# design 1

==> design_1/clocks.png <==
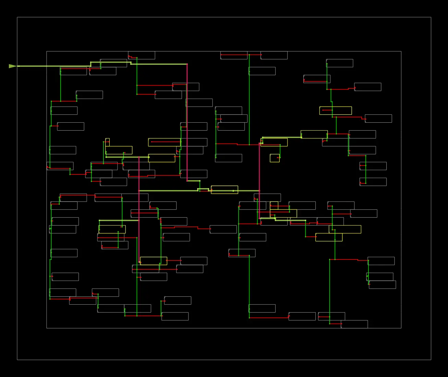

**config.mk**
```make
export PLATFORM = sky130hd
export DESIGN_NAME = time_set_ctrl
export DESIGN_NICKNAME = d
export VERILOG_FILES = /design/src/rtl/time_set_ctrl.sv
export SDC_FILE = /design/constraint.sdc
export NUM_CORES = 1
export LEC_CHECK = 0
export ABC_AREA = 1
export CORE_ASPECT_RATIO = 0.8
export CORE_MARGIN = 10
export CORE_UTILIZATION = 40
export DETAILED_ROUTE_END_ITERATION = 7
export PLACE_DENSITY = 0.54
export SLEW_MARGIN = 20
export SYNTH_ARGS = -nofsm -noshare
export SYNTH_HDL_FRONTEND = slang
export SYNTH_SLANG_ARGS = --single-unit
```
**constraint.sdc**
```tcl
create_clock -name clk_i -period 3.2 [get_ports clk_i]
set_input_delay 0.96 -clock clk_i [delete_from_list [all_inputs] [get_ports clk_i]]
set_output_delay 0.96 -clock clk_i [all_outputs]
set_load 0.02 [all_outputs]
```
**src/rtl/time_set_ctrl.sv**
```systemverilog
// Time-set controller: debounced mode/up/down buttons drive an
// hrs/min/sec edit FSM that commits a new time with a one-cycle strobe.
module time_set_ctrl #(
  parameter int DEBOUNCE_MS = 20,
  parameter int TIMEOUT_MS  = 10000,
  parameter int HR_MIN      = 0,
  parameter int HR_MAX      = 23
) (
  input  logic       clk_i,
  input  logic       reset_i,
  input  logic       tick_1khz_i,
  input  logic       btn_mode_i,
  input  logic       btn_up_i,
  input  logic       btn_down_i,
  output logic [5:0] set_hrs_o,
  output logic [5:0] set_min_o,
  output logic [5:0] set_sec_o,
  output logic       set_time_o,
  output logic       editing_o,
  output logic [1:0] field_o
);

  localparam int DW = $clog2(DEBOUNCE_MS + 1);
  localparam int TW = $clog2(TIMEOUT_MS + 1);
  localparam logic [DW-1:0] DB_END = DW'(DEBOUNCE_MS);
  localparam logic [TW-1:0] TO_END = TW'(TIMEOUT_MS);
  localparam logic [5:0] HMIN = 6'(HR_MIN);
  localparam logic [5:0] HMAX = 6'(HR_MAX);
  localparam logic [5:0] SMAX = 6'd59;

  typedef enum logic [2:0] {
    IDLE,
    EDIT_HRS,
    EDIT_MIN,
    EDIT_SEC,
    COMMIT
  } state_t;

  state_t state;
  state_t state_nx;

  logic [2:0]         raw;
  logic [2:0]         sync1;
  logic [2:0]         sync2;
  logic [2:0]         stable;
  logic [2:0]         stable_q;
  logic [2:0][DW-1:0] db_cnt;
  logic [2:0]         press;

  logic press_mode;
  logic press_up;
  logic press_down;
  logic step;
  logic timeout;
  logic editing;

  logic [TW-1:0] inact;
  logic [5:0]    sh_hrs;
  logic [5:0]    sh_min;
  logic [5:0]    sh_sec;

  assign raw = {btn_down_i, btn_up_i, btn_mode_i};

  always_ff @(posedge clk_i or posedge reset_i) begin
    if (reset_i) begin
      sync1 <= '0;
      sync2 <= '0;
    end else begin
      sync1 <= raw;
      sync2 <= sync1;
    end
  end

  // A level is accepted only after DEBOUNCE_MS ticks of disagreement.
  always_ff @(posedge clk_i or posedge reset_i) begin
    if (reset_i) begin
      stable   <= '0;
      stable_q <= '0;
      db_cnt   <= '0;
    end else begin
      stable_q <= stable;
      for (int i = 0; i < 3; i++) begin
        if (sync2[i] == stable[i]) begin
          db_cnt[i] <= '0;
        end else if (db_cnt[i] == DB_END) begin
          stable[i] <= sync2[i];
          db_cnt[i] <= '0;
        end else if (tick_1khz_i) begin
          db_cnt[i] <= db_cnt[i] + 1'b1;
        end
      end
    end
  end

  assign press      = stable & ~stable_q;
  assign press_mode = press[0];
  assign press_up   = press[1];
  assign press_down = press[2];
  assign step       = (press_up ^ press_down) & ~press_mode;
  assign timeout    = (inact == TO_END);

  always_ff @(posedge clk_i or posedge reset_i) begin
    if (reset_i) state <= IDLE;
    else         state <= state_nx;
  end

  always_comb begin
    state_nx = state;
    unique case (state)
      IDLE: begin
        if (press_mode) state_nx = EDIT_HRS;
      end
      EDIT_HRS: begin
        if (press_mode)   state_nx = EDIT_MIN;
        else if (timeout) state_nx = IDLE;
      end
      EDIT_MIN: begin
        if (press_mode)   state_nx = EDIT_SEC;
        else if (timeout) state_nx = IDLE;
      end
      EDIT_SEC: begin
        if (press_mode)   state_nx = COMMIT;
        else if (timeout) state_nx = IDLE;
      end
      COMMIT: state_nx = IDLE;
      default: state_nx = IDLE;
    endcase
  end

  always_comb begin
    editing = 1'b0;
    field_o = 2'd0;
    unique case (state)
      EDIT_HRS: begin
        editing = 1'b1;
        field_o = 2'd1;
      end
      EDIT_MIN: begin
        editing = 1'b1;
        field_o = 2'd2;
      end
      EDIT_SEC: begin
        editing = 1'b1;
        field_o = 2'd3;
      end
      default: begin
        editing = 1'b0;
        field_o = 2'd0;
      end
    endcase
  end

  assign editing_o  = editing;
  assign set_time_o = (state == COMMIT);

  // Idle also holds the counter at zero, so entry to EDIT_HRS starts fresh.
  always_ff @(posedge clk_i or posedge reset_i) begin
    if (reset_i) begin
      inact <= '0;
    end else if (!editing || (|press)) begin
      inact <= '0;
    end else if (tick_1khz_i && !timeout) begin
      inact <= inact + 1'b1;
    end
  end

  function automatic logic [5:0] hr_step(input logic [5:0] v,
                                         input logic up);
    if (up) return (v >= HMAX) ? HMIN : v + 6'd1;
    else    return (v <= HMIN) ? HMAX : v - 6'd1;
  endfunction

  function automatic logic [5:0] ms_step(input logic [5:0] v,
                                         input logic up);
    if (up) return (v >= SMAX) ? 6'd0 : v + 6'd1;
    else    return (v == 6'd0) ? SMAX : v - 6'd1;
  endfunction

  always_ff @(posedge clk_i or posedge reset_i) begin
    if (reset_i) begin
      sh_hrs <= '0;
      sh_min <= '0;
      sh_sec <= '0;
    end else if (state == IDLE && press_mode) begin
      sh_hrs <= set_hrs_o;
      sh_min <= set_min_o;
      sh_sec <= set_sec_o;
    end else if (step) begin
      unique case (state)
        EDIT_HRS: sh_hrs <= hr_step(sh_hrs, press_up);
        EDIT_MIN: sh_min <= ms_step(sh_min, press_up);
        EDIT_SEC: sh_sec <= ms_step(sh_sec, press_up);
        default: ;
      endcase
    end
  end

  // Load on the edge into COMMIT so values are valid while the strobe is high.
  always_ff @(posedge clk_i or posedge reset_i) begin
    if (reset_i) begin
      set_hrs_o <= HMIN;
      set_min_o <= '0;
      set_sec_o <= '0;
    end else if (state_nx == COMMIT) begin
      set_hrs_o <= sh_hrs;
      set_min_o <= sh_min;
      set_sec_o <= sh_sec;
    end
  end

endmodule

```
# design 2

## src/rtl/mem_arbiter.sv

```systemverilog
// -----------------------------------------------------------------------------
// mem_arbiter
//   Shares one single-port synchronous memory (1-cycle read latency) between
//   the 6502 core bus (CPU) and a debug/loader port (DBG). A request is sampled
//   in IDLE. The winning port's command is registered and issued to memory for
//   exactly one cycle (ACC_*), together with a one-cycle grant pulse. Read data
//   is returned one cycle later with a one-cycle rvalid strobe.
//
//   Arbitration when both ports request:
//     default                : CPU has priority. A starvation counter forces a
//                              DBG win after STARVE_MAX consecutive CPU grants
//                              taken while DBG was waiting.
//     ARB_ROUND_ROBIN_EN     : (macro) winner alternates; the port that was not
//                              the last owner wins. No starvation counter.
//
// Ports
//   clk_i                  clock, all logic on the rising edge
//   reset_i                synchronous active-high reset
//   cpu_req_i/we_i/addr_i/wdata_i   CPU command (held until cpu_gnt_o)
//   cpu_gnt_o              1-cycle pulse, CPU command issued to memory
//   cpu_rvalid_o/rdata_o   CPU read data strobe / data (data holds otherwise)
//   dbg_*                  same set for the debug/loader port
//   mem_en_o/we_o/addr_o/wdata_o    memory command (ena/wea/addra/dina)
//   mem_rdata_i            memory read data (douta)
// -----------------------------------------------------------------------------
module mem_arbiter #(
    parameter int ADDR_W     = 16,
    parameter int DATA_W     = 8,
    parameter int STARVE_MAX = 8
) (
    input  logic              clk_i,
    input  logic              reset_i,
    input  logic              cpu_req_i,
    input  logic              cpu_we_i,
    input  logic [ADDR_W-1:0] cpu_addr_i,
    input  logic [DATA_W-1:0] cpu_wdata_i,
    output logic              cpu_gnt_o,
    output logic              cpu_rvalid_o,
    output logic [DATA_W-1:0] cpu_rdata_o,
    input  logic              dbg_req_i,
    input  logic              dbg_we_i,
    input  logic [ADDR_W-1:0] dbg_addr_i,
    input  logic [DATA_W-1:0] dbg_wdata_i,
    output logic              dbg_gnt_o,
    output logic              dbg_rvalid_o,
    output logic [DATA_W-1:0] dbg_rdata_o,
    output logic              mem_en_o,
    output logic              mem_we_o,
    output logic [ADDR_W-1:0] mem_addr_o,
    output logic [DATA_W-1:0] mem_wdata_o,
    input  logic [DATA_W-1:0] mem_rdata_i
);

    typedef enum logic [1:0] {
        ST_IDLE    = 2'd0,
        ST_ACC_CPU = 2'd1,
        ST_ACC_DBG = 2'd2
    } state_e;

    state_e              state_q;
    logic                cpu_gnt_q;
    logic                dbg_gnt_q;
    logic                cpu_rvalid_q;
    logic                dbg_rvalid_q;
    logic [DATA_W-1:0]   cpu_rdata_q;
    logic [DATA_W-1:0]   dbg_rdata_q;
    logic                mem_en_q;
    logic                mem_we_q;
    logic [ADDR_W-1:0]   mem_addr_q;
    logic [DATA_W-1:0]   mem_wdata_q;

    logic                cpu_win;
    logic                dbg_win;

`ifdef ARB_ROUND_ROBIN_EN
    // 1: DBG owned the most recent grant, 0: CPU did
    logic                last_dbg_q;
`else
    localparam int                 CNT_W      = $clog2(STARVE_MAX + 1);
    localparam logic [CNT_W-1:0]   STARVE_LIM = CNT_W'(STARVE_MAX);
    localparam logic [CNT_W-1:0]   CNT_ONE    = CNT_W'(1);
    localparam logic [CNT_W-1:0]   CNT_ZERO   = CNT_W'(0);
    logic [CNT_W-1:0]    starve_q;
`endif

    // Winner selection; only meaningful while IDLE, so at most one access
    // can start every two cycles and never both ports in the same cycle.
    always_comb begin
        cpu_win = 1'b0;
        dbg_win = 1'b0;
        if (state_q == ST_IDLE) begin
            if (cpu_req_i && dbg_req_i) begin
`ifdef ARB_ROUND_ROBIN_EN
                if (last_dbg_q) begin
                    cpu_win = 1'b1;
                end else begin
                    dbg_win = 1'b1;
                end
`else
                if (starve_q == STARVE_LIM) begin
                    dbg_win = 1'b1;
                end else begin
                    cpu_win = 1'b1;
                end
`endif
            end else if (cpu_req_i) begin
                cpu_win = 1'b1;
            end else if (dbg_req_i) begin
                dbg_win = 1'b1;
            end else begin
                cpu_win = 1'b0;
            end
        end else begin
            cpu_win = 1'b0;
        end
    end

    // Access FSM, registered memory command, grant/rvalid strobes and
    // arbitration history.
    always_ff @(posedge clk_i) begin
        if (reset_i) begin
            state_q      <= ST_IDLE;
            cpu_gnt_q    <= 1'b0;
            dbg_gnt_q    <= 1'b0;
            cpu_rvalid_q <= 1'b0;
            dbg_rvalid_q <= 1'b0;
            cpu_rdata_q  <= {DATA_W{1'b0}};
            dbg_rdata_q  <= {DATA_W{1'b0}};
            mem_en_q     <= 1'b0;
            mem_we_q     <= 1'b0;
            mem_addr_q   <= {ADDR_W{1'b0}};
            mem_wdata_q  <= {DATA_W{1'b0}};
`ifdef ARB_ROUND_ROBIN_EN
            last_dbg_q   <= 1'b1;
`else
            starve_q     <= CNT_ZERO;
`endif
        end else begin
            cpu_gnt_q    <= 1'b0;
            dbg_gnt_q    <= 1'b0;
            cpu_rvalid_q <= 1'b0;
            dbg_rvalid_q <= 1'b0;
            mem_en_q     <= 1'b0;
            mem_we_q     <= 1'b0;

            // Keep the data that was just delivered so rdata holds afterwards.
            if (cpu_rvalid_q) begin
                cpu_rdata_q <= mem_rdata_i;
            end else begin
                cpu_rdata_q <= cpu_rdata_q;
            end
            if (dbg_rvalid_q) begin
                dbg_rdata_q <= mem_rdata_i;
            end else begin
                dbg_rdata_q <= dbg_rdata_q;
            end

            case (state_q)
                ST_IDLE: begin
                    if (cpu_win) begin
                        state_q     <= ST_ACC_CPU;
                        cpu_gnt_q   <= 1'b1;
                        mem_en_q    <= 1'b1;
                        mem_we_q    <= cpu_we_i;
                        mem_addr_q  <= cpu_addr_i;
                        mem_wdata_q <= cpu_wdata_i;
                    end else if (dbg_win) begin
                        state_q     <= ST_ACC_DBG;
                        dbg_gnt_q   <= 1'b1;
                        mem_en_q    <= 1'b1;
                        mem_we_q    <= dbg_we_i;
                        mem_addr_q  <= dbg_addr_i;
                        mem_wdata_q <= dbg_wdata_i;
                    end else begin
                        state_q     <= ST_IDLE;
                    end
                end
                // The memory samples the command at the end of ACC; reads
                // return data during the following cycle.
                ST_ACC_CPU: begin
                    state_q      <= ST_IDLE;
                    cpu_rvalid_q <= ~mem_we_q;
                end
                ST_ACC_DBG: begin
                    state_q      <= ST_IDLE;
                    dbg_rvalid_q <= ~mem_we_q;
                end
                default: begin
                    state_q      <= ST_IDLE;
                end
            endcase

`ifdef ARB_ROUND_ROBIN_EN
            if (cpu_win) begin
                last_dbg_q <= 1'b0;
            end else if (dbg_win) begin
                last_dbg_q <= 1'b1;
            end else begin
                last_dbg_q <= last_dbg_q;
            end
`else
            // Counts CPU grants taken while DBG waits; saturates at the limit.
            if (!dbg_req_i || dbg_win) begin
                starve_q <= CNT_ZERO;
            end else if (cpu_win && (starve_q != STARVE_LIM)) begin
                starve_q <= starve_q + CNT_ONE;
            end else begin
                starve_q <= starve_q;
            end
`endif
        end
    end

    assign cpu_gnt_o    = cpu_gnt_q;
    assign dbg_gnt_o    = dbg_gnt_q;
    assign cpu_rvalid_o = cpu_rvalid_q;
    assign dbg_rvalid_o = dbg_rvalid_q;
    assign mem_en_o     = mem_en_q;
    assign mem_we_o     = mem_we_q;
    assign mem_addr_o   = mem_addr_q;
    assign mem_wdata_o  = mem_wdata_q;

    // The memory already registers its read data, so in the rvalid cycle it is
    // forwarded directly; otherwise the last delivered value is presented.
    assign cpu_rdata_o  = cpu_rvalid_q ? mem_rdata_i : cpu_rdata_q;
    assign dbg_rdata_o  = dbg_rvalid_q ? mem_rdata_i : dbg_rdata_q;

endmodule
```

## config.mk

```make
export PLATFORM = sky130hd
export DESIGN_NAME = mem_arbiter
export DESIGN_NICKNAME = d
export VERILOG_FILES = /design/src/rtl/mem_arbiter.sv
export SDC_FILE = /design/constraint.sdc
export NUM_CORES = 1
export LEC_CHECK = 0
export CORE_ASPECT_RATIO = 0.7
export CORE_MARGIN = 1
export CORE_UTILIZATION = 45
export DETAILED_ROUTE_END_ITERATION = 8
export GPL_TIMING_DRIVEN = 0
export MAX_ROUTING_LAYER = met4
export PLACE_DENSITY_LB_ADDON = 0.1
export SLEW_MARGIN = 20
export SYNTH_ARGS = -nofsm -noshare
export SYNTH_HDL_FRONTEND = slang
export SYNTH_SLANG_ARGS = --single-unit
export TNS_END_PERCENT = 30
```

## constraint.sdc

```tcl
create_clock -name clk_i -period 2.7 [get_ports clk_i]
set_input_delay 0.675 -clock clk_i [delete_from_list [all_inputs] [get_ports clk_i]]
set_output_delay 0.675 -clock clk_i [all_outputs]
set_load 0.02 [all_outputs]
```

==> design_1/io_fan.png <==
Scale: 3 px per um.
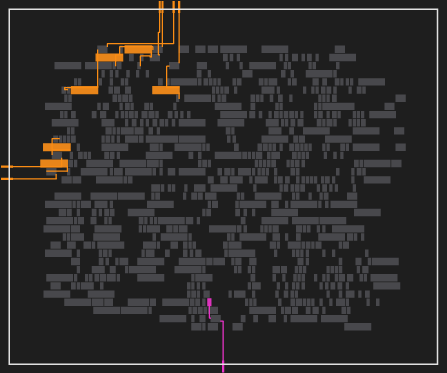
- orange: set_hrs_o (bits 6; direction output; end cells 6; buffers 6; wire 208 um)
- magenta: editing_o (bits 1; direction output; end cells 1; buffers 1; wire 19.8 um)

## Picture notes: design_1/clocks.png
cts bufs inserted: 9
clock buf count: 10
clk sink count: 80
Clk power: 1170 uW

==> flow_summary.toml, design 1 <==
# yosys + openroad results
[status]
status = "finished clean"

[worst_hold_path]
min_from = "sync1[0]$_DFF_PP0_"
hold_end = "sync2[0]$_DFF_PP0_"

[setup_path]
cp_max_fo = 4
crit_top_cell = "nor2_1"
cp-startpoint = "state[0]$_DFF_PP0_"

[floorplan]
core_area_sq_um = 11600
io-pin-count = 28
num_rows = 35

[final_layout]
regMostFlops = "db_cnt"
syn2layout_area_growth_pct = 15.5
n_fill_cell = 1157
final-instance-count-excl-fill = 837

[synthesis]
aoi_share_pct = 4.81
synth-edff-count = 0

[timing]
holdWs_ns = 0.348
fin_tns_setup_ns = 0
finalSetupViolCount = 0
drv_slew = 0

[job]
drv_cap = 0

[clock_tree]
cts_tree = "yes"
-- design 1: final cells by class --
cell class                      instances  area, sq um  area share [%]
Multi-Input combinational cell        492         2420            43.8
Sequential cell                        80         2000            36.2
Timing Repair Buffer                   32          320            5.80
Inverter                               70          264            4.78
Clock buffer                           10          229            4.14
Tap cell                              148          185            3.35
Clock inverter                          5          106            1.92
-- design 1: power breakdown --
group	internal, uW	leakage (uW)	switching, uW
registers	1030	0.00110	13.7
clock network	760	0.000159	408
logic	28.1	0.00149	48.3
==> design_2/logic_types.png <==
Scale: 4 px per um.
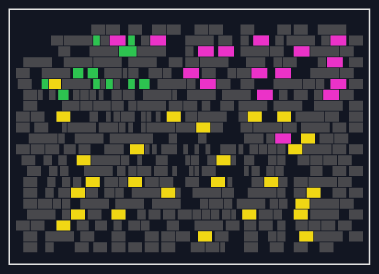
- yellow: non-inverting ao/oa cells (cells 26; most used a221o_1)
- green: aoi and oai cells (cells 11)
- magenta: mux cells (cells 16; most used mux2_2)
Commonest Layout Cell: clkdlybuf4s50_1
multi-input combinational area share: 35.0%

==> flow_summary.toml, design 2 <==
# yosys + openroad results
[status]
status = "finished clean"

[setup_path]
cp_max_fo = 2
regToRegSetupSlack_ns = 0.72
rr_worst_depth = 7
cp-end-kind = "output port"
cp_slowest_cell = "clkdlybuf4s50_1"

[clock_tree]
hold_buffers = 0
cts_setup_buffers = 0
clkTransAtPathRegs_ns = 0.09
cts_tree = "yes"

[final_layout]
largest_reg_flops = 16
final-instance-count-excl-fill = 426
drive_gt1_share_pct = 8.68

[drt]
wl_per_cell_um = 16.1
wl_um = 6850

[synthesis]
top_area_share_pct = 41.3
yosysWarningCount = 0
yosysTopAreaCell = "dfxtp_1"
yosysCellCount = 245
syn_avg_cell_area_sq_um = 9.89

[floorplan]
core_area_sq_um = 4970

[placement]
port_buffers = 106

[power]
share_comb_of_total_power_pct = 25.4
power_uw = 1810
-- design 2: logic make-up (layout without fill, tap and decap cells) --
group | Yosys count | count (layout) | synth area share, %
DFF | 50 | 50 | 41.3
buffers and inverters | 31 | 143 | 5.53
muxes | 16 | 16 | 7.44
adders and majority gates | 2 | 2 | 1.03
and+or+nand+nor | 109 | 109 | 31.0
AOI/OAI and AO/OA | 37 | 37 | 13.7
-- design 2: final cells by class --
cell class	instances	area share [%]
plain buffers	25	3.03
clock buffers	5	1.87
clock inverters	3	1.23
inverters	4	0.408
multi-input cells	164	35.0
flip-flops and latches	50	27.2
well taps	69	2.35
repair buffers	106	28.9

==> screenshots <==
Sequential cells colored by netlist name.
image #1
Scale: 3 px per um. Other sequential cells in the stronger gray, the rest of the logic in the fainter gray.
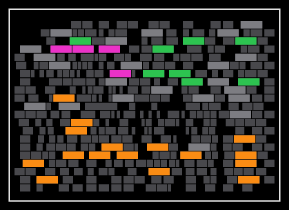
image #2
Scale: 2 px per um. Other sequential cells in the stronger gray, the rest of the logic in the fainter gray.
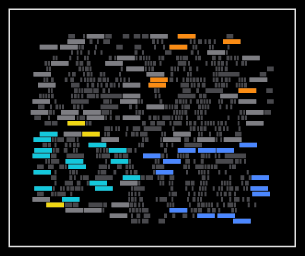
Image #2 is design 1.
Image #1 is design 2.
- largest die: image #2

Key to image #1:
- orange: mem_addr_o (flops 16)
- green: cpu_rdata_q (flops 8)
- magenta: starve_q (flops 4)


# design 3

==> design_3/logic_types.png <==
Scale: 4 px per um.
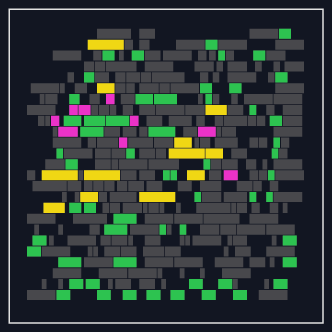

`src/rtl/sort_job_scheduler.sv`:
```
// rtl/sort_job_scheduler.sv - round-robin scheduler sharing one sort engine among several requesters
module sort_job_scheduler #(
  parameter int NUM_REQ  = 2,
  parameter int DW       = 4,
  parameter int NUM_ELEM = 4,
  parameter int TIMEOUT  = 255,
  localparam int IDW     = $clog2(NUM_REQ)
) (
  input  logic                         clk,
  input  logic                         reset,
  input  logic [NUM_REQ-1:0]           req_valid,
  input  logic [NUM_REQ*NUM_ELEM*DW-1:0] req_data,
  output logic [NUM_REQ-1:0]           req_ready,
  output logic [NUM_ELEM*DW-1:0]       eng_data,
  output logic                         eng_start,
  input  logic                         eng_dout_valid,
  input  logic [DW-1:0]                eng_dout,
  output logic                         rsp_valid,
  input  logic                         rsp_ready,
  output logic [IDW-1:0]               rsp_id,
  output logic [NUM_ELEM*DW-1:0]       rsp_data,
  output logic                         rsp_timeout,
  output logic                         busy
);

  localparam int VW  = NUM_ELEM * DW;
  localparam int BCW = (NUM_ELEM > 1) ? $clog2(NUM_ELEM) : 1;
  localparam int TW  = (TIMEOUT > 1) ? $clog2(TIMEOUT) : 1;

  typedef enum logic [1:0] {
    S_IDLE,
    S_START,
    S_COLLECT,
    S_RESP
  } state_t;

  state_t         state;
  state_t         state_nxt;
  logic [IDW-1:0] rr_ptr;
  logic [BCW-1:0] beat_cnt;
  logic [TW-1:0]  timer;
  logic           grant_found;
  logic [IDW-1:0] grant_idx;
  logic           last_beat;
  logic           final_write;
  logic           timer_expired;

  assign last_beat     = (beat_cnt == BCW'(NUM_ELEM - 1));
  assign final_write   = eng_dout_valid && last_beat;
  assign timer_expired = (timer == TW'(TIMEOUT - 1));

  // Round-robin search from rr_ptr; scanning offsets high-to-low lets the lowest offset win
  always_comb begin
    int cand;
    logic [IDW-1:0] cand_idx;
    grant_found = 1'b0;
    grant_idx   = '0;
    cand        = 0;
    cand_idx    = '0;
    for (int i = NUM_REQ - 1; i >= 0; i--) begin
      cand     = (int'(rr_ptr) + i) % NUM_REQ;
      cand_idx = cand[IDW-1:0];
      if (req_valid[cand_idx]) begin
        grant_found = 1'b1;
        grant_idx   = cand_idx;
      end
    end
  end

  // One-hot acceptance, only offered while idle
  always_comb begin
    req_ready = '0;
    if (state == S_IDLE && grant_found) req_ready[grant_idx] = 1'b1;
  end

  // State register
  always_ff @(posedge clk) begin
    if (reset) state <= S_IDLE;
    else       state <= state_nxt;
  end

  // Next-state and state-decoded outputs
  always_comb begin
    state_nxt = state;
    eng_start = 1'b0;
    rsp_valid = 1'b0;
    busy      = (state != S_IDLE);
    case (state)
      S_IDLE:    if (grant_found) state_nxt = S_START;
      S_START: begin
        eng_start = 1'b1;
        state_nxt = S_COLLECT;
      end
      S_COLLECT: if (final_write || timer_expired) state_nxt = S_RESP;
      S_RESP: begin
        rsp_valid = 1'b1;
        if (rsp_ready) state_nxt = S_IDLE;
      end
      default:   state_nxt = S_IDLE;
    endcase
  end

  // Job capture, beat collection, watchdog and round-robin pointer update
  always_ff @(posedge clk) begin
    if (reset) begin
      rr_ptr      <= '0;
      beat_cnt    <= '0;
      timer       <= '0;
      eng_data    <= '0;
      rsp_data    <= '0;
      rsp_id      <= '0;
      rsp_timeout <= 1'b0;
    end else begin
      case (state)
        S_IDLE: begin
          if (grant_found) begin
            eng_data    <= req_data[grant_idx*VW +: VW];
            rsp_id      <= grant_idx;
            rsp_data    <= '0;
            beat_cnt    <= '0;
            rsp_timeout <= 1'b0;
          end
        end
        S_START: timer <= '0;
        S_COLLECT: begin
          if (eng_dout_valid) begin
            rsp_data[beat_cnt*DW +: DW] <= eng_dout;
            beat_cnt                    <= beat_cnt + 1'b1;
          end
          // A final beat landing on the expiry cycle completes the job normally
          if (!final_write) begin
            if (timer_expired) rsp_timeout <= 1'b1;
            else               timer       <= timer + 1'b1;
          end
        end
        S_RESP: begin
          if (rsp_ready) begin
            rr_ptr <= (rsp_id == IDW'(NUM_REQ - 1)) ? '0 : rsp_id + 1'b1;
          end
        end
        default: ;
      endcase
    end
  end

endmodule
```
`config.mk`:
```
export PLATFORM = sky130hd
export DESIGN_NAME = sort_job_scheduler
export DESIGN_NICKNAME = d
export VERILOG_FILES = /design/src/rtl/sort_job_scheduler.sv
export SDC_FILE = /design/constraint.sdc
export NUM_CORES = 1
export LEC_CHECK = 0
export CAP_MARGIN = 20
export CORE_MARGIN = 4
export CORE_UTILIZATION = 45
export DETAILED_ROUTE_END_ITERATION = 16
export DONT_BUFFER_PORTS = 1
export GPL_TIMING_DRIVEN = 0
export SETUP_SLACK_MARGIN = 0.4
export SLEW_MARGIN = 20
export SYNTH_ARGS = -nofsm -noshare
export SYNTH_HDL_FRONTEND = slang
export SYNTH_SLANG_ARGS = --single-unit
export TNS_END_PERCENT = 100
```
`constraint.sdc`:
```
create_clock -name clk -period 1.6 [get_ports clk]
set_input_delay 0.32 -clock clk [delete_from_list [all_inputs] [get_ports clk]]
set_output_delay 0.32 -clock clk [all_outputs]
set_load 0.01 [all_outputs]
```
# design 4

### src/rtl/schmitt_trigger_bank_if.sv
// Handshake-free signal bundle for schmitt_trigger_bank: raw inputs and soft clear
// from the controller, filtered levels, edge strobes and ready back from the bank.
interface schmitt_trigger_bank_if #(
  parameter int unsigned p_CHANNELS = 8
);
  logic                  i_clr;
  logic [p_CHANNELS-1:0] i_in;
  logic [p_CHANNELS-1:0] o_out;
  logic [p_CHANNELS-1:0] o_rise;
  logic [p_CHANNELS-1:0] o_fall;
  logic                  o_ready;

  modport master (output i_clr, i_in, input o_out, o_rise, o_fall, o_ready);
  modport slave  (input i_clr, i_in, output o_out, o_rise, o_fall, o_ready);
endinterface

### src/rtl/schmitt_trigger_bank.sv
// Multi-channel hysteresis debouncer: optional synchroniser, per-channel rise/fall
// filter FSMs, registered levels and one-cycle edge strobes.
module schmitt_trigger_bank #(
  parameter int unsigned p_CHANNELS    = 8,
  parameter int unsigned p_RISE_FILTER = 5,
  parameter int unsigned p_FALL_FILTER = 5,
  parameter int unsigned p_SYNC_STAGES = 2
) (
  input logic                    i_clk,
  input logic                    i_rst_n,
  schmitt_trigger_bank_if.slave  bus
);

  localparam int unsigned MAX_FILT = (p_RISE_FILTER > p_FALL_FILTER) ? p_RISE_FILTER : p_FALL_FILTER;
  localparam int unsigned CW       = $clog2(MAX_FILT + 1);
  localparam int unsigned IW       = $clog2(p_SYNC_STAGES + 2);

  localparam logic [CW-1:0] CNT_ONE   = CW'(1);
  localparam logic [CW-1:0] RISE_LAST = CW'(p_RISE_FILTER - 1);
  localparam logic [CW-1:0] FALL_LAST = CW'(p_FALL_FILTER - 1);
  localparam logic [IW-1:0] INIT_LAST = IW'(p_SYNC_STAGES);

  typedef enum logic [2:0] {
    START = 3'd0,
    LOW   = 3'd1,
    RISE  = 3'd2,
    HIGH  = 3'd3,
    FALL  = 3'd4
  } state_t;

  logic [p_CHANNELS-1:0] s;

  generate
    if (p_SYNC_STAGES == 0) begin : g_nosync
      assign s = bus.i_in;
    end else begin : g_sync
      logic [p_CHANNELS-1:0] chain_q [p_SYNC_STAGES];

      // Not affected by i_clr: only the hard reset empties the chain.
      always_ff @(posedge i_clk or negedge i_rst_n) begin
        if (!i_rst_n) begin
          for (int unsigned i = 0; i < p_SYNC_STAGES; i++) chain_q[i] <= '0;
        end else begin
          chain_q[0] <= bus.i_in;
          for (int unsigned i = 1; i < p_SYNC_STAGES; i++) chain_q[i] <= chain_q[i-1];
        end
      end

      assign s = chain_q[p_SYNC_STAGES-1];
    end
  endgenerate

  logic [IW-1:0] init_cnt_q;
  logic          ready_q;
  logic          init_edge;

  assign init_edge = !ready_q && (init_cnt_q == INIT_LAST);

  always_ff @(posedge i_clk or negedge i_rst_n) begin
    if (!i_rst_n) begin
      init_cnt_q <= '0;
      ready_q    <= 1'b0;
    end else if (bus.i_clr) begin
      init_cnt_q <= '0;
      ready_q    <= 1'b0;
    end else if (!ready_q) begin
      if (init_cnt_q == INIT_LAST) ready_q <= 1'b1;
      else                         init_cnt_q <= init_cnt_q + IW'(1);
    end
  end

  state_t                state_q [p_CHANNELS];
  logic [CW-1:0]         cnt_q   [p_CHANNELS];
  logic [p_CHANNELS-1:0] out_q;
  logic [p_CHANNELS-1:0] rise_q;
  logic [p_CHANNELS-1:0] fall_q;

  always_ff @(posedge i_clk or negedge i_rst_n) begin
    if (!i_rst_n) begin
      for (int unsigned c = 0; c < p_CHANNELS; c++) begin
        state_q[c] <= START;
        cnt_q[c]   <= '0;
      end
      out_q  <= '0;
      rise_q <= '0;
      fall_q <= '0;
    end else if (bus.i_clr) begin
      for (int unsigned c = 0; c < p_CHANNELS; c++) begin
        state_q[c] <= START;
        cnt_q[c]   <= '0;
      end
      out_q  <= '0;
      rise_q <= '0;
      fall_q <= '0;
    end else begin
      for (int unsigned c = 0; c < p_CHANNELS; c++) begin
        rise_q[c] <= 1'b0;
        fall_q[c] <= 1'b0;
        case (state_q[c])
          // ready_q also releases START so a channel recovering from an illegal
          // encoding after init does not stay parked there.
          START: begin
            cnt_q[c] <= '0;
            out_q[c] <= 1'b0;
            if (init_edge || ready_q) begin
              state_q[c] <= s[c] ? HIGH : LOW;
              out_q[c]   <= s[c];
            end
          end
          LOW: begin
            out_q[c] <= 1'b0;
            cnt_q[c] <= '0;
            if (s[c]) begin
              if (p_RISE_FILTER == 1) begin
                state_q[c] <= HIGH;
                out_q[c]   <= 1'b1;
                rise_q[c]  <= 1'b1;
              end else begin
                state_q[c] <= RISE;
                cnt_q[c]   <= CNT_ONE;
              end
            end
          end
          RISE: begin
            if (!s[c]) begin
              state_q[c] <= LOW;
              cnt_q[c]   <= '0;
            end else if (cnt_q[c] == RISE_LAST) begin
              state_q[c] <= HIGH;
              cnt_q[c]   <= '0;
              out_q[c]   <= 1'b1;
              rise_q[c]  <= 1'b1;
            end else begin
              cnt_q[c] <= cnt_q[c] + CNT_ONE;
            end
          end
          HIGH: begin
            out_q[c] <= 1'b1;
            cnt_q[c] <= '0;
            if (!s[c]) begin
              if (p_FALL_FILTER == 1) begin
                state_q[c] <= LOW;
                out_q[c]   <= 1'b0;
                fall_q[c]  <= 1'b1;
              end else begin
                state_q[c] <= FALL;
                cnt_q[c]   <= CNT_ONE;
              end
            end
          end
          FALL: begin
            if (s[c]) begin
              state_q[c] <= HIGH;
              cnt_q[c]   <= '0;
            end else if (cnt_q[c] == FALL_LAST) begin
              state_q[c] <= LOW;
              cnt_q[c]   <= '0;
              out_q[c]   <= 1'b0;
              fall_q[c]  <= 1'b1;
            end else begin
              cnt_q[c] <= cnt_q[c] + CNT_ONE;
            end
          end
          default: begin
            state_q[c] <= START;
            cnt_q[c]   <= '0;
            out_q[c]   <= 1'b0;
          end
        endcase
      end
    end
  end

  assign bus.o_out   = out_q;
  assign bus.o_rise  = rise_q;
  assign bus.o_fall  = fall_q;
  assign bus.o_ready = ready_q;

endmodule
### src/flat_wrapper.sv
// flat-port wrapper written by rule: the top's interface ports become plain ports
module schmitt_trigger_bank_flat 
#(
  parameter int unsigned p_CHANNELS    = 8,
  parameter int unsigned p_RISE_FILTER = 5,
  parameter int unsigned p_FALL_FILTER = 5,
  parameter int unsigned p_SYNC_STAGES = 2
)
  (i_clk, i_rst_n, bus_i_clr, bus_i_in, bus_o_out, bus_o_rise, bus_o_fall, bus_o_ready);
  schmitt_trigger_bank_if #(.p_CHANNELS(p_CHANNELS)) bus_i ();
  input logic i_clk;
  input logic i_rst_n;
  input wire logic [$bits(bus_i.i_clr)-1:0] bus_i_clr;
  input wire logic [$bits(bus_i.i_in)-1:0] bus_i_in;
  output wire logic [$bits(bus_i.o_out)-1:0] bus_o_out;
  output wire logic [$bits(bus_i.o_rise)-1:0] bus_o_rise;
  output wire logic [$bits(bus_i.o_fall)-1:0] bus_o_fall;
  output wire logic [$bits(bus_i.o_ready)-1:0] bus_o_ready;
  assign bus_i.i_clr = bus_i_clr;
  assign bus_i.i_in = bus_i_in;
  assign bus_o_out = bus_i.o_out;
  assign bus_o_rise = bus_i.o_rise;
  assign bus_o_fall = bus_i.o_fall;
  assign bus_o_ready = bus_i.o_ready;
  schmitt_trigger_bank #(.p_CHANNELS(p_CHANNELS), .p_RISE_FILTER(p_RISE_FILTER), .p_FALL_FILTER(p_FALL_FILTER), .p_SYNC_STAGES(p_SYNC_STAGES)) u_core (.i_clk(i_clk), .i_rst_n(i_rst_n), .bus(bus_i));
endmodule
### config.mk
export PLATFORM = sky130hd
export DESIGN_NAME = schmitt_trigger_bank_flat
export DESIGN_NICKNAME = d
export VERILOG_FILES = /design/src/rtl/schmitt_trigger_bank_if.sv /design/src/rtl/schmitt_trigger_bank.sv /design/src/flat_wrapper.sv
export SDC_FILE = /design/constraint.sdc
export NUM_CORES = 1
export LEC_CHECK = 0
export ABC_AREA = 1
export CAP_MARGIN = 20
export CORE_MARGIN = 2
export CORE_UTILIZATION = 33
export DETAILED_ROUTE_END_ITERATION = 10
export SLEW_MARGIN = 20
export SYNTH_ARGS = -nofsm -noshare
export SYNTH_HDL_FRONTEND = slang
export SYNTH_SLANG_ARGS = --single-unit
### constraint.sdc
create_clock -name i_clk -period 1.7 [get_ports i_clk]
set_clock_uncertainty 0.15 [all_clocks]
set_input_delay 0.17 -clock i_clk [delete_from_list [all_inputs] [get_ports i_clk]]
set_output_delay 0.17 -clock i_clk [all_outputs]
set_load 0.01 [all_outputs]
# design 5

===== src/rtl/alu_sequencer.sv =====
// ---------------------------------------------------------------------------
// alu_sequencer
//   Sequences an external 8-bit ALU. One encoded instruction is accepted per
//   valid/ready handshake, operands are read from an internal register file
//   and registered onto the ALU inputs. After the ALU's one-clock registered
//   latency the result is written back to the register file and the
//   architectural flags are updated. A host side port loads and inspects
//   registers.
//
// Ports
//   clk, rst          clock, asynchronous active-high reset
//   instr_valid/ready instruction handshake; ready is high only in IDLE
//   instr             {grp, opcode[2:0], rd, rs_a, rs_b}, MSB first
//   reg_we/waddr/wdata host register write (honoured only in IDLE)
//   reg_raddr/rdata   host combinational register read
//   alu_grp/opcode/op1/op2/op3/flags   registered ALU inputs
//   alu_result, alu_flags_in           ALU outputs, valid in WB
//   done_o, err_o     one-cycle retire pulse, err_o marks illegal encodings
//   result_o, flags_o last legal result and architectural flags
//                     {parity, zero, borrow, carry}
// ---------------------------------------------------------------------------
module alu_sequencer #(
  parameter int REG_AW = 3,
  parameter int DATA_W = 8
) (
  input  logic                  clk,
  input  logic                  rst,
  input  logic                  instr_valid,
  output logic                  instr_ready,
  input  logic [4+3*REG_AW-1:0] instr,
  input  logic                  reg_we,
  input  logic [REG_AW-1:0]     reg_waddr,
  input  logic [DATA_W-1:0]     reg_wdata,
  input  logic [REG_AW-1:0]     reg_raddr,
  output logic [DATA_W-1:0]     reg_rdata,
  output logic                  alu_grp,
  output logic [2:0]            alu_opcode,
  output logic [DATA_W-1:0]     alu_op1,
  output logic [DATA_W-1:0]     alu_op2,
  output logic [DATA_W-1:0]     alu_op3,
  output logic [3:0]            alu_flags,
  input  logic [DATA_W-1:0]     alu_result,
  input  logic [3:0]            alu_flags_in,
  output logic                  done_o,
  output logic                  err_o,
  output logic [DATA_W-1:0]     result_o,
  output logic [3:0]            flags_o
);

  localparam int NREG = 1 << REG_AW;

  typedef enum logic [1:0] {
    IDLE  = 2'd0,
    ISSUE = 2'd1,
    WB    = 2'd2
  } state_e;

  state_e state_q, state_d;

  logic [DATA_W-1:0] regFile_q [NREG];
  logic [REG_AW-1:0] rd_q;
  logic              aluGrp_q;
  logic [2:0]        aluOpcode_q;
  logic [DATA_W-1:0] aluOp1_q, aluOp2_q, aluOp3_q;
  logic [DATA_W-1:0] result_q;
  logic [3:0]        flags_q;
  logic              done_q, err_q;

  // Instruction field decode
  logic              instrGrp;
  logic [2:0]        instrOpc;
  logic [REG_AW-1:0] instrRd, instrRsA, instrRsB;
  logic              instrLegal;
  logic              accept;
  logic              hostWe;

  assign instrGrp = instr[3*REG_AW+3];
  assign instrOpc = instr[3*REG_AW+2 -: 3];
  assign instrRd  = instr[3*REG_AW-1 -: REG_AW];
  assign instrRsA = instr[2*REG_AW-1 -: REG_AW];
  assign instrRsB = instr[REG_AW-1:0];

  // Arithmetic group has four opcodes, logic/shift group has six
  assign instrLegal = instrGrp ? (instrOpc <= 3'd5) : (instrOpc <= 3'd3);

  assign instr_ready = (state_q == IDLE);
  assign accept      = instr_valid && instr_ready;

  // Host writes only land while idle, so they never collide with writeback
  assign hostWe = reg_we && (state_q == IDLE);

  assign reg_rdata  = regFile_q[reg_raddr];
  assign alu_grp    = aluGrp_q;
  assign alu_opcode = aluOpcode_q;
  assign alu_op1    = aluOp1_q;
  assign alu_op2    = aluOp2_q;
  assign alu_op3    = aluOp3_q;
  assign alu_flags  = flags_q;
  assign done_o     = done_q;
  assign err_o      = err_q;
  assign result_o   = result_q;
  assign flags_o    = flags_q;

  // Next state: illegal instructions retire directly from IDLE
  always_comb begin
    state_d = state_q;
    case (state_q)
      IDLE:    if (accept && instrLegal) state_d = ISSUE;
      ISSUE:   state_d = WB;
      WB:      state_d = IDLE;
      default: state_d = IDLE;
    endcase
  end

  // All architectural state: operands are latched at accept from the
  // pre-edge register file, so rd aliasing a source is harmless
  always_ff @(posedge clk or posedge rst) begin
    if (rst) begin
      state_q     <= IDLE;
      for (int i = 0; i < NREG; i++) regFile_q[i] <= '0;
      rd_q        <= '0;
      aluGrp_q    <= 1'b0;
      aluOpcode_q <= '0;
      aluOp1_q    <= '0;
      aluOp2_q    <= '0;
      aluOp3_q    <= '0;
      result_q    <= '0;
      flags_q     <= '0;
      done_q      <= 1'b0;
      err_q       <= 1'b0;
    end else begin
      state_q <= state_d;
      done_q  <= 1'b0;
      err_q   <= 1'b0;
      case (state_q)
        IDLE: begin
          if (accept) begin
            if (instrLegal) begin
              rd_q        <= instrRd;
              aluGrp_q    <= instrGrp;
              aluOpcode_q <= instrOpc;
              aluOp1_q    <= regFile_q[instrRsA];
              aluOp2_q    <= regFile_q[instrRsA];
              aluOp3_q    <= regFile_q[instrRsB];
            end else begin
              done_q <= 1'b1;
              err_q  <= 1'b1;
            end
          end
          if (hostWe) regFile_q[reg_waddr] <= reg_wdata;
        end
        WB: begin
          regFile_q[rd_q] <= alu_result;
          result_q        <= alu_result;
          flags_q         <= alu_flags_in;
          done_q          <= 1'b1;
        end
        default: ;
      endcase
    end
  end

endmodule


===== config.mk =====
export PLATFORM = sky130hd
export DESIGN_NAME = alu_sequencer
export DESIGN_NICKNAME = d
export VERILOG_FILES = /design/src/rtl/alu_sequencer.sv
export SDC_FILE = /design/constraint.sdc
export NUM_CORES = 1
export LEC_CHECK = 0
export ABC_AREA = 1
export CAP_MARGIN = 5
export CORE_ASPECT_RATIO = 0.75
export CORE_UTILIZATION = 60
export CTS_CLUSTER_SIZE = 14
export DETAILED_ROUTE_END_ITERATION = 8
export PLACE_DENSITY = 0.9
export SETUP_SLACK_MARGIN = 0.2
export SYNTH_ARGS = -nofsm -noshare
export SYNTH_HDL_FRONTEND = slang
export SYNTH_SLANG_ARGS = --single-unit
export TNS_END_PERCENT = 1

===== constraint.sdc =====
create_clock -name clk -period 8 [get_ports clk]
set_clock_uncertainty 0.15 [all_clocks]
set_input_delay 1.6 -clock clk [delete_from_list [all_inputs] [get_ports clk]]
set_output_delay 1.6 -clock clk [all_outputs]
set_load 0.005 [all_outputs]


## Gallery

Clock routing.
shot_01.png
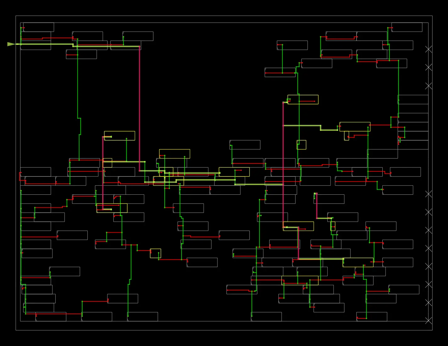
shot_02.png
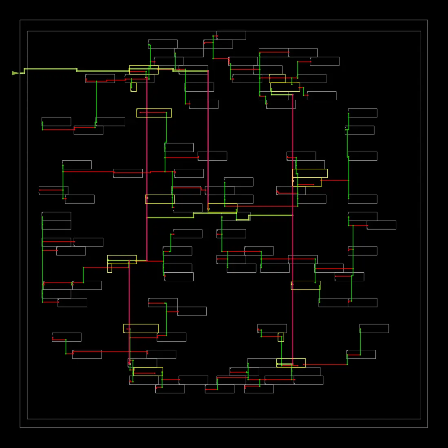
shot_03.png
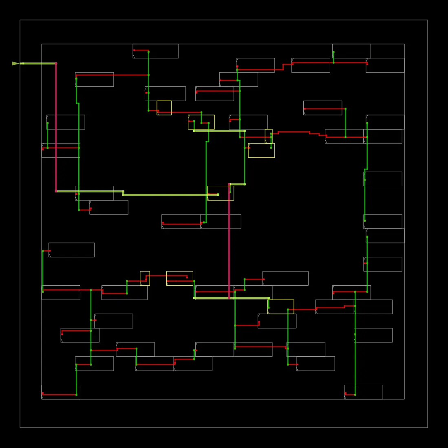
The one with the fewest clock buffers is shot_03.png.
The one with the fewest sequential cells is shot_03.png.
shot_02.png comes from design 4.
shot_01.png comes from design 5.
shot_03.png comes from design 3.

==> design_5/io_fan.png <==
Scale: 4 px per um.
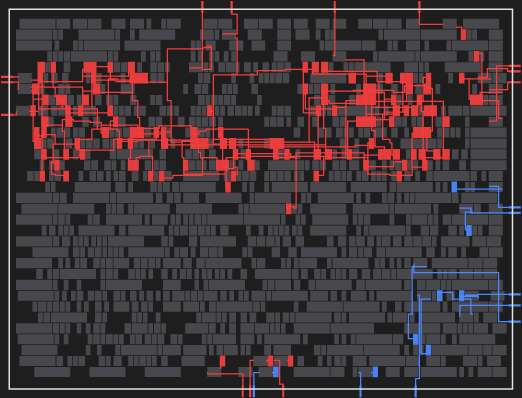
- blue: alu_result (bits 8; direction input; end cells 8; buffers 8; wire 204 um)
- red: instr (bits 13; direction input; end cells 126; buffers 15; wire 1490 um)
Ports: 98
IO Port Bufs: 97

==> flow_summary.toml, design 5 <==
# yosys + openroad results
[setup_path]
slowest_delay_ns = 1.14
cp_cell_sequence = "clkdlybuf4s50_1, inv_1, a21oi_1, o21ai_0, nand2_1, nand2_1, nand2_1, clkdlybuf4s50_1"
cp_slowest_cell = "clkdlybuf4s50_1"

[timing]
relSlewSlack_pct = 27.1
tightest_slew_ns = 1.09
clock.fmax_mhz = 159
hold_viol = 0
drv_slew = 0

[drt]
drt_first_iter_violations = 1261
drc = 11

[final_layout]
layout_top_cell = "nand2_1"
regMostFlops = "regFile_q"
final_core_util_pct = 72.5
flop_area_sq_um = 2580

[power]
power_leader = "registers"
powerSeq_uw = 686
pwr-share-seq_pct = 41.4
combinationalPower_uw = 518

[global_routing]
grt_pass1_vias = 6897
met2_usage_pct = 60.8
grt_start_max_net_pins = 76

[status]
status = "complete, but fails checks"
violations = "DRC"

[floorplan]
core_area_sq_um = 11000
die_y_um = 94.6

[clock_tree]
cts_inserted_buffers = 9
htreeDepth = 3

[synthesis]
logic_family = "simple AND/OR/NAND/NOR gates"
design 5: cell type report:
type                            count  share of cell area, %
Clock buffer                       11                   2.91
Clock inverter                      5                  0.814
Inverter                           94                   4.45
Multi-Input combinational cell    775                   45.0
Sequential cell                   103                   32.2
Tap cell                          140                   2.19
Timing Repair Buffer              100                   12.4
design 5: per-layer routing:
metal	vias to the layer above	routed length, um
li1	3444	-
met1	3379	9330
met2	594	9500
met3	120	3530
met4	0	1200
met5	-	0
==> design_4/flops_by_reg.png <==
Scale: 2 px per um. Other sequential cells in the stronger gray, the rest of the logic in the fainter gray.
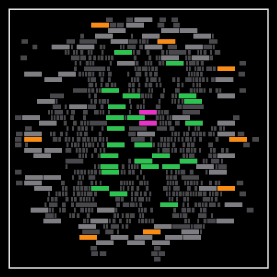
- magenta: u_core.init_cnt_q (flops 2)
- green: u_core.state_q (flops 24; where center)
- orange: u_core.bus.o_rise (flops 8; where all over the die)
- not colored: 57

==> flow_summary.toml, design 4 <==
# yosys + openroad results
[status]
status = "finished clean"

[final_layout]
layout_top_cell = "nand2_1"
seq_share_pct = 37.4
ff_count = 91
clockBufferCount = 11
comb_share_pct = 40.6
nets = 737
dominant_cells = "logic gates"

[timing]
rsz0062_at_grt = "no"
hold_viol = 0
tightest_slew_ns = 0.388
drv_slew = 0

[placement]
dp_slack_ns = 0.0411
dp_hpwl_um = 7460

[setup_path]
path_buffers = 1

[synthesis]
synth_cell_type_count = 42

[floorplan]
io-pin-count = 36

[global_routing]
grt-busiest-layer = "met2"
grt_pass1_wl_um = 18500

[drt]
wl_um = 10500

[clock_tree]
clock_sinks = 91
[design 4: routing by layer]
metal	vias to the layer above	share of wire [%]
met3	17	3.4
met2	80	44
met1	1982	50
met4	0	2.4
met5	-	0
li1	2297	-
[design 4: power breakdown]
group	leakage, uW	switching, uW	internal (uW)	total [uW]
clock	0.000169	815	1470	2290
sequential	0.00121	420	2500	2920
combinational	0.00152	1570	965	2540
==> design_3/io_fan.png <==
Scale: 6 px per um.
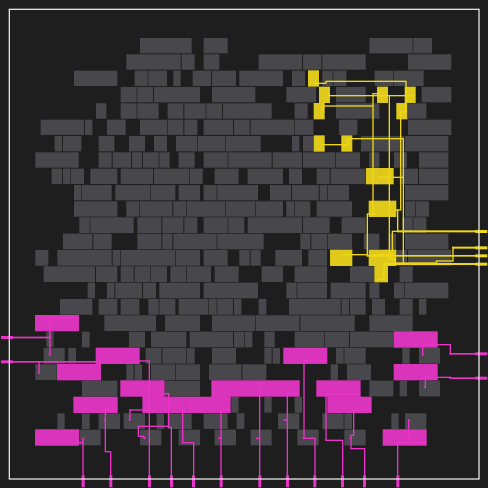
- yellow: eng_dout (bits 4; direction input; end cells 16; buffers 0; wire 243 um)
- magenta: eng_data (bits 16; direction output; end cells 16; buffers 0; wire 266 um)
Ports: 81
IO Port Bufs: 0

About design_3/logic_types.png:
- green: aoi and oai cells (cells 57; most used a222oi_1; where all over the die)
- magenta: and/or cells (cells 9; most used and3_1)
- yellow: fa/ha/maj cells (cells 12)
Commonest Layout Cell: dfxtp_1
multi-input combinational area share: 48.7%
Final Non-Filler Cells: 358

==> flow_summary.toml, design 3 <==
# yosys + openroad results
[timing]
holdWs_ns = 0.167
finalSetupViolCount = 3
worst_slack_ns = -0.0220
fin_crit_sh_pct = 101

[clock_tree]
hold_buffers = 0
cts_tree = "yes"
cts_inserted_buffers = 5

[global_routing]
grt_pass1_vias = 2066
grtUsageMet1_pct = 25.3

[status]
status = "complete, but fails checks"
violations = "setup timing"

[drt]
drc = 0
dr_wl_met3_um = 321
via_per_inst = 5.75
vias = 2060

[floorplan]
core_area_sq_um = 4720
die_y_um = 78.0

[worst_hold_path]
min_path_cells = 2
min_path_type = "input pin to flop"

[setup_path]
worst_r2r_startpoint = "state[0]$_SDFFE_PP0P_"

[final_layout]
drive_gt1_share_pct = 43.3
mostFrequentLayoutCells = "dfxtp_1, nor2_1, buf_6"
final_cell_area_sq_um = 3250

[synthesis]
yosysCellCount = 241
synth_top_cell_by_count = "dfxtp_1"
-- design 3: sequential cells by signal (all words and copies together) (netlist names) --
name / count
state: 2
rsp_id: 1
beat_cnt: 2
rsp_data: 16
timer: 8
rr_ptr: 1
eng_data: 16
rsp_timeout: 1
-- design 3: area by class of cell --
class,instances,share of cell area (%)
well taps,67,2.58
repair buffers,41,12.6
flip-flops and latches,47,29.5
inverters,10,1.54
clock buffers,6,2.24
multi-input cells,175,48.7
clock inverters,2,0.385
plain buffers,10,2.43

# design 6

==> design_6/flops_by_reg.png <==
Scale: 1 px per um. Other sequential cells in the stronger gray, the rest of the logic in the fainter gray.
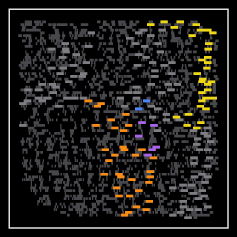

==> src/rtl/div32_iter.sv <==
// div32_iter: iterative 32-bit restoring divider (DIV/DIVU), one step per clock.
// Ports: clk, rst (sync high), start/is_signed/dividend/divisor in; busy, done, quotient, remainder, div_zero out.
module div32_iter (
  input  logic        clk,
  input  logic        rst,
  input  logic        start,
  input  logic        is_signed,
  input  logic [31:0] dividend,
  input  logic [31:0] divisor,
  output logic        busy,
  output logic        done,
  output logic [31:0] quotient,
  output logic [31:0] remainder,
  output logic        div_zero
);

  typedef enum logic [1:0] {
    IDLE,
    CALC,
    FIX
  } state_t;

  state_t      state;
  logic [32:0] rem;
  logic [31:0] quo;
  logic [31:0] dvs;
  logic [5:0]  cnt;
  logic        q_neg;
  logic        r_neg;
  logic        dz;

  logic [32:0] rem_sh;
  logic [33:0] trial;
  logic [31:0] mag_a;
  logic [31:0] mag_b;

  // quo starts as the dividend magnitude and fills with quotient bits
  // from the bottom as dividend bits leave through the top.
  always_comb begin
    rem_sh = {rem[31:0], quo[31]};
    trial  = {rem, quo[31]} - {2'b0, dvs};
    mag_a  = (is_signed && dividend[31]) ? -dividend : dividend;
    mag_b  = (is_signed && divisor[31])  ? -divisor  : divisor;
  end

  always_ff @(posedge clk) begin
    if (rst) begin
      state     <= IDLE;
      rem       <= '0;
      quo       <= '0;
      dvs       <= '0;
      cnt       <= '0;
      q_neg     <= 1'b0;
      r_neg     <= 1'b0;
      dz        <= 1'b0;
      busy      <= 1'b0;
      done      <= 1'b0;
      quotient  <= '0;
      remainder <= '0;
      div_zero  <= 1'b0;
    end else begin
      done <= 1'b0;
      unique case (state)
        IDLE: begin
          if (start) begin
            busy  <= 1'b1;
            cnt   <= '0;
            q_neg <= is_signed & (dividend[31] ^ divisor[31]);
            r_neg <= is_signed & dividend[31];
            dvs   <= mag_b;
            if (divisor == 32'd0) begin
              // raw dividend kept so it comes back unchanged
              rem   <= {1'b0, dividend};
              quo   <= '1;
              dz    <= 1'b1;
              state <= FIX;
            end else begin
              rem   <= '0;
              quo   <= mag_a;
              dz    <= 1'b0;
              state <= CALC;
            end
          end
        end
        CALC: begin
          if (trial[33]) begin
            rem <= rem_sh;
            quo <= {quo[30:0], 1'b0};
          end else begin
            rem <= trial[32:0];
            quo <= {quo[30:0], 1'b1};
          end
          cnt <= cnt + 6'd1;
          if (cnt == 6'd31) state <= FIX;
        end
        FIX: begin
          if (dz) begin
            quotient  <= quo;
            remainder <= rem[31:0];
          end else begin
            quotient  <= q_neg ? -quo : quo;
            remainder <= r_neg ? -rem[31:0] : rem[31:0];
          end
          div_zero <= dz;
          done     <= 1'b1;
          busy     <= 1'b0;
          state    <= IDLE;
        end
        default: state <= IDLE;
      endcase
    end
  end

endmodule

==> config.mk <==
export PLATFORM = sky130hd
export DESIGN_NAME = div32_iter
export DESIGN_NICKNAME = d
export VERILOG_FILES = /design/src/rtl/div32_iter.sv
export SDC_FILE = /design/constraint.sdc
export NUM_CORES = 1
export LEC_CHECK = 0
export ABC_AREA = 1
export CELL_PAD_IN_SITES_DETAIL_PLACEMENT = 0
export CELL_PAD_IN_SITES_GLOBAL_PLACEMENT = 2
export CORE_MARGIN = 8
export CORE_UTILIZATION = 33
export DETAILED_ROUTE_END_ITERATION = 12
export GPL_TIMING_DRIVEN = 1
export PLACE_DENSITY_LB_ADDON = 0.1
export SLEW_MARGIN = 5
export SYNTH_ARGS = -nofsm -noshare
export SYNTH_HDL_FRONTEND = slang
export SYNTH_SLANG_ARGS = --single-unit
export TNS_END_PERCENT = 100
==> constraint.sdc <==
create_clock -name clk -period 5.5 [get_ports clk]
set_clock_uncertainty 0.15 [all_clocks]
set_input_delay 0.55 -clock clk [delete_from_list [all_inputs] [get_ports clk]]
set_output_delay 0.55 -clock clk [all_outputs]
set_load 0.01 [all_outputs]
# design 7

--- src/rtl/host_buffer_writer_pkg.sv ---
// Definitions shared between the host buffer writer and the sequencing controller.
// Sync marker, packet layout and a byte-count helper for field sizing.
package host_buffer_writer_pkg;

  localparam logic [7:0] DEFAULT_SYNC_BYTE = 8'hA5;
  localparam int PKT_ADDR_W = 16;
  localparam int PKT_DATA_W = 16;

  typedef struct packed {
    logic [PKT_ADDR_W-1:0] addr;
    logic [PKT_DATA_W-1:0] data;
  } buffer_packet_t;

  function automatic int bytes_for(input int width);
    return (width + 7) / 8;
  endfunction

endpackage

--- src/rtl/host_buffer_writer_sync_fifo_fwft.sv ---
// Show-ahead synchronous FIFO: the head entry is presented combinationally while non-empty.
// Pops while empty and pushes while full are ignored; level is tracked separately from the pointers.
module sync_fifo_fwft #(
  parameter int WIDTH = 32,
  parameter int DEPTH = 16
) (
  input  logic                       clk,
  input  logic                       reset,
  input  logic                       push,
  input  logic [WIDTH-1:0]           push_data,
  input  logic                       pop,
  output logic [WIDTH-1:0]           pop_data,
  output logic                       full,
  output logic                       empty,
  output logic [$clog2(DEPTH):0]     level
);

  localparam int AW = $clog2(DEPTH);

  logic [WIDTH-1:0] mem [DEPTH];
  logic [AW-1:0]    wr_ptr;
  logic [AW-1:0]    rd_ptr;
  logic [AW:0]      level_q;
  logic             do_push;
  logic             do_pop;

  assign full     = (level_q == (AW+1)'(DEPTH));
  assign empty    = (level_q == '0);
  assign level    = level_q;
  assign do_push  = push && !full;
  assign do_pop   = pop && !empty;
  // Head is forced to zero while empty so the outputs read zero out of reset.
  assign pop_data = empty ? '0 : mem[rd_ptr];

  always_ff @(posedge clk) begin
    if (do_push) mem[wr_ptr] <= push_data;
  end

  always_ff @(posedge clk or negedge reset) begin
    if (!reset) begin
      wr_ptr  <= '0;
      rd_ptr  <= '0;
      level_q <= '0;
    end else begin
      if (do_push) wr_ptr <= wr_ptr + 1'b1;
      if (do_pop)  rd_ptr <= rd_ptr + 1'b1;
      case ({do_push, do_pop})
        2'b10:   level_q <= level_q + 1'b1;
        2'b01:   level_q <= level_q - 1'b1;
        default: level_q <= level_q;
      endcase
    end
  end

endmodule

--- src/rtl/host_buffer_writer.sv ---
// Frames the host byte stream (SYNC, address bytes, data bytes, MSB first) into
// {address, data} packets and queues them for the sequencing controller.
module host_buffer_writer
  import host_buffer_writer_pkg::*;
#(
  parameter int          BUFFER_LENGTH = 16,
  parameter int          DATA_WIDTH    = 16,
  parameter int          FIFO_DEPTH    = 16,
  parameter logic [7:0]  SYNC_BYTE     = DEFAULT_SYNC_BYTE
) (
  input  logic                           clk,
  input  logic                           reset,
  input  logic [7:0]                     rx_data,
  input  logic                           rx_valid,
  output logic                           rx_ready,
  input  logic                           buffer_read_enable,
  output logic                           buffer_empty,
  output logic [BUFFER_LENGTH-1:0]       buffer_addr,
  output logic [DATA_WIDTH-1:0]          buffer_data,
  output logic [$clog2(FIFO_DEPTH):0]    buffer_level,
  output logic                           frame_error,
  input  logic                           error_clear
);

  localparam int ADDR_BYTES = bytes_for(BUFFER_LENGTH);
  localparam int DATA_BYTES = bytes_for(DATA_WIDTH);
  localparam int MAX_BYTES  = (ADDR_BYTES > DATA_BYTES) ? ADDR_BYTES : DATA_BYTES;
  localparam int CNT_W      = $clog2(MAX_BYTES + 1);
  localparam int PKT_W      = BUFFER_LENGTH + DATA_WIDTH;

  typedef enum logic [1:0] {HUNT, ADDR, DATA} state_t;

  state_t                   state;
  logic [CNT_W-1:0]         cnt;
  logic [BUFFER_LENGTH-1:0] addr_sr;
  logic [DATA_WIDTH-1:0]    data_sr;
  logic [DATA_WIDTH-1:0]    data_next;
  logic [BUFFER_LENGTH-1:0] addr_next;
  logic                     ready_en;
  logic                     last_addr;
  logic                     last_data;
  logic                     accept;
  logic                     push;
  logic                     fifo_full;
  logic [PKT_W-1:0]         head;

  assign last_addr = (state == ADDR) && (cnt == CNT_W'(ADDR_BYTES - 1));
  assign last_data = (state == DATA) && (cnt == CNT_W'(DATA_BYTES - 1));
  // The final data byte is held off while full; a same-cycle pop only makes room for the next cycle.
  assign rx_ready  = ready_en && !(last_data && fifo_full);
  assign accept    = rx_valid && rx_ready;
  assign push      = accept && last_data;
  assign addr_next = BUFFER_LENGTH'({addr_sr, rx_data});
  assign data_next = DATA_WIDTH'({data_sr, rx_data});

  always_ff @(posedge clk or negedge reset) begin
    if (!reset) begin
      state       <= HUNT;
      cnt         <= '0;
      addr_sr     <= '0;
      data_sr     <= '0;
      frame_error <= 1'b0;
      ready_en    <= 1'b0;
    end else begin
      ready_en <= 1'b1;
      if (accept && state == HUNT && rx_data != SYNC_BYTE) frame_error <= 1'b1;
      else if (error_clear)                                 frame_error <= 1'b0;
      if (accept) begin
        case (state)
          HUNT: begin
            if (rx_data == SYNC_BYTE) begin
              state <= ADDR;
              cnt   <= '0;
            end
          end
          ADDR: begin
            addr_sr <= addr_next;
            if (last_addr) begin
              state <= DATA;
              cnt   <= '0;
            end else begin
              cnt <= cnt + 1'b1;
            end
          end
          DATA: begin
            data_sr <= data_next;
            if (last_data) begin
              state <= HUNT;
              cnt   <= '0;
            end else begin
              cnt <= cnt + 1'b1;
            end
          end
          default: state <= HUNT;
        endcase
      end
    end
  end

  sync_fifo_fwft #(
    .WIDTH (PKT_W),
    .DEPTH (FIFO_DEPTH)
  ) u_fifo (
    .clk       (clk),
    .reset     (reset),
    .push      (push),
    .push_data ({addr_sr, data_next}),
    .pop       (buffer_read_enable),
    .pop_data  (head),
    .full      (fifo_full),
    .empty     (buffer_empty),
    .level     (buffer_level)
  );

  assign buffer_addr = head[PKT_W-1:DATA_WIDTH];
  assign buffer_data = head[DATA_WIDTH-1:0];

endmodule

--- config.mk ---
export PLATFORM = sky130hd
export DESIGN_NAME = host_buffer_writer
export DESIGN_NICKNAME = d
export VERILOG_FILES = /design/src/rtl/host_buffer_writer_pkg.sv /design/src/rtl/host_buffer_writer_sync_fifo_fwft.sv /design/src/rtl/host_buffer_writer.sv
export SDC_FILE = /design/constraint.sdc
export NUM_CORES = 1
export LEC_CHECK = 0
export ABC_CLOCK_PERIOD_IN_PS = 9900
export CAP_MARGIN = 20
export CORE_ASPECT_RATIO = 1.2
export CORE_MARGIN = 5
export CORE_UTILIZATION = 50
export CTS_CLUSTER_DIAMETER = 30
export DETAILED_ROUTE_END_ITERATION = 16
export PLACE_DENSITY = 0.77
export SLEW_MARGIN = 0
export SYNTH_ARGS = -nofsm -noshare
export SYNTH_HDL_FRONTEND = slang
export SYNTH_SLANG_ARGS = --single-unit
export TNS_END_PERCENT = 20
--- constraint.sdc ---
create_clock -name clk -period 9.9 [get_ports clk]
set_input_delay 0.99 -clock clk [delete_from_list [all_inputs] [get_ports clk]]
set_output_delay 0.99 -clock clk [all_outputs]
set_load 0.01 [all_outputs]
# design 8

==> config.mk <==
export PLATFORM = sky130hd
export DESIGN_NAME = riscv_fetch_queue
export DESIGN_NICKNAME = d
export VERILOG_FILES = /design/src/rtl/riscv_pkg.sv /design/src/rtl/fetch_fifo.sv /design/src/rtl/riscv_fetch_queue.sv
export SDC_FILE = /design/constraint.sdc
export NUM_CORES = 1
export LEC_CHECK = 0
export CAP_MARGIN = 15
export CORE_AREA = 5 5 210 212
export DETAILED_ROUTE_END_ITERATION = 7
export DIE_AREA = 0 0 215 217
export GPL_TIMING_DRIVEN = 0
export MAX_ROUTING_LAYER = met4
export PLACE_DENSITY = 0.78
export SYNTH_ARGS = -nofsm -noshare
export SYNTH_HDL_FRONTEND = slang
export SYNTH_SLANG_ARGS = --single-unit
==> constraint.sdc <==
create_clock -name clock -period 9 [get_ports clock]
set_clock_uncertainty 0.15 [all_clocks]
set_input_delay 1.8 -clock clock [delete_from_list [all_inputs] [get_ports clock]]
set_output_delay 1.8 -clock clock [all_outputs]
set_load 0.01 [all_outputs]
==> src/rtl/riscv_pkg.sv <==
// Shared RISC-V constants: canonical NOP, base opcodes and the default PC width.
package riscv_pkg;

  localparam int          XLEN = 64;
  localparam logic [31:0] NOP  = 32'h0000_0013;

  localparam logic [6:0] OPC_LOAD   = 7'b0000011;
  localparam logic [6:0] OPC_OP_IMM = 7'b0010011;
  localparam logic [6:0] OPC_AUIPC  = 7'b0010111;
  localparam logic [6:0] OPC_STORE  = 7'b0100011;
  localparam logic [6:0] OPC_OP     = 7'b0110011;
  localparam logic [6:0] OPC_LUI    = 7'b0110111;
  localparam logic [6:0] OPC_BRANCH = 7'b1100011;
  localparam logic [6:0] OPC_JALR   = 7'b1100111;
  localparam logic [6:0] OPC_JAL    = 7'b1101111;

  function automatic logic [6:0] opcodeOf(input logic [31:0] instr);
    return instr[6:0];
  endfunction

endpackage

==> src/rtl/fetch_fifo.sv <==
// Circular prefetch buffer of {pc, instr} entries with push, pop, flush and occupancy count.
module fetch_fifo #(
  parameter int DEPTH = 4,
  parameter int WIDTH = 96
) (
  input  logic                         clock,
  input  logic                         reset,
  input  logic                         push,
  input  logic [WIDTH-1:0]             pushData,
  input  logic                         pop,
  input  logic                         flush,
  output logic [WIDTH-1:0]             headData,
  output logic [$clog2(DEPTH+1)-1:0]   count
);

  localparam int PW = $clog2(DEPTH);
  localparam int CW = $clog2(DEPTH+1);

  logic [WIDTH-1:0] mem [DEPTH];
  logic [PW-1:0]    head;
  logic [PW-1:0]    tail;

  // Storage needs no reset; only the pointers and count define validity.
  always_ff @(posedge clock) begin
    if (push && !flush && !reset) begin
      mem[tail] <= pushData;
    end
  end

  always_ff @(posedge clock) begin
    if (reset || flush) begin
      head  <= '0;
      tail  <= '0;
      count <= '0;
    end else begin
      if (push) tail <= tail + 1'b1;
      if (pop)  head <= head + 1'b1;
      if (push && !pop)      count <= count + CW'(1);
      else if (pop && !push) count <= count - CW'(1);
    end
  end

  assign headData = mem[head];

endmodule

==> src/rtl/riscv_fetch_queue.sv <==
// Fetch front end: credit-limited in-order word fetches, prefetch queue, IF/ID register with redirect flush.
module riscv_fetch_queue #(
  parameter int               DEPTH    = 4,
  parameter int               XLEN     = riscv_pkg::XLEN,
  parameter logic [XLEN-1:0]  RESET_PC = '0
) (
  input  logic             clock,
  input  logic             reset,
  output logic             imem_req_valid,
  output logic [XLEN-1:0]  imem_req_addr,
  input  logic             imem_req_ready,
  input  logic             imem_resp_valid,
  input  logic [31:0]      imem_resp_data,
  input  logic             stall,
  input  logic             redirect_valid,
  input  logic [XLEN-1:0]  redirect_pc,
  output logic [31:0]      ifid_ir,
  output logic [XLEN-1:0]  ifid_pc,
  output logic             ifid_valid
);

  import riscv_pkg::*;

  localparam int          CW  = $clog2(DEPTH+1);
  localparam logic [CW:0] CAP = (CW+1)'(DEPTH);

  logic [XLEN-1:0]    fetchPc;
  logic [CW-1:0]      inflight;
  logic [CW-1:0]      discard;
  logic [CW-1:0]      count;
  logic [XLEN+31:0]   headData;
  logic [XLEN-1:0]    respPc;
  logic               accept;
  logic               respKeep;
  logic               pop;
  logic               unusedRedirectBits;

  assign unusedRedirectBits = ^redirect_pc[1:0];

  assign imem_req_valid = !redirect_valid && (({1'b0, inflight} + {1'b0, count}) < CAP);
  assign imem_req_addr  = fetchPc;
  assign accept         = imem_req_valid && imem_req_ready;
  assign respKeep       = imem_resp_valid && (discard == '0) && !redirect_valid;
  assign pop            = !redirect_valid && !stall && (count != '0);

  // With no stale responses pending, outstanding requests are consecutive words ending at fetchPc-4.
  assign respPc = fetchPc - (XLEN'(inflight) << 2);

  fetch_fifo #(
    .DEPTH (DEPTH),
    .WIDTH (XLEN + 32)
  ) fifo (
    .clock    (clock),
    .reset    (reset),
    .push     (respKeep),
    .pushData ({respPc, imem_resp_data}),
    .pop      (pop),
    .flush    (redirect_valid),
    .headData (headData),
    .count    (count)
  );

  always_ff @(posedge clock) begin
    if (reset) begin
      fetchPc  <= RESET_PC;
      inflight <= '0;
      discard  <= '0;
    end else begin
      if (redirect_valid)  fetchPc <= {redirect_pc[XLEN-1:2], 2'b00};
      else if (accept)     fetchPc <= fetchPc + XLEN'(4);
      inflight <= inflight + CW'(accept) - CW'(imem_resp_valid);
      // Every request still outstanding after a redirect returns a stale word.
      if (redirect_valid)
        discard <= inflight - CW'(imem_resp_valid);
      else if (imem_resp_valid && (discard != '0))
        discard <= discard - CW'(1);
    end
  end

  always_ff @(posedge clock) begin
    if (reset) begin
      ifid_ir    <= NOP;
      ifid_pc    <= RESET_PC;
      ifid_valid <= 1'b0;
    end else if (redirect_valid) begin
      ifid_ir    <= NOP;
      ifid_valid <= 1'b0;
    end else if (!stall) begin
      if (count != '0) begin
        ifid_pc    <= headData[XLEN+31:32];
        ifid_ir    <= headData[31:0];
        ifid_valid <= 1'b1;
      end else begin
        ifid_ir    <= NOP;
        ifid_valid <= 1'b0;
      end
    end
  end

endmodule

==> design_7/io_fan.png <==
Scale: 2 px per um.
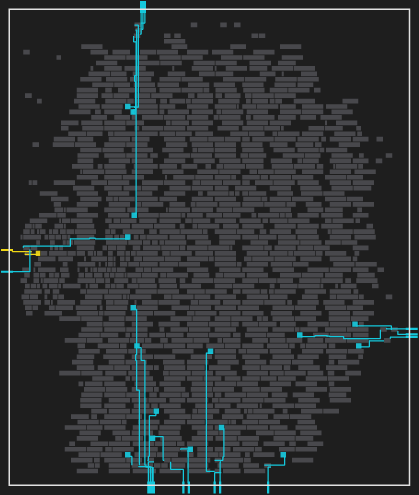
- cyan: buffer_data (bits 16; direction output; end cells 16; buffers 16; wire 817 um)
- yellow: rx_ready (bits 1; direction output; end cells 1; buffers 1; wire 18.9 um)

==> design_7/clocks.png <==
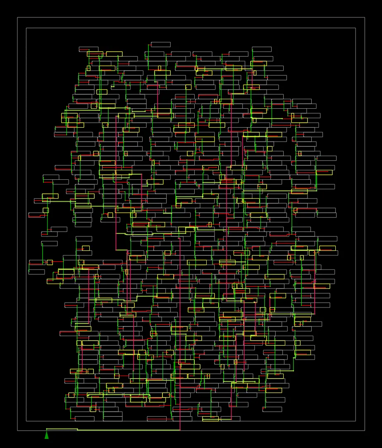
clk sink count: 555
clock buf count: 90
Clk power: 2990 uW
cts bufs inserted: 82
skew final: 0.0189 ns

==> flow_summary.toml, design 7 <==
# yosys + openroad results
[setup_path]
path_buffers = 3
start_kind = "flop"

[final_layout]
ff_count = 555
regMostFlops = "u_fifo.mem"
largest_reg_flops = 512

[clock_tree]
clkTransAtPathRegs_ns = 0.06

[floorplan]
die_y_um = 237
die-width_um = 199

[placement]
placed_area_sq_um = 22700

[power]
powerDensity_nw_per_um2 = 314
leakage_uw = 0.00842

[worst_hold_path]
min_path_type = "input pin to async pin"

[synthesis]
synth_top_cell_by_count = "edfxtp_1"
synth_cell_type_count = 55

[drt]
met2_length_um = 25500

[global_routing]
globalRouteOverflowTotal = 0

[timing]
drv_slew = 0

[status]
status = "finished clean"
## design 7: worst register-to-register path, delay by kind of cell (launching register included)
kind,cells,cell delay (ns)
buffers and inverters,2,0.53
flip-flops,1,0.39
adder cells (fa/ha/maj),1,0.27
AND/OR/NAND/NOR,3,1.46
AND-OR/OR-AND,1,0.50
## design 7: where the power goes
part	internal (uW)	leakage [uW]	switching [uW]
combinational	963	0.00194	851
sequential	2880	0.00509	379
clock	1860	0.00139	1130
total	5700	0.00842	2360
==> design_6/clocks.png <==
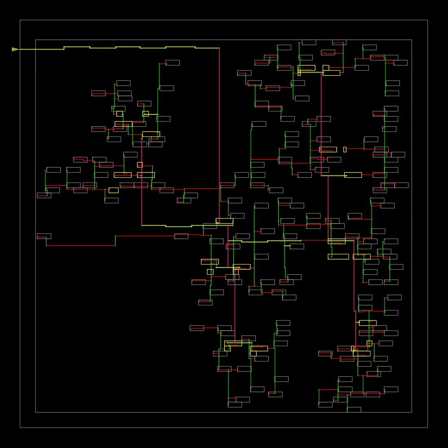
cts bufs inserted: 17
Clk power: 1200 uW
clock buf count: 21
flop count: 175

About design_6/flops_by_reg.png:
- purple: cnt (flops 6)
- blue: state (flops 2)
- yellow: quotient (flops 32)
- orange: rem (flops 33)
- not colored: 102
seq pwr: 1540 uW
FF+latch area: 3500 sq um

==> flow_summary.toml, design 6 <==
# yosys + openroad results
[status]
status = "finished clean"

[setup_path]
rr_worst_depth = 9
worst_r2r_startpoint = "state[0]$_SDFFE_PP0P_"

[synthesis]
synthCells = 2236
yosysCellCount = 2236
synth_cell_type_count = 50

[final_layout]
buf_share_pct = 9.07
logic_area_sq_um = 8080
layout_top_cell = "nand2_1"
n_fill_cell = 4502

[drt]
dr_wl_met3_um = 2130
drc = 0

[clock_tree]
clockRootBuffer = "clkbuf_16"
clk_latency_ns = 0.46

[power]
leakage_uw = 0.00743

[timing]
fin_crit_sh_pct = 62.5
## design 6: layer usage
layer / vias up / GRT usage, %
met1: 6422 / 30.4
met5: - / 0
met4: 0 / 8.21
li1: 7247 / -
met2: 290 / 35.4
met3: 47 / 2.68
## design 6: per-stage QoR
stage               area, sq um  util (%)  hold slack [ns]  setup slack, ns  total power, uW
global route              15600      39.2            0.345             1.72             5340
global placement          15100      37.8            0.298             2.05             3790
finish                    15600      39.2            0.317             2.06             4970
CTS                       15600      39.2            0.318             2.09             4990
floorplan                 13400         -            0.280             3.27             3050
detailed placement        15100      37.8            0.308             2.01             3790
==> design_8/clocks.png <==
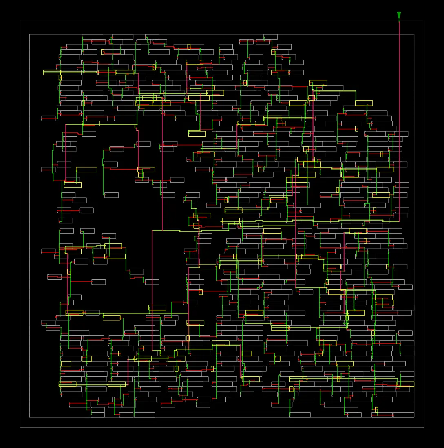
cts bufs inserted: 55
clock buf count: 78
flop count: 548
clk sink count: 548

==> flow_summary.toml, design 8 <==
# yosys + openroad results
[status]
status = "finished clean"

[setup_path]
cp-startpoint = "redirect_valid"
slowest_delay_ns = 0.60
critPathArrivalTime_ns = 3.25
path_buffers = 2
r2r_end = "fifo.mem[0][90]$_DFFE_PP_"
cp_cell_sequence = "clkbuf_1, nor4_1, and2_1, clkdlybuf4s50_1"

[synthesis]
yosysCellCount = 1722
synth_cell_type_count = 61
synth_area_sq_um = 22800
syn_avg_cell_area_sq_um = 13.2
top_cells_by_area = "edfxtp_1, dfxtp_1, mux4_2"

[final_layout]
num-nonclk-inverters = 23
final_cell_area_sq_um = 28000
seq_share_pct = 52.7
flop_area_sq_um = 14700

[job]
drv_cap = 0

[global_routing]
grt_use_met3_pct = 5.10

[power]
switching_share_pct = 24.1
leakage_uw = 0.00897

[floorplan]
fp-utilization_pct = 54.5

[placement]
dp_slack_ns = 3.81
-- design 8: flip-flops by register name, summed over array words and instances (netlist names), named ones only --
register	flops
ifid_pc	62
fifo.mem	376
fifo.count	3
fifo.head	2
imem_req_addr	62
ifid_valid	1
discard	3
inflight	3
fifo.tail	2
ifid_ir	32
-- design 8: worst register-to-register path: cells and delay by family, from the launching register on --
| family | cells | cell delay (ns) |
|---|---|---|
| DFF | 1 | 0.33 |
| buffers and inverters | 2 | 0.52 |
| and+or+nand+nor | 5 | 2.31 |
| xor gates and xnor gates | 1 | 0.40 |

# design 9

==> design_9/flops_by_reg.png <==
Scale: 1 px per um. Other sequential cells in the stronger gray, the rest of the logic in the fainter gray.
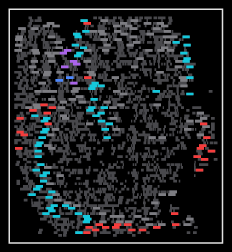

--- src/rtl/alu_iter_mul.sv ---
// Iterative shift-add multiplier: WIDTH x WIDTH -> 2*WIDTH, signed or unsigned,
// one multiplier bit per cycle with valid/ready handshakes on both sides.
module alu_iter_mul #(
    parameter int unsigned WIDTH = 32
) (
    input  logic             clk,
    input  logic             rst_n,
    input  logic             in_valid,
    output logic             in_ready,
    input  logic [WIDTH-1:0] op_a,
    input  logic [WIDTH-1:0] op_b,
    input  logic             is_signed,
    output logic             out_valid,
    input  logic             out_ready,
    output logic [WIDTH-1:0] prod_hi,
    output logic [WIDTH-1:0] prod_lo,
    output logic             busy
);

    localparam int unsigned PW = 2 * WIDTH;
    localparam int unsigned CW = $clog2(WIDTH) + 1;

    typedef enum logic [1:0] {StIdle, StCalc, StDone} state_e;

    state_e          state;
    logic [PW-1:0]   mcand;
    logic [PW-1:0]   acc;
    logic [WIDTH-1:0] mplier;
    logic [CW-1:0]   cnt;
    logic            neg;

    logic [WIDTH-1:0] mag_a;
    logic [WIDTH-1:0] mag_b;
    logic [PW-1:0]    acc_sum;
    logic [PW-1:0]    result;

    // Operate on magnitudes; the sign is reapplied once at the end.
    always_comb begin
        mag_a   = (is_signed && op_a[WIDTH-1]) ? (~op_a + WIDTH'(1)) : op_a;
        mag_b   = (is_signed && op_b[WIDTH-1]) ? (~op_b + WIDTH'(1)) : op_b;
        acc_sum = acc + (mplier[0] ? mcand : '0);
        result  = neg ? (~acc_sum + PW'(1)) : acc_sum;
    end

    always_ff @(posedge clk) begin
        if (!rst_n) begin
            state     <= StIdle;
            mcand     <= '0;
            acc       <= '0;
            mplier    <= '0;
            cnt       <= '0;
            neg       <= 1'b0;
            prod_hi   <= '0;
            prod_lo   <= '0;
            in_ready  <= 1'b1;
            out_valid <= 1'b0;
            busy      <= 1'b0;
        end else begin
            unique case (state)
                StIdle: begin
                    if (in_valid) begin
                        mcand    <= {{WIDTH{1'b0}}, mag_a};
                        mplier   <= mag_b;
                        neg      <= is_signed & (op_a[WIDTH-1] ^ op_b[WIDTH-1]);
                        acc      <= '0;
                        cnt      <= '0;
                        state    <= StCalc;
                        in_ready <= 1'b0;
                        busy     <= 1'b1;
                    end
                end
                StCalc: begin
                    acc    <= acc_sum;
                    mcand  <= mcand << 1;
                    mplier <= mplier >> 1;
                    cnt    <= cnt + CW'(1);
                    if (cnt == CW'(WIDTH - 1)) begin
                        {prod_hi, prod_lo} <= result;
                        state              <= StDone;
                        out_valid          <= 1'b1;
                    end
                end
                StDone: begin
                    if (out_ready) begin
                        state     <= StIdle;
                        out_valid <= 1'b0;
                        busy      <= 1'b0;
                        in_ready  <= 1'b1;
                    end
                end
                default: state <= StIdle;
            endcase
        end
    end

endmodule
--- config.mk ---
export PLATFORM = sky130hd
export DESIGN_NAME = alu_iter_mul
export DESIGN_NICKNAME = d
export VERILOG_FILES = /design/src/rtl/alu_iter_mul.sv
export SDC_FILE = /design/constraint.sdc
export NUM_CORES = 1
export LEC_CHECK = 0
export CORE_ASPECT_RATIO = 1.1
export CORE_MARGIN = 4
export CORE_UTILIZATION = 35
export DETAILED_ROUTE_END_ITERATION = 8
export SYNTH_ARGS = -nofsm -noshare
export SYNTH_HDL_FRONTEND = slang
export SYNTH_SLANG_ARGS = --single-unit
--- constraint.sdc ---
create_clock -name clk -period 5.81 [get_ports clk]
set_input_delay 1.4525 -clock clk [delete_from_list [all_inputs] [get_ports clk]]
set_output_delay 1.4525 -clock clk [all_outputs]
set_load 0.02 [all_outputs]
# design 10

### src/rtl/fifo_push_arbiter_if.sv
// ----------------------------------------------------------------------------
// fifo_push_arbiter_if
// Write-side bundle between fifo_push_arbiter and one std_fifo.
//   push        : push strobe into the FIFO (i_push)
//   data        : word to store (i_data)
//   clear       : one-cycle FIFO clear (i_clear)
//   full        : FIFO cannot accept a word this cycle (o_full)
//   almost_full : FIFO is about to fill (o_almost_full)
// Modports: master = arbiter side, slave = FIFO side.
// ----------------------------------------------------------------------------
interface fifo_push_arbiter_if #(
   parameter int WIDTH = 8
) ();
   logic             push;
   logic [WIDTH-1:0] data;
   logic             clear;
   logic             full;
   logic             almost_full;

   modport master (output push, data, clear, input full, almost_full);
   modport slave  (input push, data, clear, output full, almost_full);
endinterface

### src/rtl/fifo_push_arbiter.sv
// ----------------------------------------------------------------------------
// fifo_push_arbiter
// Shares the write port of one std_fifo between N_REQ producers using
// round-robin, burst-locked arbitration with backpressure from full and
// almost_full. Also sequences a FIFO clear on request, only between bursts.
//
// Ports:
//   i_clk, i_rst   clock (rising edge) and synchronous active-high reset
//   i_req          producer i has a word on its i_data slice
//   i_data         producer words, slice i = [i*WIDTH +: WIDTH]
//   o_ack          word of producer i consumed this cycle
//   o_grant        one-hot registered grant, 0 outside of a burst
//   i_flush        pulse requesting a FIFO clear
//   o_flush_busy   flush pending or in progress
//   o_starved      per-producer starvation flags
//   fifo           master side of the FIFO write bundle
//
// Optional feature: define FIFO_ARB_STARVE_EN to build the per-producer
// saturating wait counters behind o_starved. Without it o_starved is 0.
// ----------------------------------------------------------------------------
module fifo_push_arbiter #(
   parameter int N_REQ        = 4,
   parameter int WIDTH        = 8,
   parameter int MAX_BURST    = 4,
   parameter int STARVE_LIMIT = 64
) (
   input  logic                   i_clk,
   input  logic                   i_rst,
   input  logic [N_REQ-1:0]       i_req,
   input  logic [N_REQ*WIDTH-1:0] i_data,
   output logic [N_REQ-1:0]       o_ack,
   output logic [N_REQ-1:0]       o_grant,
   input  logic                   i_flush,
   output logic                   o_flush_busy,
   output logic [N_REQ-1:0]       o_starved,
   fifo_push_arbiter_if.master    fifo
);

   localparam int IDX_W = (N_REQ > 1) ? $clog2(N_REQ) : 1;

   localparam logic [1:0] S_IDLE  = 2'd0;
   localparam logic [1:0] S_BURST = 2'd1;
   localparam logic [1:0] S_FLUSH = 2'd2;

   if (N_REQ < 1 || N_REQ > 16 || MAX_BURST < 1 || MAX_BURST > 255 ||
       STARVE_LIMIT < 1) begin : g_bad_param
      $error("fifo_push_arbiter: parameter out of range");
   end

   logic [1:0]       state_q,      state_d;
   logic [IDX_W-1:0] gnt_idx_q,    gnt_idx_d;
   logic [N_REQ-1:0] gnt_q,        gnt_d;
   logic [IDX_W-1:0] rr_ptr_q,     rr_ptr_d;
   logic [7:0]       beat_q,       beat_d;
   logic             flush_pend_q, flush_pend_d;

   logic             win_found;
   logic [IDX_W-1:0] win_idx;
   logic             gnt_req;
   logic             push;
   logic [7:0]       beat_inc;
   logic [WIDTH-1:0] slice [N_REQ];

   for (genvar g = 0; g < N_REQ; g++) begin : g_slice
      assign slice[g] = i_data[g*WIDTH +: WIDTH];
   end

   // Round-robin search: first requester strictly after rr_ptr, wrapping,
   // so the producer that just finished a burst has the lowest priority.
   always_comb begin
      logic [IDX_W-1:0] cand;
      // NOTE: every combinational output gets a default before any branch so
      // no path leaves it unassigned, which would otherwise infer a latch.
      win_found = 1'b0;
      win_idx   = '0;
      cand      = '0;
      for (int off = 1; off <= N_REQ; off++) begin
         cand = IDX_W'((int'(rr_ptr_q) + off) % N_REQ);
         if (!win_found && i_req[cand]) begin
            win_found = 1'b1;
            win_idx   = cand;
         end
      end
   end

   assign gnt_req  = i_req[gnt_idx_q];
   assign push     = (state_q == S_BURST) && gnt_req && !fifo.full;
   assign beat_inc = beat_q + 8'd1;

   always_comb begin
      state_d      = state_q;
      gnt_idx_d    = gnt_idx_q;
      gnt_d        = gnt_q;
      rr_ptr_d     = rr_ptr_q;
      beat_d       = beat_q;
      flush_pend_d = flush_pend_q | i_flush;

      case (state_q)
         S_IDLE: begin
            // A flush request outranks any new grant.
            if (flush_pend_q || i_flush) begin
               state_d = S_FLUSH;
            end else if (win_found) begin
               state_d   = S_BURST;
               gnt_idx_d = win_idx;
               gnt_d     = N_REQ'(1) << win_idx;
               beat_d    = '0;
            end
         end
         S_BURST: begin
            if (push) begin
               beat_d = beat_inc;
               if (beat_inc == 8'(MAX_BURST) || fifo.almost_full) begin
                  state_d  = S_IDLE;
                  gnt_d    = '0;
                  rr_ptr_d = gnt_idx_q;
                  beat_d   = '0;
               end
            end else if (!gnt_req) begin
               state_d  = S_IDLE;
               gnt_d    = '0;
               rr_ptr_d = gnt_idx_q;
               beat_d   = '0;
            end
            // Otherwise the FIFO is full: hold grant and beat count.
         end
         S_FLUSH: begin
            flush_pend_d = 1'b0;
            state_d      = S_IDLE;
         end
         default: state_d = S_IDLE;
      endcase
   end

   // NOTE: state registers use non-blocking assignments so every flop samples
   // the values from before this edge, independent of statement order.
   always_ff @(posedge i_clk) begin
      if (i_rst) begin
         state_q      <= S_IDLE;
         gnt_idx_q    <= '0;
         gnt_q        <= '0;
         rr_ptr_q     <= IDX_W'(N_REQ - 1);
         beat_q       <= '0;
         flush_pend_q <= 1'b0;
      end else begin
         state_q      <= state_d;
         gnt_idx_q    <= gnt_idx_d;
         gnt_q        <= gnt_d;
         rr_ptr_q     <= rr_ptr_d;
         beat_q       <= beat_d;
         flush_pend_q <= flush_pend_d;
      end
   end

   assign o_grant      = gnt_q;
   assign o_ack        = push ? gnt_q : '0;
   assign o_flush_busy = flush_pend_q || (state_q == S_FLUSH);
   assign fifo.push    = push;
   assign fifo.data    = slice[gnt_idx_q];
   assign fifo.clear   = (state_q == S_FLUSH);

`ifdef FIFO_ARB_STARVE_EN
   logic [7:0] wait_q [N_REQ];
   logic [7:0] wait_d [N_REQ];

   // A producer counts cycles spent requesting without being served.
   always_comb begin
      for (int i = 0; i < N_REQ; i++) begin
         wait_d[i] = '0;
         if (i_req[i] && !o_ack[i]) begin
            wait_d[i] = (wait_q[i] == 8'hFF) ? wait_q[i] : wait_q[i] + 8'd1;
         end
      end
   end

   // NOTE: the counter array is small and its flags are visible outputs, so
   // every entry is reset rather than left to settle after reset.
   always_ff @(posedge i_clk) begin
      for (int i = 0; i < N_REQ; i++) begin
         if (i_rst) wait_q[i] <= '0;
         else       wait_q[i] <= wait_d[i];
      end
   end

   always_comb begin
      for (int i = 0; i < N_REQ; i++) begin
         o_starved[i] = (int'(wait_q[i]) >= STARVE_LIMIT);
      end
   end
`else
   assign o_starved = '0;
`endif

endmodule

### src/flat_wrapper.sv
// flat-port wrapper written by rule: the top's interface ports become plain ports
module fifo_push_arbiter_flat 
#(
   parameter int N_REQ        = 4,
   parameter int WIDTH        = 8,
   parameter int MAX_BURST    = 4,
   parameter int STARVE_LIMIT = 64
)
  (i_clk, i_rst, i_req, i_data, o_ack, o_grant, i_flush, o_flush_busy, o_starved, fifo_push, fifo_data, fifo_clear, fifo_full, fifo_almost_full);
  fifo_push_arbiter_if #(.WIDTH(WIDTH)) fifo_i ();
  input  logic i_clk;
  input  logic i_rst;
  input  logic [N_REQ-1:0] i_req;
  input  logic [N_REQ*WIDTH-1:0] i_data;
  output logic [N_REQ-1:0] o_ack;
  output logic [N_REQ-1:0] o_grant;
  input  logic i_flush;
  output logic o_flush_busy;
  output logic [N_REQ-1:0] o_starved;
  output wire logic [$bits(fifo_i.push)-1:0] fifo_push;
  output wire logic [$bits(fifo_i.data)-1:0] fifo_data;
  output wire logic [$bits(fifo_i.clear)-1:0] fifo_clear;
  input wire logic [$bits(fifo_i.full)-1:0] fifo_full;
  input wire logic [$bits(fifo_i.almost_full)-1:0] fifo_almost_full;
  assign fifo_push = fifo_i.push;
  assign fifo_data = fifo_i.data;
  assign fifo_clear = fifo_i.clear;
  assign fifo_i.full = fifo_full;
  assign fifo_i.almost_full = fifo_almost_full;
  fifo_push_arbiter #(.N_REQ(N_REQ), .WIDTH(WIDTH), .MAX_BURST(MAX_BURST), .STARVE_LIMIT(STARVE_LIMIT)) u_core (.i_clk(i_clk), .i_rst(i_rst), .i_req(i_req), .i_data(i_data), .o_ack(o_ack), .o_grant(o_grant), .i_flush(i_flush), .o_flush_busy(o_flush_busy), .o_starved(o_starved), .fifo(fifo_i));
endmodule
### config.mk
export PLATFORM = sky130hd
export DESIGN_NAME = fifo_push_arbiter_flat
export DESIGN_NICKNAME = d
export VERILOG_FILES = /design/src/rtl/fifo_push_arbiter_if.sv /design/src/rtl/fifo_push_arbiter.sv /design/src/flat_wrapper.sv
export SDC_FILE = /design/constraint.sdc
export NUM_CORES = 1
export LEC_CHECK = 0
export ABC_AREA = 0
export CORE_AREA = 2 2 45 79
export DETAILED_ROUTE_END_ITERATION = 12
export DIE_AREA = 0 0 47 81
export PLACE_DENSITY = 0.83
export SYNTH_ARGS = -nofsm -noshare
export SYNTH_HDL_FRONTEND = slang
export SYNTH_SLANG_ARGS = --single-unit
### constraint.sdc
create_clock -name i_clk -period 5.1 [get_ports i_clk]
set_input_delay 1.275 -clock i_clk [delete_from_list [all_inputs] [get_ports i_clk]]
set_output_delay 1.275 -clock i_clk [all_outputs]
set_load 0.02 [all_outputs]
==> design_10/logic_types.png <==
Scale: 6 px per um.
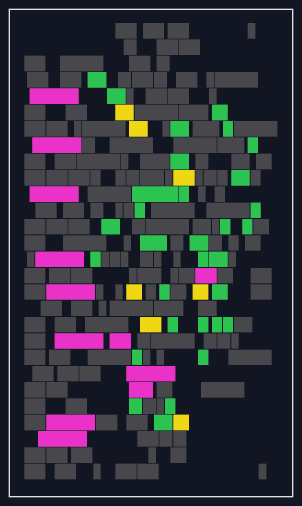
- yellow: non-inverting ao/oa cells (cells 7)
- magenta: mux cells (cells 12; most used mux4_2)
- green: aoi and oai cells (cells 31; most used o21ai_0)

==> flow_summary.toml, design 10 <==
# yosys + openroad results
[setup_path]
cp_cell_sequence = "clkdlybuf4s50_1, mux4_2, nand3b_1, inv_1, and2_1, clkdlybuf4s50_1"
crit_required_ns = 3.83
cp_max_fo = 8

[power]
clk-power_uw = 108
p_int_uw = 282

[final_layout]
comb_share_pct = 44.8
antenna_cells = 0
clk_share_pct = 2.31
n_fill_cell = 301
layout_top_cell = "clkdlybuf4s50_1"

[global_routing]
grt-busiest-layer = "met2"

[synthesis]
yosysCellCount = 149
yosysWarningCount = 0

[status]
status = "finished clean"

[placement]
dp_hpwl_um = 2930

[floorplan]
io-pin-count = 64

[drt]
wl_per_cell_um = 14.3

[timing]
tightest_slew_ns = 1.13

[clock_tree]
cts_setup_buffers = 0
design 10: metrics by stage:
stage | std cells | util, % | area [sq um] | power (uW) | hold WS [ns]
after floorplan | 152 | - | 1360 | 235 | 0.457
after global placement | 247 | 60.8 | 1960 | 296 | 0.478
after detailed placement | 247 | 60.8 | 1960 | 298 | 0.487
after CTS | 251 | 62.2 | 2000 | 405 | 0.497
after global routing | 251 | 62.2 | 2000 | 424 | 0.505
final | 251 | 62.2 | 2000 | 402 | 0.493
==> design_9/wires.png <==
Scale: 1.5 px per um.
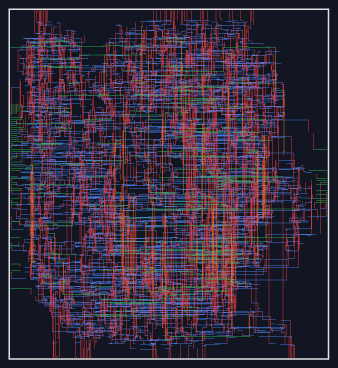
- green: metal 3 (wire length 4020 um)
- red: metal 2 (wire length 25.3 mm)
- blue: metal 1 (wire length 25.8 mm)
- orange: metal 4 (wire length 2110 um)

==> design_9/clocks.png <==
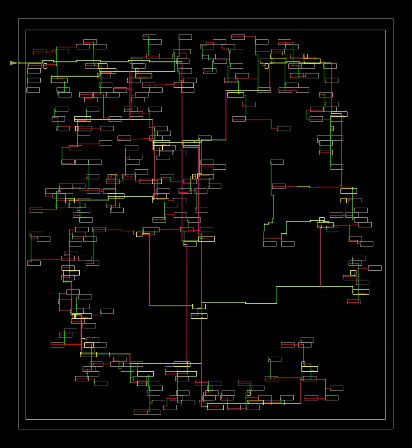
Clk power: 1870 uW
flop count: 236
Late-Pin Clk Latency: 0.59 ns
skew final: 0.0210 ns

## Picture notes: design_9/flops_by_reg.png
- purple: cnt (flops 6)
- red: prod_lo (flops 32)
- blue: state (flops 2)
- cyan: mcand (flops 64; where all over the die)
- not colored: 132

==> flow_summary.toml, design 9 <==
# yosys + openroad results
[final_layout]
comb_share_pct = 56.7
nets = 2273
n_all_buffers = 168
clockBufferCount = 40

[synthesis]
aoi_share_pct = 28.4
logic_family = "AND-OR/OR-AND gates"
ys_seq_share_pct = 29.5

[timing]
hold_viol = 0
fin_crit_sh_pct = 93.6
holdWs_ns = 0.451

[worst_hold_path]
min_path_cells = 2
hold_end = "prod_hi[27]$_SDFFE_PN0P_"

[global_routing]
globalRouteOverflowTotal = 0
track_usage_pct = 22.5

[setup_path]
rr_worst_depth = 15
path_buffers = 1
cp_top_family = "AND-OR/OR-AND gates"
start_kind = "flop"

[placement]
gp_congestion = 0.953
placed_area_sq_um = 17800

[power]
peakVddDrop_mv = 0.240
power_leader = "clock"
powerDensity_nw_per_um2 = 223
power_uw = 4190

[floorplan]
core_area_sq_um = 44800
nWellTaps = 581

[drt]
dr_wl_met3_um = 4020
antenna_left = 0

[clock_tree]
cts_resized = 0

[status]
status = "finished clean"
-- design 9: Yosys cell counts (29+ instances only) --
cell / instances / area (sq um)
o21ai_0: 91 / 455
and2_1: 83 / 519
nand3_1: 37 / 185
a211oi_1: 43 / 323
nor2_1: 334 / 1250
nor3_1: 37 / 185
nand4_1: 37 / 231
ha_1: 67 / 838
nand2_1: 161 / 604
dfxtp_1: 236 / 4720
xor2_1: 78 / 683
a22oi_1: 83 / 623
clkbuf_1: 125 / 469
a21oi_1: 146 / 731
o21ai_1: 30 / 150
xnor2_1: 77 / 674
a222oi_1: 60 / 601
o31ai_1: 29 / 218

# design 11

==> design_11/io_fan.png <==
Scale: 4 px per um.
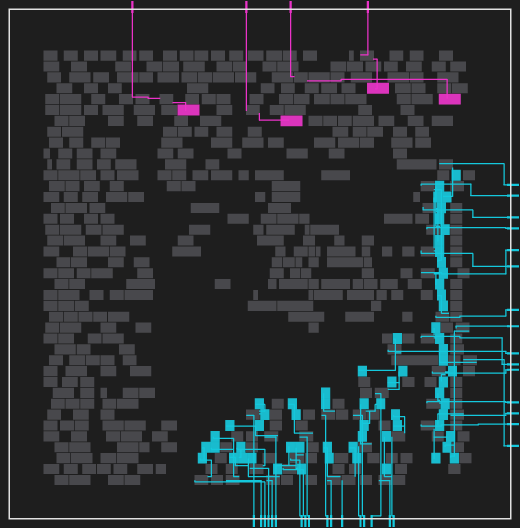

File: config.mk
export PLATFORM = sky130hd
export DESIGN_NAME = scarv_cop_mem_arbiter
export DESIGN_NICKNAME = d
export VERILOG_FILES = /design/src/rtl/scarv_cop_mem_arbiter.sv
export SDC_FILE = /design/constraint.sdc
export NUM_CORES = 1
export LEC_CHECK = 0
export CORE_AREA = 8 8 117 119
export CTS_CLUSTER_SIZE = 30
export DETAILED_ROUTE_END_ITERATION = 7
export DIE_AREA = 0 0 125 127
export HOLD_SLACK_MARGIN = 0.12
export PLACE_DENSITY_LB_ADDON = 0.2
export SLEW_MARGIN = 40
export SYNTH_ARGS = -nofsm -noshare
export SYNTH_HDL_FRONTEND = slang
export SYNTH_SLANG_ARGS = --single-unit
File: constraint.sdc
create_clock -name g_clk -period 3.3 [get_ports g_clk]
set_input_delay 0.99 -clock g_clk [delete_from_list [all_inputs] [get_ports g_clk]]
set_output_delay 0.99 -clock g_clk [all_outputs]
set_load 0.02 [all_outputs]
File: src/rtl/scarv_cop_mem_arbiter.sv
// scarv_cop_mem_arbiter
//   Shares one pipelined cen/stall memory port between the host CPU data port
//   and the COP memory port. The request mux is combinational, so no cycles
//   are added. Responses (stall/rdata/error) are routed only by the registered
//   owner of the outstanding data phase.
//
// Parameters
//   ARB_MODE  0: CPU fixed priority, 1: COP fixed priority, 2: round robin
//
// Ports
//   g_clk, g_reset            clock, synchronous active-high reset
//   cpu_mem_*                 CPU master: cen/wen/addr/wdata/ben in,
//                             rdata/stall/error out
//   cop_mem_*                 COP master, same set of signals as the CPU
//   ram_cen/wen/addr/wdata/ben  shared request out
//   ram_rdata/stall/error     shared response in
module scarv_cop_mem_arbiter #(
    parameter int ARB_MODE = 2
) (
    input  logic        g_clk,
    input  logic        g_reset,

    input  logic        cpu_mem_cen,
    input  logic        cpu_mem_wen,
    input  logic [31:0] cpu_mem_addr,
    input  logic [31:0] cpu_mem_wdata,
    input  logic [3:0]  cpu_mem_ben,
    output logic [31:0] cpu_mem_rdata,
    output logic        cpu_mem_stall,
    output logic        cpu_mem_error,

    input  logic        cop_mem_cen,
    input  logic        cop_mem_wen,
    input  logic [31:0] cop_mem_addr,
    input  logic [31:0] cop_mem_wdata,
    input  logic [3:0]  cop_mem_ben,
    output logic [31:0] cop_mem_rdata,
    output logic        cop_mem_stall,
    output logic        cop_mem_error,

    output logic        ram_cen,
    output logic        ram_wen,
    output logic [31:0] ram_addr,
    output logic [31:0] ram_wdata,
    output logic [3:0]  ram_ben,
    input  logic [31:0] ram_rdata,
    input  logic        ram_stall,
    input  logic        ram_error
);

    logic        dp_valid;   // data phase outstanding on the ram port
    logic        dp_own;     // owner of that data phase: 0=CPU, 1=COP
    logic        sel_q;      // previous cycle's mux select
    logic        rr_last;    // last granted master
    logic        cpu_pend;   // CPU requested last cycle and was not accepted
    logic        cop_pend;

    logic        bus_free;
    logic        arb_sel;
    logic        sel;
    logic        accept;
    logic [31:0] addr_mux;

    assign bus_free = !dp_valid || !ram_stall;

    always_comb begin
        arb_sel = sel_q;
        if (cpu_mem_cen && cop_mem_cen) begin
            if (ARB_MODE == 0)      arb_sel = 1'b0;
            else if (ARB_MODE == 1) arb_sel = 1'b1;
            else                    arb_sel = !rr_last;
        end else if (cpu_mem_cen) begin
            arb_sel = 1'b0;
        end else if (cop_mem_cen) begin
            arb_sel = 1'b1;
        end
    end

    // While the current data phase is stalled the pending address on the
    // ram port must not move, so the mux is frozen.
    assign sel = bus_free ? arb_sel : sel_q;

    assign addr_mux  = sel ? cop_mem_addr  : cpu_mem_addr;
    assign ram_cen   = (sel ? cop_mem_cen : cpu_mem_cen) && !g_reset;
    assign ram_wen   = sel ? cop_mem_wen   : cpu_mem_wen;
    assign ram_wdata = sel ? cop_mem_wdata : cpu_mem_wdata;
    assign ram_ben   = sel ? cop_mem_ben   : cpu_mem_ben;
    assign ram_addr  = addr_mux & 32'hFFFF_FFFC;

    assign accept = ram_cen && bus_free;

    always_ff @(posedge g_clk) begin
        if (g_reset) begin
            dp_valid <= 1'b0;
            dp_own   <= 1'b0;
            sel_q    <= 1'b0;
            rr_last  <= 1'b1;   // CPU wins the first round-robin contest
            cpu_pend <= 1'b0;
            cop_pend <= 1'b0;
        end else begin
            sel_q <= sel;
            if (accept) begin
                dp_valid <= 1'b1;
                dp_own   <= sel;
                rr_last  <= sel;
            end else if (dp_valid && !ram_stall) begin
                dp_valid <= 1'b0;
            end
            // A losing master sees stall=1 next cycle so it keeps cen held.
            cpu_pend <= cpu_mem_cen && !(accept && !sel);
            cop_pend <= cop_mem_cen && !(accept &&  sel);
        end
    end

    always_comb begin
        cpu_mem_stall = cpu_pend;
        cpu_mem_rdata = 32'h0;
        cpu_mem_error = 1'b0;
        cop_mem_stall = cop_pend;
        cop_mem_rdata = 32'h0;
        cop_mem_error = 1'b0;
        if (g_reset) begin
            cpu_mem_stall = 1'b1;
            cop_mem_stall = 1'b1;
        end else if (dp_valid) begin
            if (dp_own) begin
                cop_mem_stall = ram_stall;
                cop_mem_rdata = ram_rdata;
                cop_mem_error = ram_error && !ram_stall;
            end else begin
                cpu_mem_stall = ram_stall;
                cpu_mem_rdata = ram_rdata;
                cpu_mem_error = ram_error && !ram_stall;
            end
        end
    end

endmodule
# design 12

==> config.mk <==
export PLATFORM = sky130hd
export DESIGN_NAME = sc_pointregister_player
export DESIGN_NICKNAME = d
export VERILOG_FILES = /design/src/rtl/sc_pointplayer_pkg.sv /design/src/rtl/sc_pointedge_comparator.sv /design/src/rtl/sc_pointregister_player.sv
export SDC_FILE = /design/constraint.sdc
export NUM_CORES = 1
export LEC_CHECK = 0
export CAP_MARGIN = 40
export CORE_AREA = 4 4 50 52
export DETAILED_ROUTE_END_ITERATION = 16
export DIE_AREA = 0 0 54 56
export PLACE_DENSITY = 0.77
export SYNTH_ARGS = -nofsm -noshare
export SYNTH_HDL_FRONTEND = slang
export SYNTH_HIERARCHICAL = 1
export SYNTH_SLANG_ARGS = --single-unit
==> constraint.sdc <==
create_clock -name SC_POINTREGISTER_CLOCK_50 -period 4.39 [get_ports SC_POINTREGISTER_CLOCK_50]
set_input_delay 0.878 -clock SC_POINTREGISTER_CLOCK_50 [delete_from_list [all_inputs] [get_ports SC_POINTREGISTER_CLOCK_50]]
set_output_delay 0.878 -clock SC_POINTREGISTER_CLOCK_50 [all_outputs]
set_load 0.05 [all_outputs]
==> src/rtl/sc_pointplayer_pkg.sv <==
// Shared definitions for the player point datapath and its state machine.
// Holds the 2-bit shift-selection command encoding.
package sc_pointplayer_pkg;

    localparam logic [1:0] SHIFT_RSVD  = 2'b00;  // treated as hold
    localparam logic [1:0] SHIFT_LEFT  = 2'b01;  // toward MSB
    localparam logic [1:0] SHIFT_RIGHT = 2'b10;  // toward LSB
    localparam logic [1:0] SHIFT_HOLD  = 2'b11;

endpackage

==> src/rtl/sc_pointedge_comparator.sv <==
// Side/edge comparator for the point register.
// Ports:
//   i_data           current point register
//   o_side_n         low when the register is all-zero (no point, moves disallowed)
//   o_left_edge_n    low when the MSB is set
//   o_right_edge_n   low when the LSB is set
// Pure combinational; depends only on the register, never on commands.
module sc_pointedge_comparator #(
    parameter int WIDTH = 8
) (
    input  logic [WIDTH-1:0] i_data,
    output logic             o_side_n,
    output logic             o_left_edge_n,
    output logic             o_right_edge_n
);

    assign o_side_n       = |i_data;
    assign o_left_edge_n  = ~i_data[WIDTH-1];
    assign o_right_edge_n = ~i_data[0];

endmodule

==> src/rtl/sc_pointregister_player.sv <==
// Player point register: one-hot point position moved left/right by the
// player state machine, with clear/load strobes, edge flags, a per-move pulse
// and a saturating move counter.
// Ports:
//   SC_POINTREGISTER_CLOCK_50            system clock
//   SC_POINTREGISTER_RESET_InHigh        synchronous active-high reset
//   SC_POINTREGISTER_clear_InLow         clear strobe (active low)
//   SC_POINTREGISTER_load_InLow          load INIT_VALUE strobe (active low)
//   SC_POINTREGISTER_shiftselection_In   01 left, 10 right, 11/00 hold
//   SC_POINTREGISTER_data_Out            point register
//   SC_POINTREGISTER_sidecomparator_OutLow  low when register is zero
//   SC_POINTREGISTER_leftEdge_OutLow     low when MSB set
//   SC_POINTREGISTER_rightEdge_OutLow    low when LSB set
//   SC_POINTREGISTER_moved_Out           pulse the cycle after an accepted move
//   SC_POINTREGISTER_moveCount_Out       accepted moves since clear/load (saturating)
module sc_pointregister_player
    import sc_pointplayer_pkg::*;
#(
    parameter int               WIDTH       = 8,
    parameter logic [WIDTH-1:0] INIT_VALUE  = WIDTH'(8'b0001_0000),
    parameter int               WRAP        = 0,
    parameter int               COUNT_WIDTH = 8
) (
    input  logic                   SC_POINTREGISTER_CLOCK_50,
    input  logic                   SC_POINTREGISTER_RESET_InHigh,
    input  logic                   SC_POINTREGISTER_clear_InLow,
    input  logic                   SC_POINTREGISTER_load_InLow,
    input  logic [1:0]             SC_POINTREGISTER_shiftselection_In,
    output logic [WIDTH-1:0]       SC_POINTREGISTER_data_Out,
    output logic                   SC_POINTREGISTER_sidecomparator_OutLow,
    output logic                   SC_POINTREGISTER_leftEdge_OutLow,
    output logic                   SC_POINTREGISTER_rightEdge_OutLow,
    output logic                   SC_POINTREGISTER_moved_Out,
    output logic [COUNT_WIDTH-1:0] SC_POINTREGISTER_moveCount_Out
);

    localparam logic [WIDTH-1:0] LSB_ONE = WIDTH'(1);
    localparam logic [WIDTH-1:0] MSB_ONE = LSB_ONE << (WIDTH - 1);

    logic [WIDTH-1:0]       r_data;
    logic [COUNT_WIDTH-1:0] r_count;
    logic                   r_moved;

    logic [WIDTH-1:0]       w_next;
    logic                   w_accept;

    // Candidate move. An empty register never moves, so the register can only
    // ever hold zero or a single set bit.
    always_comb begin
        w_next   = r_data;
        w_accept = 1'b0;
        if (r_data != '0) begin
            case (SC_POINTREGISTER_shiftselection_In)
                SHIFT_LEFT: begin
                    if (!r_data[WIDTH-1]) begin
                        w_next   = r_data << 1;
                        w_accept = 1'b1;
                    end else if (WRAP != 0) begin
                        w_next   = LSB_ONE;
                        w_accept = 1'b1;
                    end
                end
                SHIFT_RIGHT: begin
                    if (!r_data[0]) begin
                        w_next   = r_data >> 1;
                        w_accept = 1'b1;
                    end else if (WRAP != 0) begin
                        w_next   = MSB_ONE;
                        w_accept = 1'b1;
                    end
                end
                default: ;  // hold / reserved
            endcase
        end
    end

    // Priority: reset > clear > load > shift > hold.
    always_ff @(posedge SC_POINTREGISTER_CLOCK_50) begin
        if (SC_POINTREGISTER_RESET_InHigh) begin
            r_data  <= '0;
            r_count <= '0;
            r_moved <= 1'b0;
        end else if (!SC_POINTREGISTER_clear_InLow) begin
            r_data  <= '0;
            r_count <= '0;
            r_moved <= 1'b0;
        end else if (!SC_POINTREGISTER_load_InLow) begin
            r_data  <= INIT_VALUE;
            r_count <= '0;
            r_moved <= 1'b0;
        end else begin
            r_moved <= w_accept;
            if (w_accept) begin
                r_data <= w_next;
                if (r_count != '1)
                    r_count <= r_count + COUNT_WIDTH'(1);
            end
        end
    end

    sc_pointedge_comparator #(
        .WIDTH (WIDTH)
    ) u_edge (
        .i_data         (r_data),
        .o_side_n       (SC_POINTREGISTER_sidecomparator_OutLow),
        .o_left_edge_n  (SC_POINTREGISTER_leftEdge_OutLow),
        .o_right_edge_n (SC_POINTREGISTER_rightEdge_OutLow)
    );

    assign SC_POINTREGISTER_data_Out      = r_data;
    assign SC_POINTREGISTER_moveCount_Out = r_count;
    assign SC_POINTREGISTER_moved_Out     = r_moved;

endmodule

# design 13

[src/rtl/uart_sram_host.sv]
// Host-side initiator for the UART SRAM command protocol: serializes one read/write request
// into command/data bytes and collects the reply into a single response pulse.
module uart_sram_host #(
    parameter int unsigned TIMEOUT_CYCLES = 100000,
    parameter int unsigned TO_W           = 17,
    parameter logic [7:0]  ACK_BYTE       = 8'hAA
) (
    input  logic        clk,
    input  logic        reset,
    input  logic        req_valid,
    output logic        req_ready,
    input  logic        req_we,
    input  logic [4:0]  req_addr,
    input  logic [31:0] req_wdata,
    output logic        rsp_valid,
    output logic [31:0] rsp_rdata,
    output logic        rsp_timeout,
    output logic        rsp_error,
    output logic        busy,
    output logic        tx_enable,
    output logic        tx_valid,
    output logic [7:0]  tx_data_in,
    input  logic        tx_ready,
    output logic        rx_enable,
    input  logic        rx_valid,
    input  logic [7:0]  rx_data_out
);

    typedef enum logic [2:0] {StIdle, StSendCmd, StSendData, StWaitRsp, StDone} state_e;

    localparam logic [TO_W-1:0] TO_LAST = TO_W'(TIMEOUT_CYCLES - 1);

    state_e          state_q, state_d;
    logic            we_q, we_d;
    logic [4:0]      addr_q, addr_d;
    logic [31:0]     wdata_q, wdata_d;
    logic [1:0]      idx_q, idx_d;
    logic [TO_W-1:0] to_cnt_q, to_cnt_d;
    logic [23:0]     shadow_q, shadow_d;
    logic [31:0]     rdata_q, rdata_d;
    logic            timeout_q, timeout_d;
    logic            error_q, error_d;

    always_ff @(posedge clk or posedge reset) begin
        if (reset) begin
            state_q   <= StIdle;
            we_q      <= 1'b0;
            addr_q    <= '0;
            wdata_q   <= '0;
            idx_q     <= '0;
            to_cnt_q  <= '0;
            shadow_q  <= '0;
            rdata_q   <= '0;
            timeout_q <= 1'b0;
            error_q   <= 1'b0;
        end else begin
            state_q   <= state_d;
            we_q      <= we_d;
            addr_q    <= addr_d;
            wdata_q   <= wdata_d;
            idx_q     <= idx_d;
            to_cnt_q  <= to_cnt_d;
            shadow_q  <= shadow_d;
            rdata_q   <= rdata_d;
            timeout_q <= timeout_d;
            error_q   <= error_d;
        end
    end

    always_comb begin
        state_d    = state_q;
        we_d       = we_q;
        addr_d     = addr_q;
        wdata_d    = wdata_q;
        idx_d      = idx_q;
        to_cnt_d   = to_cnt_q;
        shadow_d   = shadow_q;
        rdata_d    = rdata_q;
        timeout_d  = timeout_q;
        error_d    = error_q;
        req_ready  = 1'b0;
        tx_valid   = 1'b0;
        tx_data_in = 8'h00;
        rsp_valid  = 1'b0;

        unique case (state_q)
            StIdle: begin
                req_ready = 1'b1;
                if (req_valid) begin
                    we_d      = req_we;
                    addr_d    = req_addr;
                    wdata_d   = req_wdata;
                    timeout_d = 1'b0;
                    error_d   = 1'b0;
                    state_d   = StSendCmd;
                end
            end
            StSendCmd: begin
                tx_valid   = 1'b1;
                tx_data_in = {we_q, 2'b00, addr_q};
                if (tx_ready) begin
                    idx_d    = 2'd0;
                    to_cnt_d = '0;
                    state_d  = we_q ? StSendData : StWaitRsp;
                end
            end
            StSendData: begin
                tx_valid = 1'b1;
                unique case (idx_q)
                    2'd0: tx_data_in = wdata_q[7:0];
                    2'd1: tx_data_in = wdata_q[15:8];
                    2'd2: tx_data_in = wdata_q[23:16];
                    2'd3: tx_data_in = wdata_q[31:24];
                    default: tx_data_in = 8'h00;
                endcase
                if (tx_ready) begin
                    idx_d = idx_q + 2'd1;
                    if (idx_q == 2'd3) begin
                        to_cnt_d = '0;
                        state_d  = StWaitRsp;
                    end
                end
            end
            StWaitRsp: begin
                // An arriving byte takes priority over the timeout threshold.
                if (rx_valid) begin
                    to_cnt_d = '0;
                    if (we_q) begin
                        error_d = (rx_data_out != ACK_BYTE);
                        state_d = StDone;
                    end else begin
                        idx_d = idx_q + 2'd1;
                        unique case (idx_q)
                            2'd0: shadow_d[7:0]   = rx_data_out;
                            2'd1: shadow_d[15:8]  = rx_data_out;
                            2'd2: shadow_d[23:16] = rx_data_out;
                            2'd3: begin
                                rdata_d = {rx_data_out, shadow_q};
                                state_d = StDone;
                            end
                            default: ;
                        endcase
                    end
                end else if (to_cnt_q == TO_LAST) begin
                    timeout_d = 1'b1;
                    state_d   = StDone;
                end else begin
                    to_cnt_d = to_cnt_q + 1'b1;
                end
            end
            StDone: begin
                rsp_valid = 1'b1;
                state_d   = StIdle;
            end
            default: state_d = StIdle;
        endcase
    end

    assign rsp_rdata   = rdata_q;
    assign rsp_timeout = rsp_valid & timeout_q;
    assign rsp_error   = rsp_valid & error_q;
    assign busy        = (state_q != StIdle);
    assign tx_enable   = 1'b1;
    assign rx_enable   = 1'b1;

endmodule

[config.mk]
export PLATFORM = sky130hd
export DESIGN_NAME = uart_sram_host
export DESIGN_NICKNAME = d
export VERILOG_FILES = /design/src/rtl/uart_sram_host.sv
export SDC_FILE = /design/constraint.sdc
export NUM_CORES = 1
export LEC_CHECK = 0
export CORE_MARGIN = 2
export CORE_UTILIZATION = 34
export DETAILED_ROUTE_END_ITERATION = 10
export SYNTH_ARGS = -nofsm -noshare
export SYNTH_HDL_FRONTEND = slang
export SYNTH_SLANG_ARGS = --single-unit
[constraint.sdc]
create_clock -name clk -period 3.62 [get_ports clk]
set_input_delay 0.543 -clock clk [delete_from_list [all_inputs] [get_ports clk]]
set_output_delay 0.543 -clock clk [all_outputs]
set_load 0.02 [all_outputs]

==> notes/layouts.md <==
Pictures saved along the way, in no particular order.

Gate families picked out.
panel A
Scale: 3 px per um.
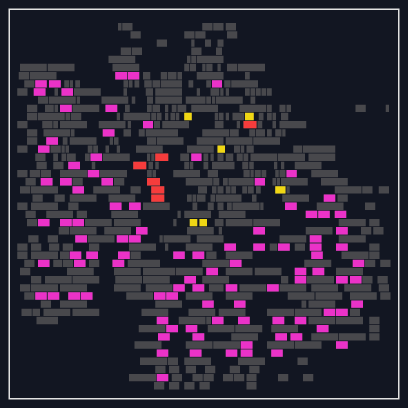
panel B
Scale: 3 px per um.
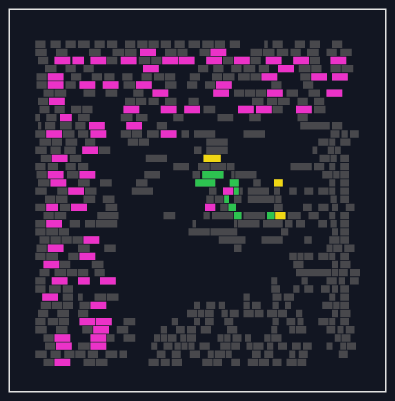
panel C
Scale: 6 px per um.
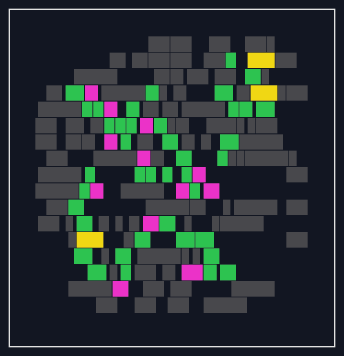
| picture | from |
|---|---|
| panel B | design 11 |
| panel A | design 13 |
| panel C | design 12 |
The one with the fewest cells is panel C.
The one with the smallest die is panel C.

Key to panel A:
- yellow: non-inverting ao/oa cells (cells 6; most used a21o_1; where center)
- magenta: mux cells (cells 98; most used mux2_2)
- red: fa/ha/maj cells (cells 6; most used ha_1)

==> design_12/wires.png <==
Scale: 6 px per um.
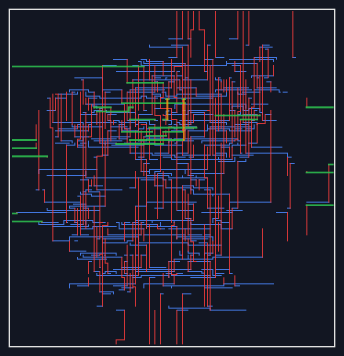
- green: metal 3 (wire length 132 um)
- orange: metal 4 (wire length 10.2 um)
- red: metal 2 (wire length 1250 um)
- blue: metal 1 (wire length 1110 um)
Total GRT Usage: 17.9%
final WL: 2500 um

==> flow_summary.toml, design 12 <==
# yosys + openroad results
[power]
powerSeq_uw = 155

[clock_tree]
cts_tree = "yes"

[setup_path]
cp_max_fo = 28
crit_type = "input pin to flop"
rr_worst_depth = 4
slowest_delay_ns = 0.63
cp-end-kind = "flop"
crit_path_end = "SC_POINTREGISTER_moveCount_Out[7]$_SDFFE_PP0P_"

[global_routing]
grt_pass1_wl_um = 4090
met2_usage_pct = 29.1

[drt]
drt-pass1-iter-count = 5
drt_first_iter_violations = 30

[synthesis]
ys_seq_share_pct = 34.9
top_area_share_pct = 34.9
top_cells_by_area = "dfxtp_1, a21oi_1, o21ai_0"
xor_share_pct = 0

[final_layout]
syn2layout_area_growth_pct = 29.0
drive_gt1_share_pct = 4.23
clockBufferCount = 4
n_fill_cell = 188
seq_share_pct = 27.0
nets = 152

[timing]
finalSetupViolCount = 0
post-route-min-period_ns = 3.13

[floorplan]
core_area_sq_um = 2110
fp-utilization_pct = 46.3

[status]
status = "finished clean"
## design 12: per-stage QoR
step                      hold slack, ns  power [uW]  utilization [%]
final                              0.512         274             59.8
after global routing               0.540         285             59.8
after CTS                          0.515         276             59.8
after detailed placement           0.498         189             58.5
after global placement             0.492         187             58.3
after floorplan                    0.724         178                -
## design 12: critical path: cells and delay by family
family	cells	cell delay, ns
AND-OR/OR-AND	2	0.78
AND/OR/NAND/NOR	2	0.70
buffers and inverters	1	0.49
adder cells (fa/ha/maj)	1	0.50
==> design_11/clocks.png <==
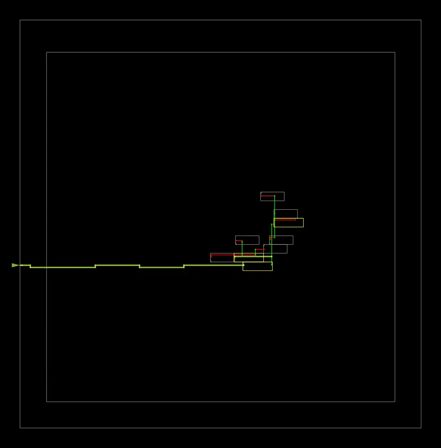
Late-Pin Clk Latency: 0.22 ns
skew final: 0.000279 ns
clk sink count: 6
cts bufs inserted: 3

Notes on design_11/io_fan.png above:
- magenta: cpu_mem_ben (bits 4; direction input; end cells 4; buffers 4; wire 147 um)
- cyan: ram_rdata (bits 32; direction input; end cells 64; buffers 32; wire 1060 um)

==> flow_summary.toml, design 11 <==
# yosys + openroad results
[status]
status = "complete, but fails checks"
violations = "setup timing"

[clock_tree]
htreeDepth = 1
cts_setup_buffers = 22
clockRootBuffer = "clkbuf_16"

[final_layout]
antenna_cells = 0
nMultiInputCombCells = 160
flop_area_sq_um = 120

[timing]
fin_crit_sh_pct = 103
worst_slack_ns = -0.0942
clock.fmax_mhz = 295
finalSetupViolCount = 35

[global_routing]
track_usage_pct = 14.8
grt_start_max_net_pins = 19

[drt]
wl_per_cell_um = 18.6
via_per_inst = 3.98
dr_wl_met3_um = 1260

[setup_path]
cp.depth = 9
regToRegSetupSlack_ns = 1.99

[floorplan]
nWellTaps = 147

[synthesis]
synthCells = 183
yosysWarningCount = 0
yosysCellCount = 183
xor_share_pct = 0
top_area_share_pct = 31.7
synth_area_sq_um = 1710

[placement]
gp_congestion = 0.813
-- design 11: registers in the layout, indices dropped and copies added (netlist names) --
name,cells
dp_own,1
cpu_pend,1
rr_last,1
dp_valid,1
sel_q,1
cop_pend,1
-- design 11: stage by stage --
stage / hold slack, ns / util (%)
after floorplan: 0.490 / -
after CTS: 0.523 / 47.2
final: 0.521 / 47.8
after global placement: 0.520 / 43.0
after detailed placement: 0.515 / 43.0
after global routing: 0.544 / 47.8
==> design_13/io_fan.png <==
Scale: 4 px per um.
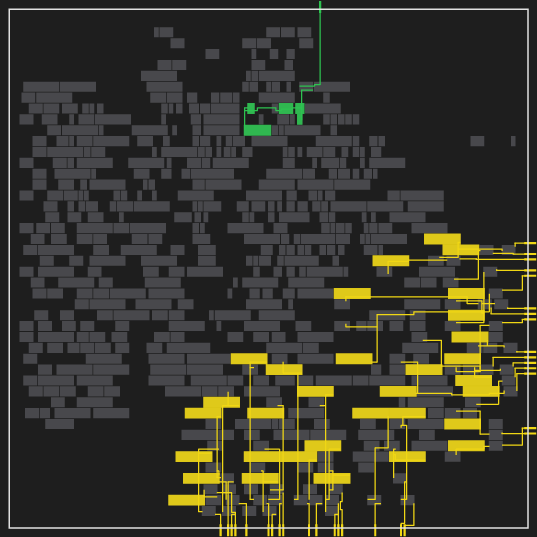
- green: rx_valid (bits 1; direction input; end cells 5; buffers 1; wire 56.5 um)
- yellow: rsp_rdata (bits 32; direction output; end cells 32; buffers 32; wire 918 um)

==> flow_summary.toml, design 13 <==
# yosys + openroad results
[final_layout]
final-instance-count-excl-fill = 744
logic_area_sq_um = 2210
nets = 577

[drt]
drc = 0
antenna_left = 0
drt-pass1-iter-count = 5

[placement]
dp_hpwl_um = 8260

[global_routing]
track_usage_pct = 15.1

[clock_tree]
hold_buffers = 0
cts_resized = 0

[setup_path]
cp_max_fo = 9
cp-end-kind = "output port"
crit_required_ns = 3.08
cp_slowest_cell = "clkdlybuf4s50_1"

[synthesis]
adder_share_pct = 1.41
logic_family = "multiplexers"
top_cells_by_count = "dfrtp_1, mux2_2, nand2_1"
xor_share_pct = 0.492
ff_type = "dfrtp_1"
yosysWarningCount = 0

[status]
status = "finished clean"

[power]
switching_share_pct = 31.0
-- design 13: power by group through the flow --
| stage | clock network [uW] | logic, uW | registers [uW] |
|---|---|---|---|
| floorplan | 0 | 1130 | 2100 |
| global placement | 0 | 1720 | 2090 |
| detailed placement | 0 | 1750 | 2110 |
| CTS | 1830 | 1760 | 2090 |
| global route | 1900 | 1900 | 2160 |
| finish | 1800 | 1730 | 2090 |
-- design 13: routing by layer --
| layer | routed length (um) | vias to the layer above |
|---|---|---|
| met5 | 0 | - |
| met4 | 244 | 0 |
| met3 | 575 | 14 |
| met2 | 5590 | 98 |
| met1 | 5370 | 1865 |
| li1 | - | 1721 |


==> notes/layouts.md <==
Pictures saved along the way, in no particular order.

Nets reached from selected ports.
Plate I
Scale: 2 px per um.
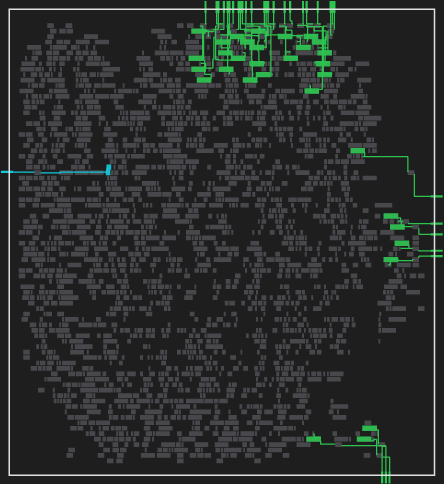
Plate II
Scale: 4 px per um.
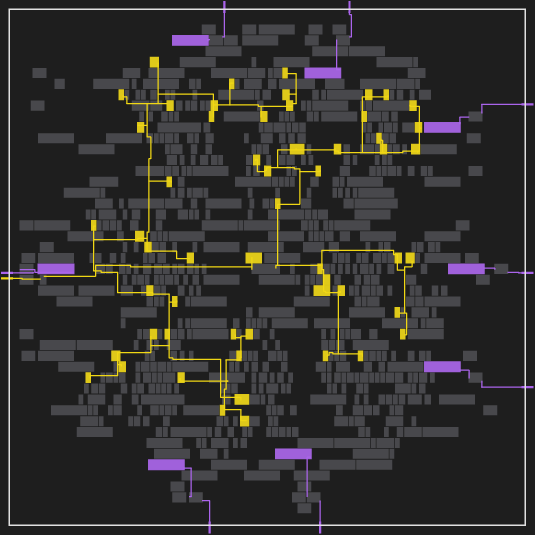
Plate III
Scale: 2 px per um.
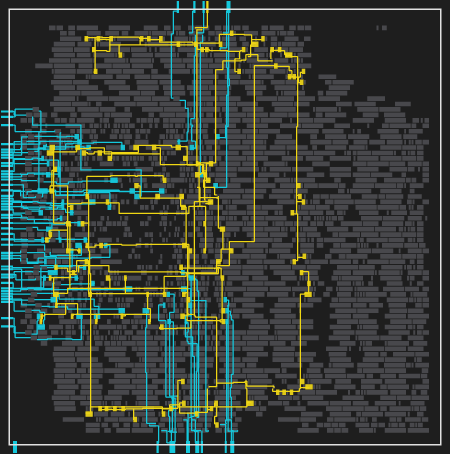
Plate IV
Scale: 2 px per um.
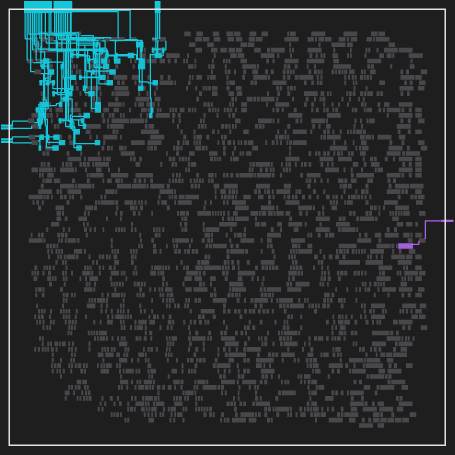
Plate V
Scale: 6 px per um.
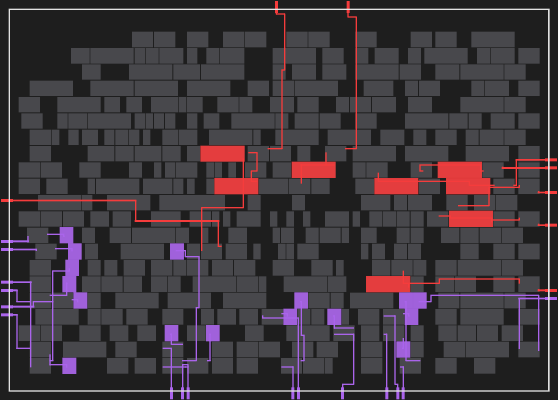
Plate VI
Scale: 8 px per um.
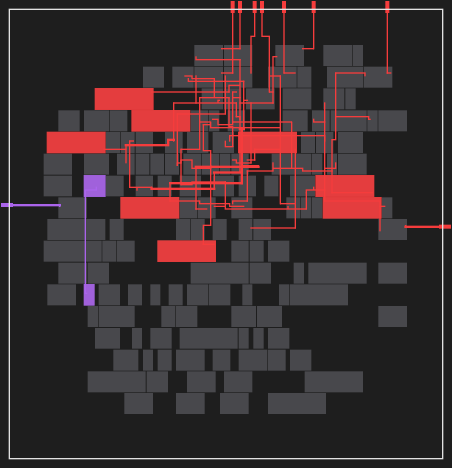
Design 6 is Plate IV.
Design 4 is Plate II.
Design 2 is Plate V.
Design 8 is Plate III.
Design 9 is Plate I.
Design 12 is Plate VI.


==> layout pictures side by side <==
Sequential cells colored by netlist name.
picture 1
Scale: 1 px per um. Other sequential cells in the stronger gray, the rest of the logic in the fainter gray.
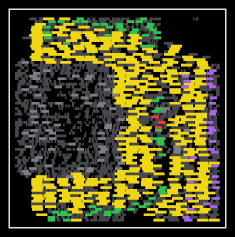
picture 2
Scale: 4 px per um. Other sequential cells in the stronger gray, the rest of the logic in the fainter gray.
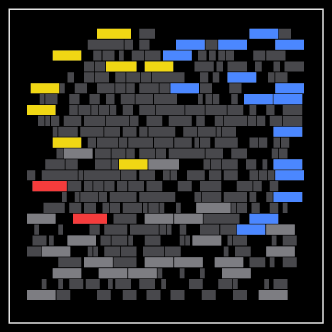
picture 3
Scale: 1 px per um. Other sequential cells in the stronger gray, the rest of the logic in the fainter gray.
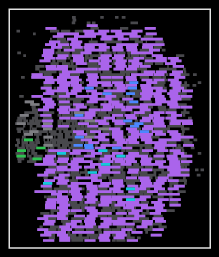
picture 4
Scale: 2 px per um. Other sequential cells in the stronger gray, the rest of the logic in the fainter gray.
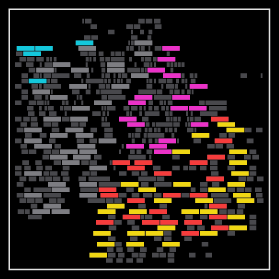
picture 5
Scale: 4 px per um. Other sequential cells in the stronger gray, the rest of the logic in the fainter gray.
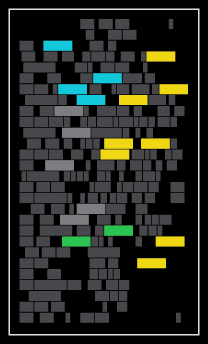
picture 6
Scale: 2 px per um. Other sequential cells in the stronger gray, the rest of the logic in the fainter gray.
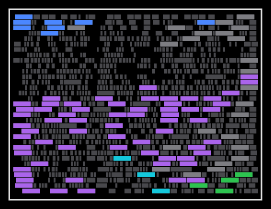
For design 13, see picture 4.
For design 7, see picture 3.
For design 5, see picture 6.
For design 8, see picture 1.
For design 3, see picture 2.
For design 10, see picture 5.

Power and IR drop assume default switching activity.
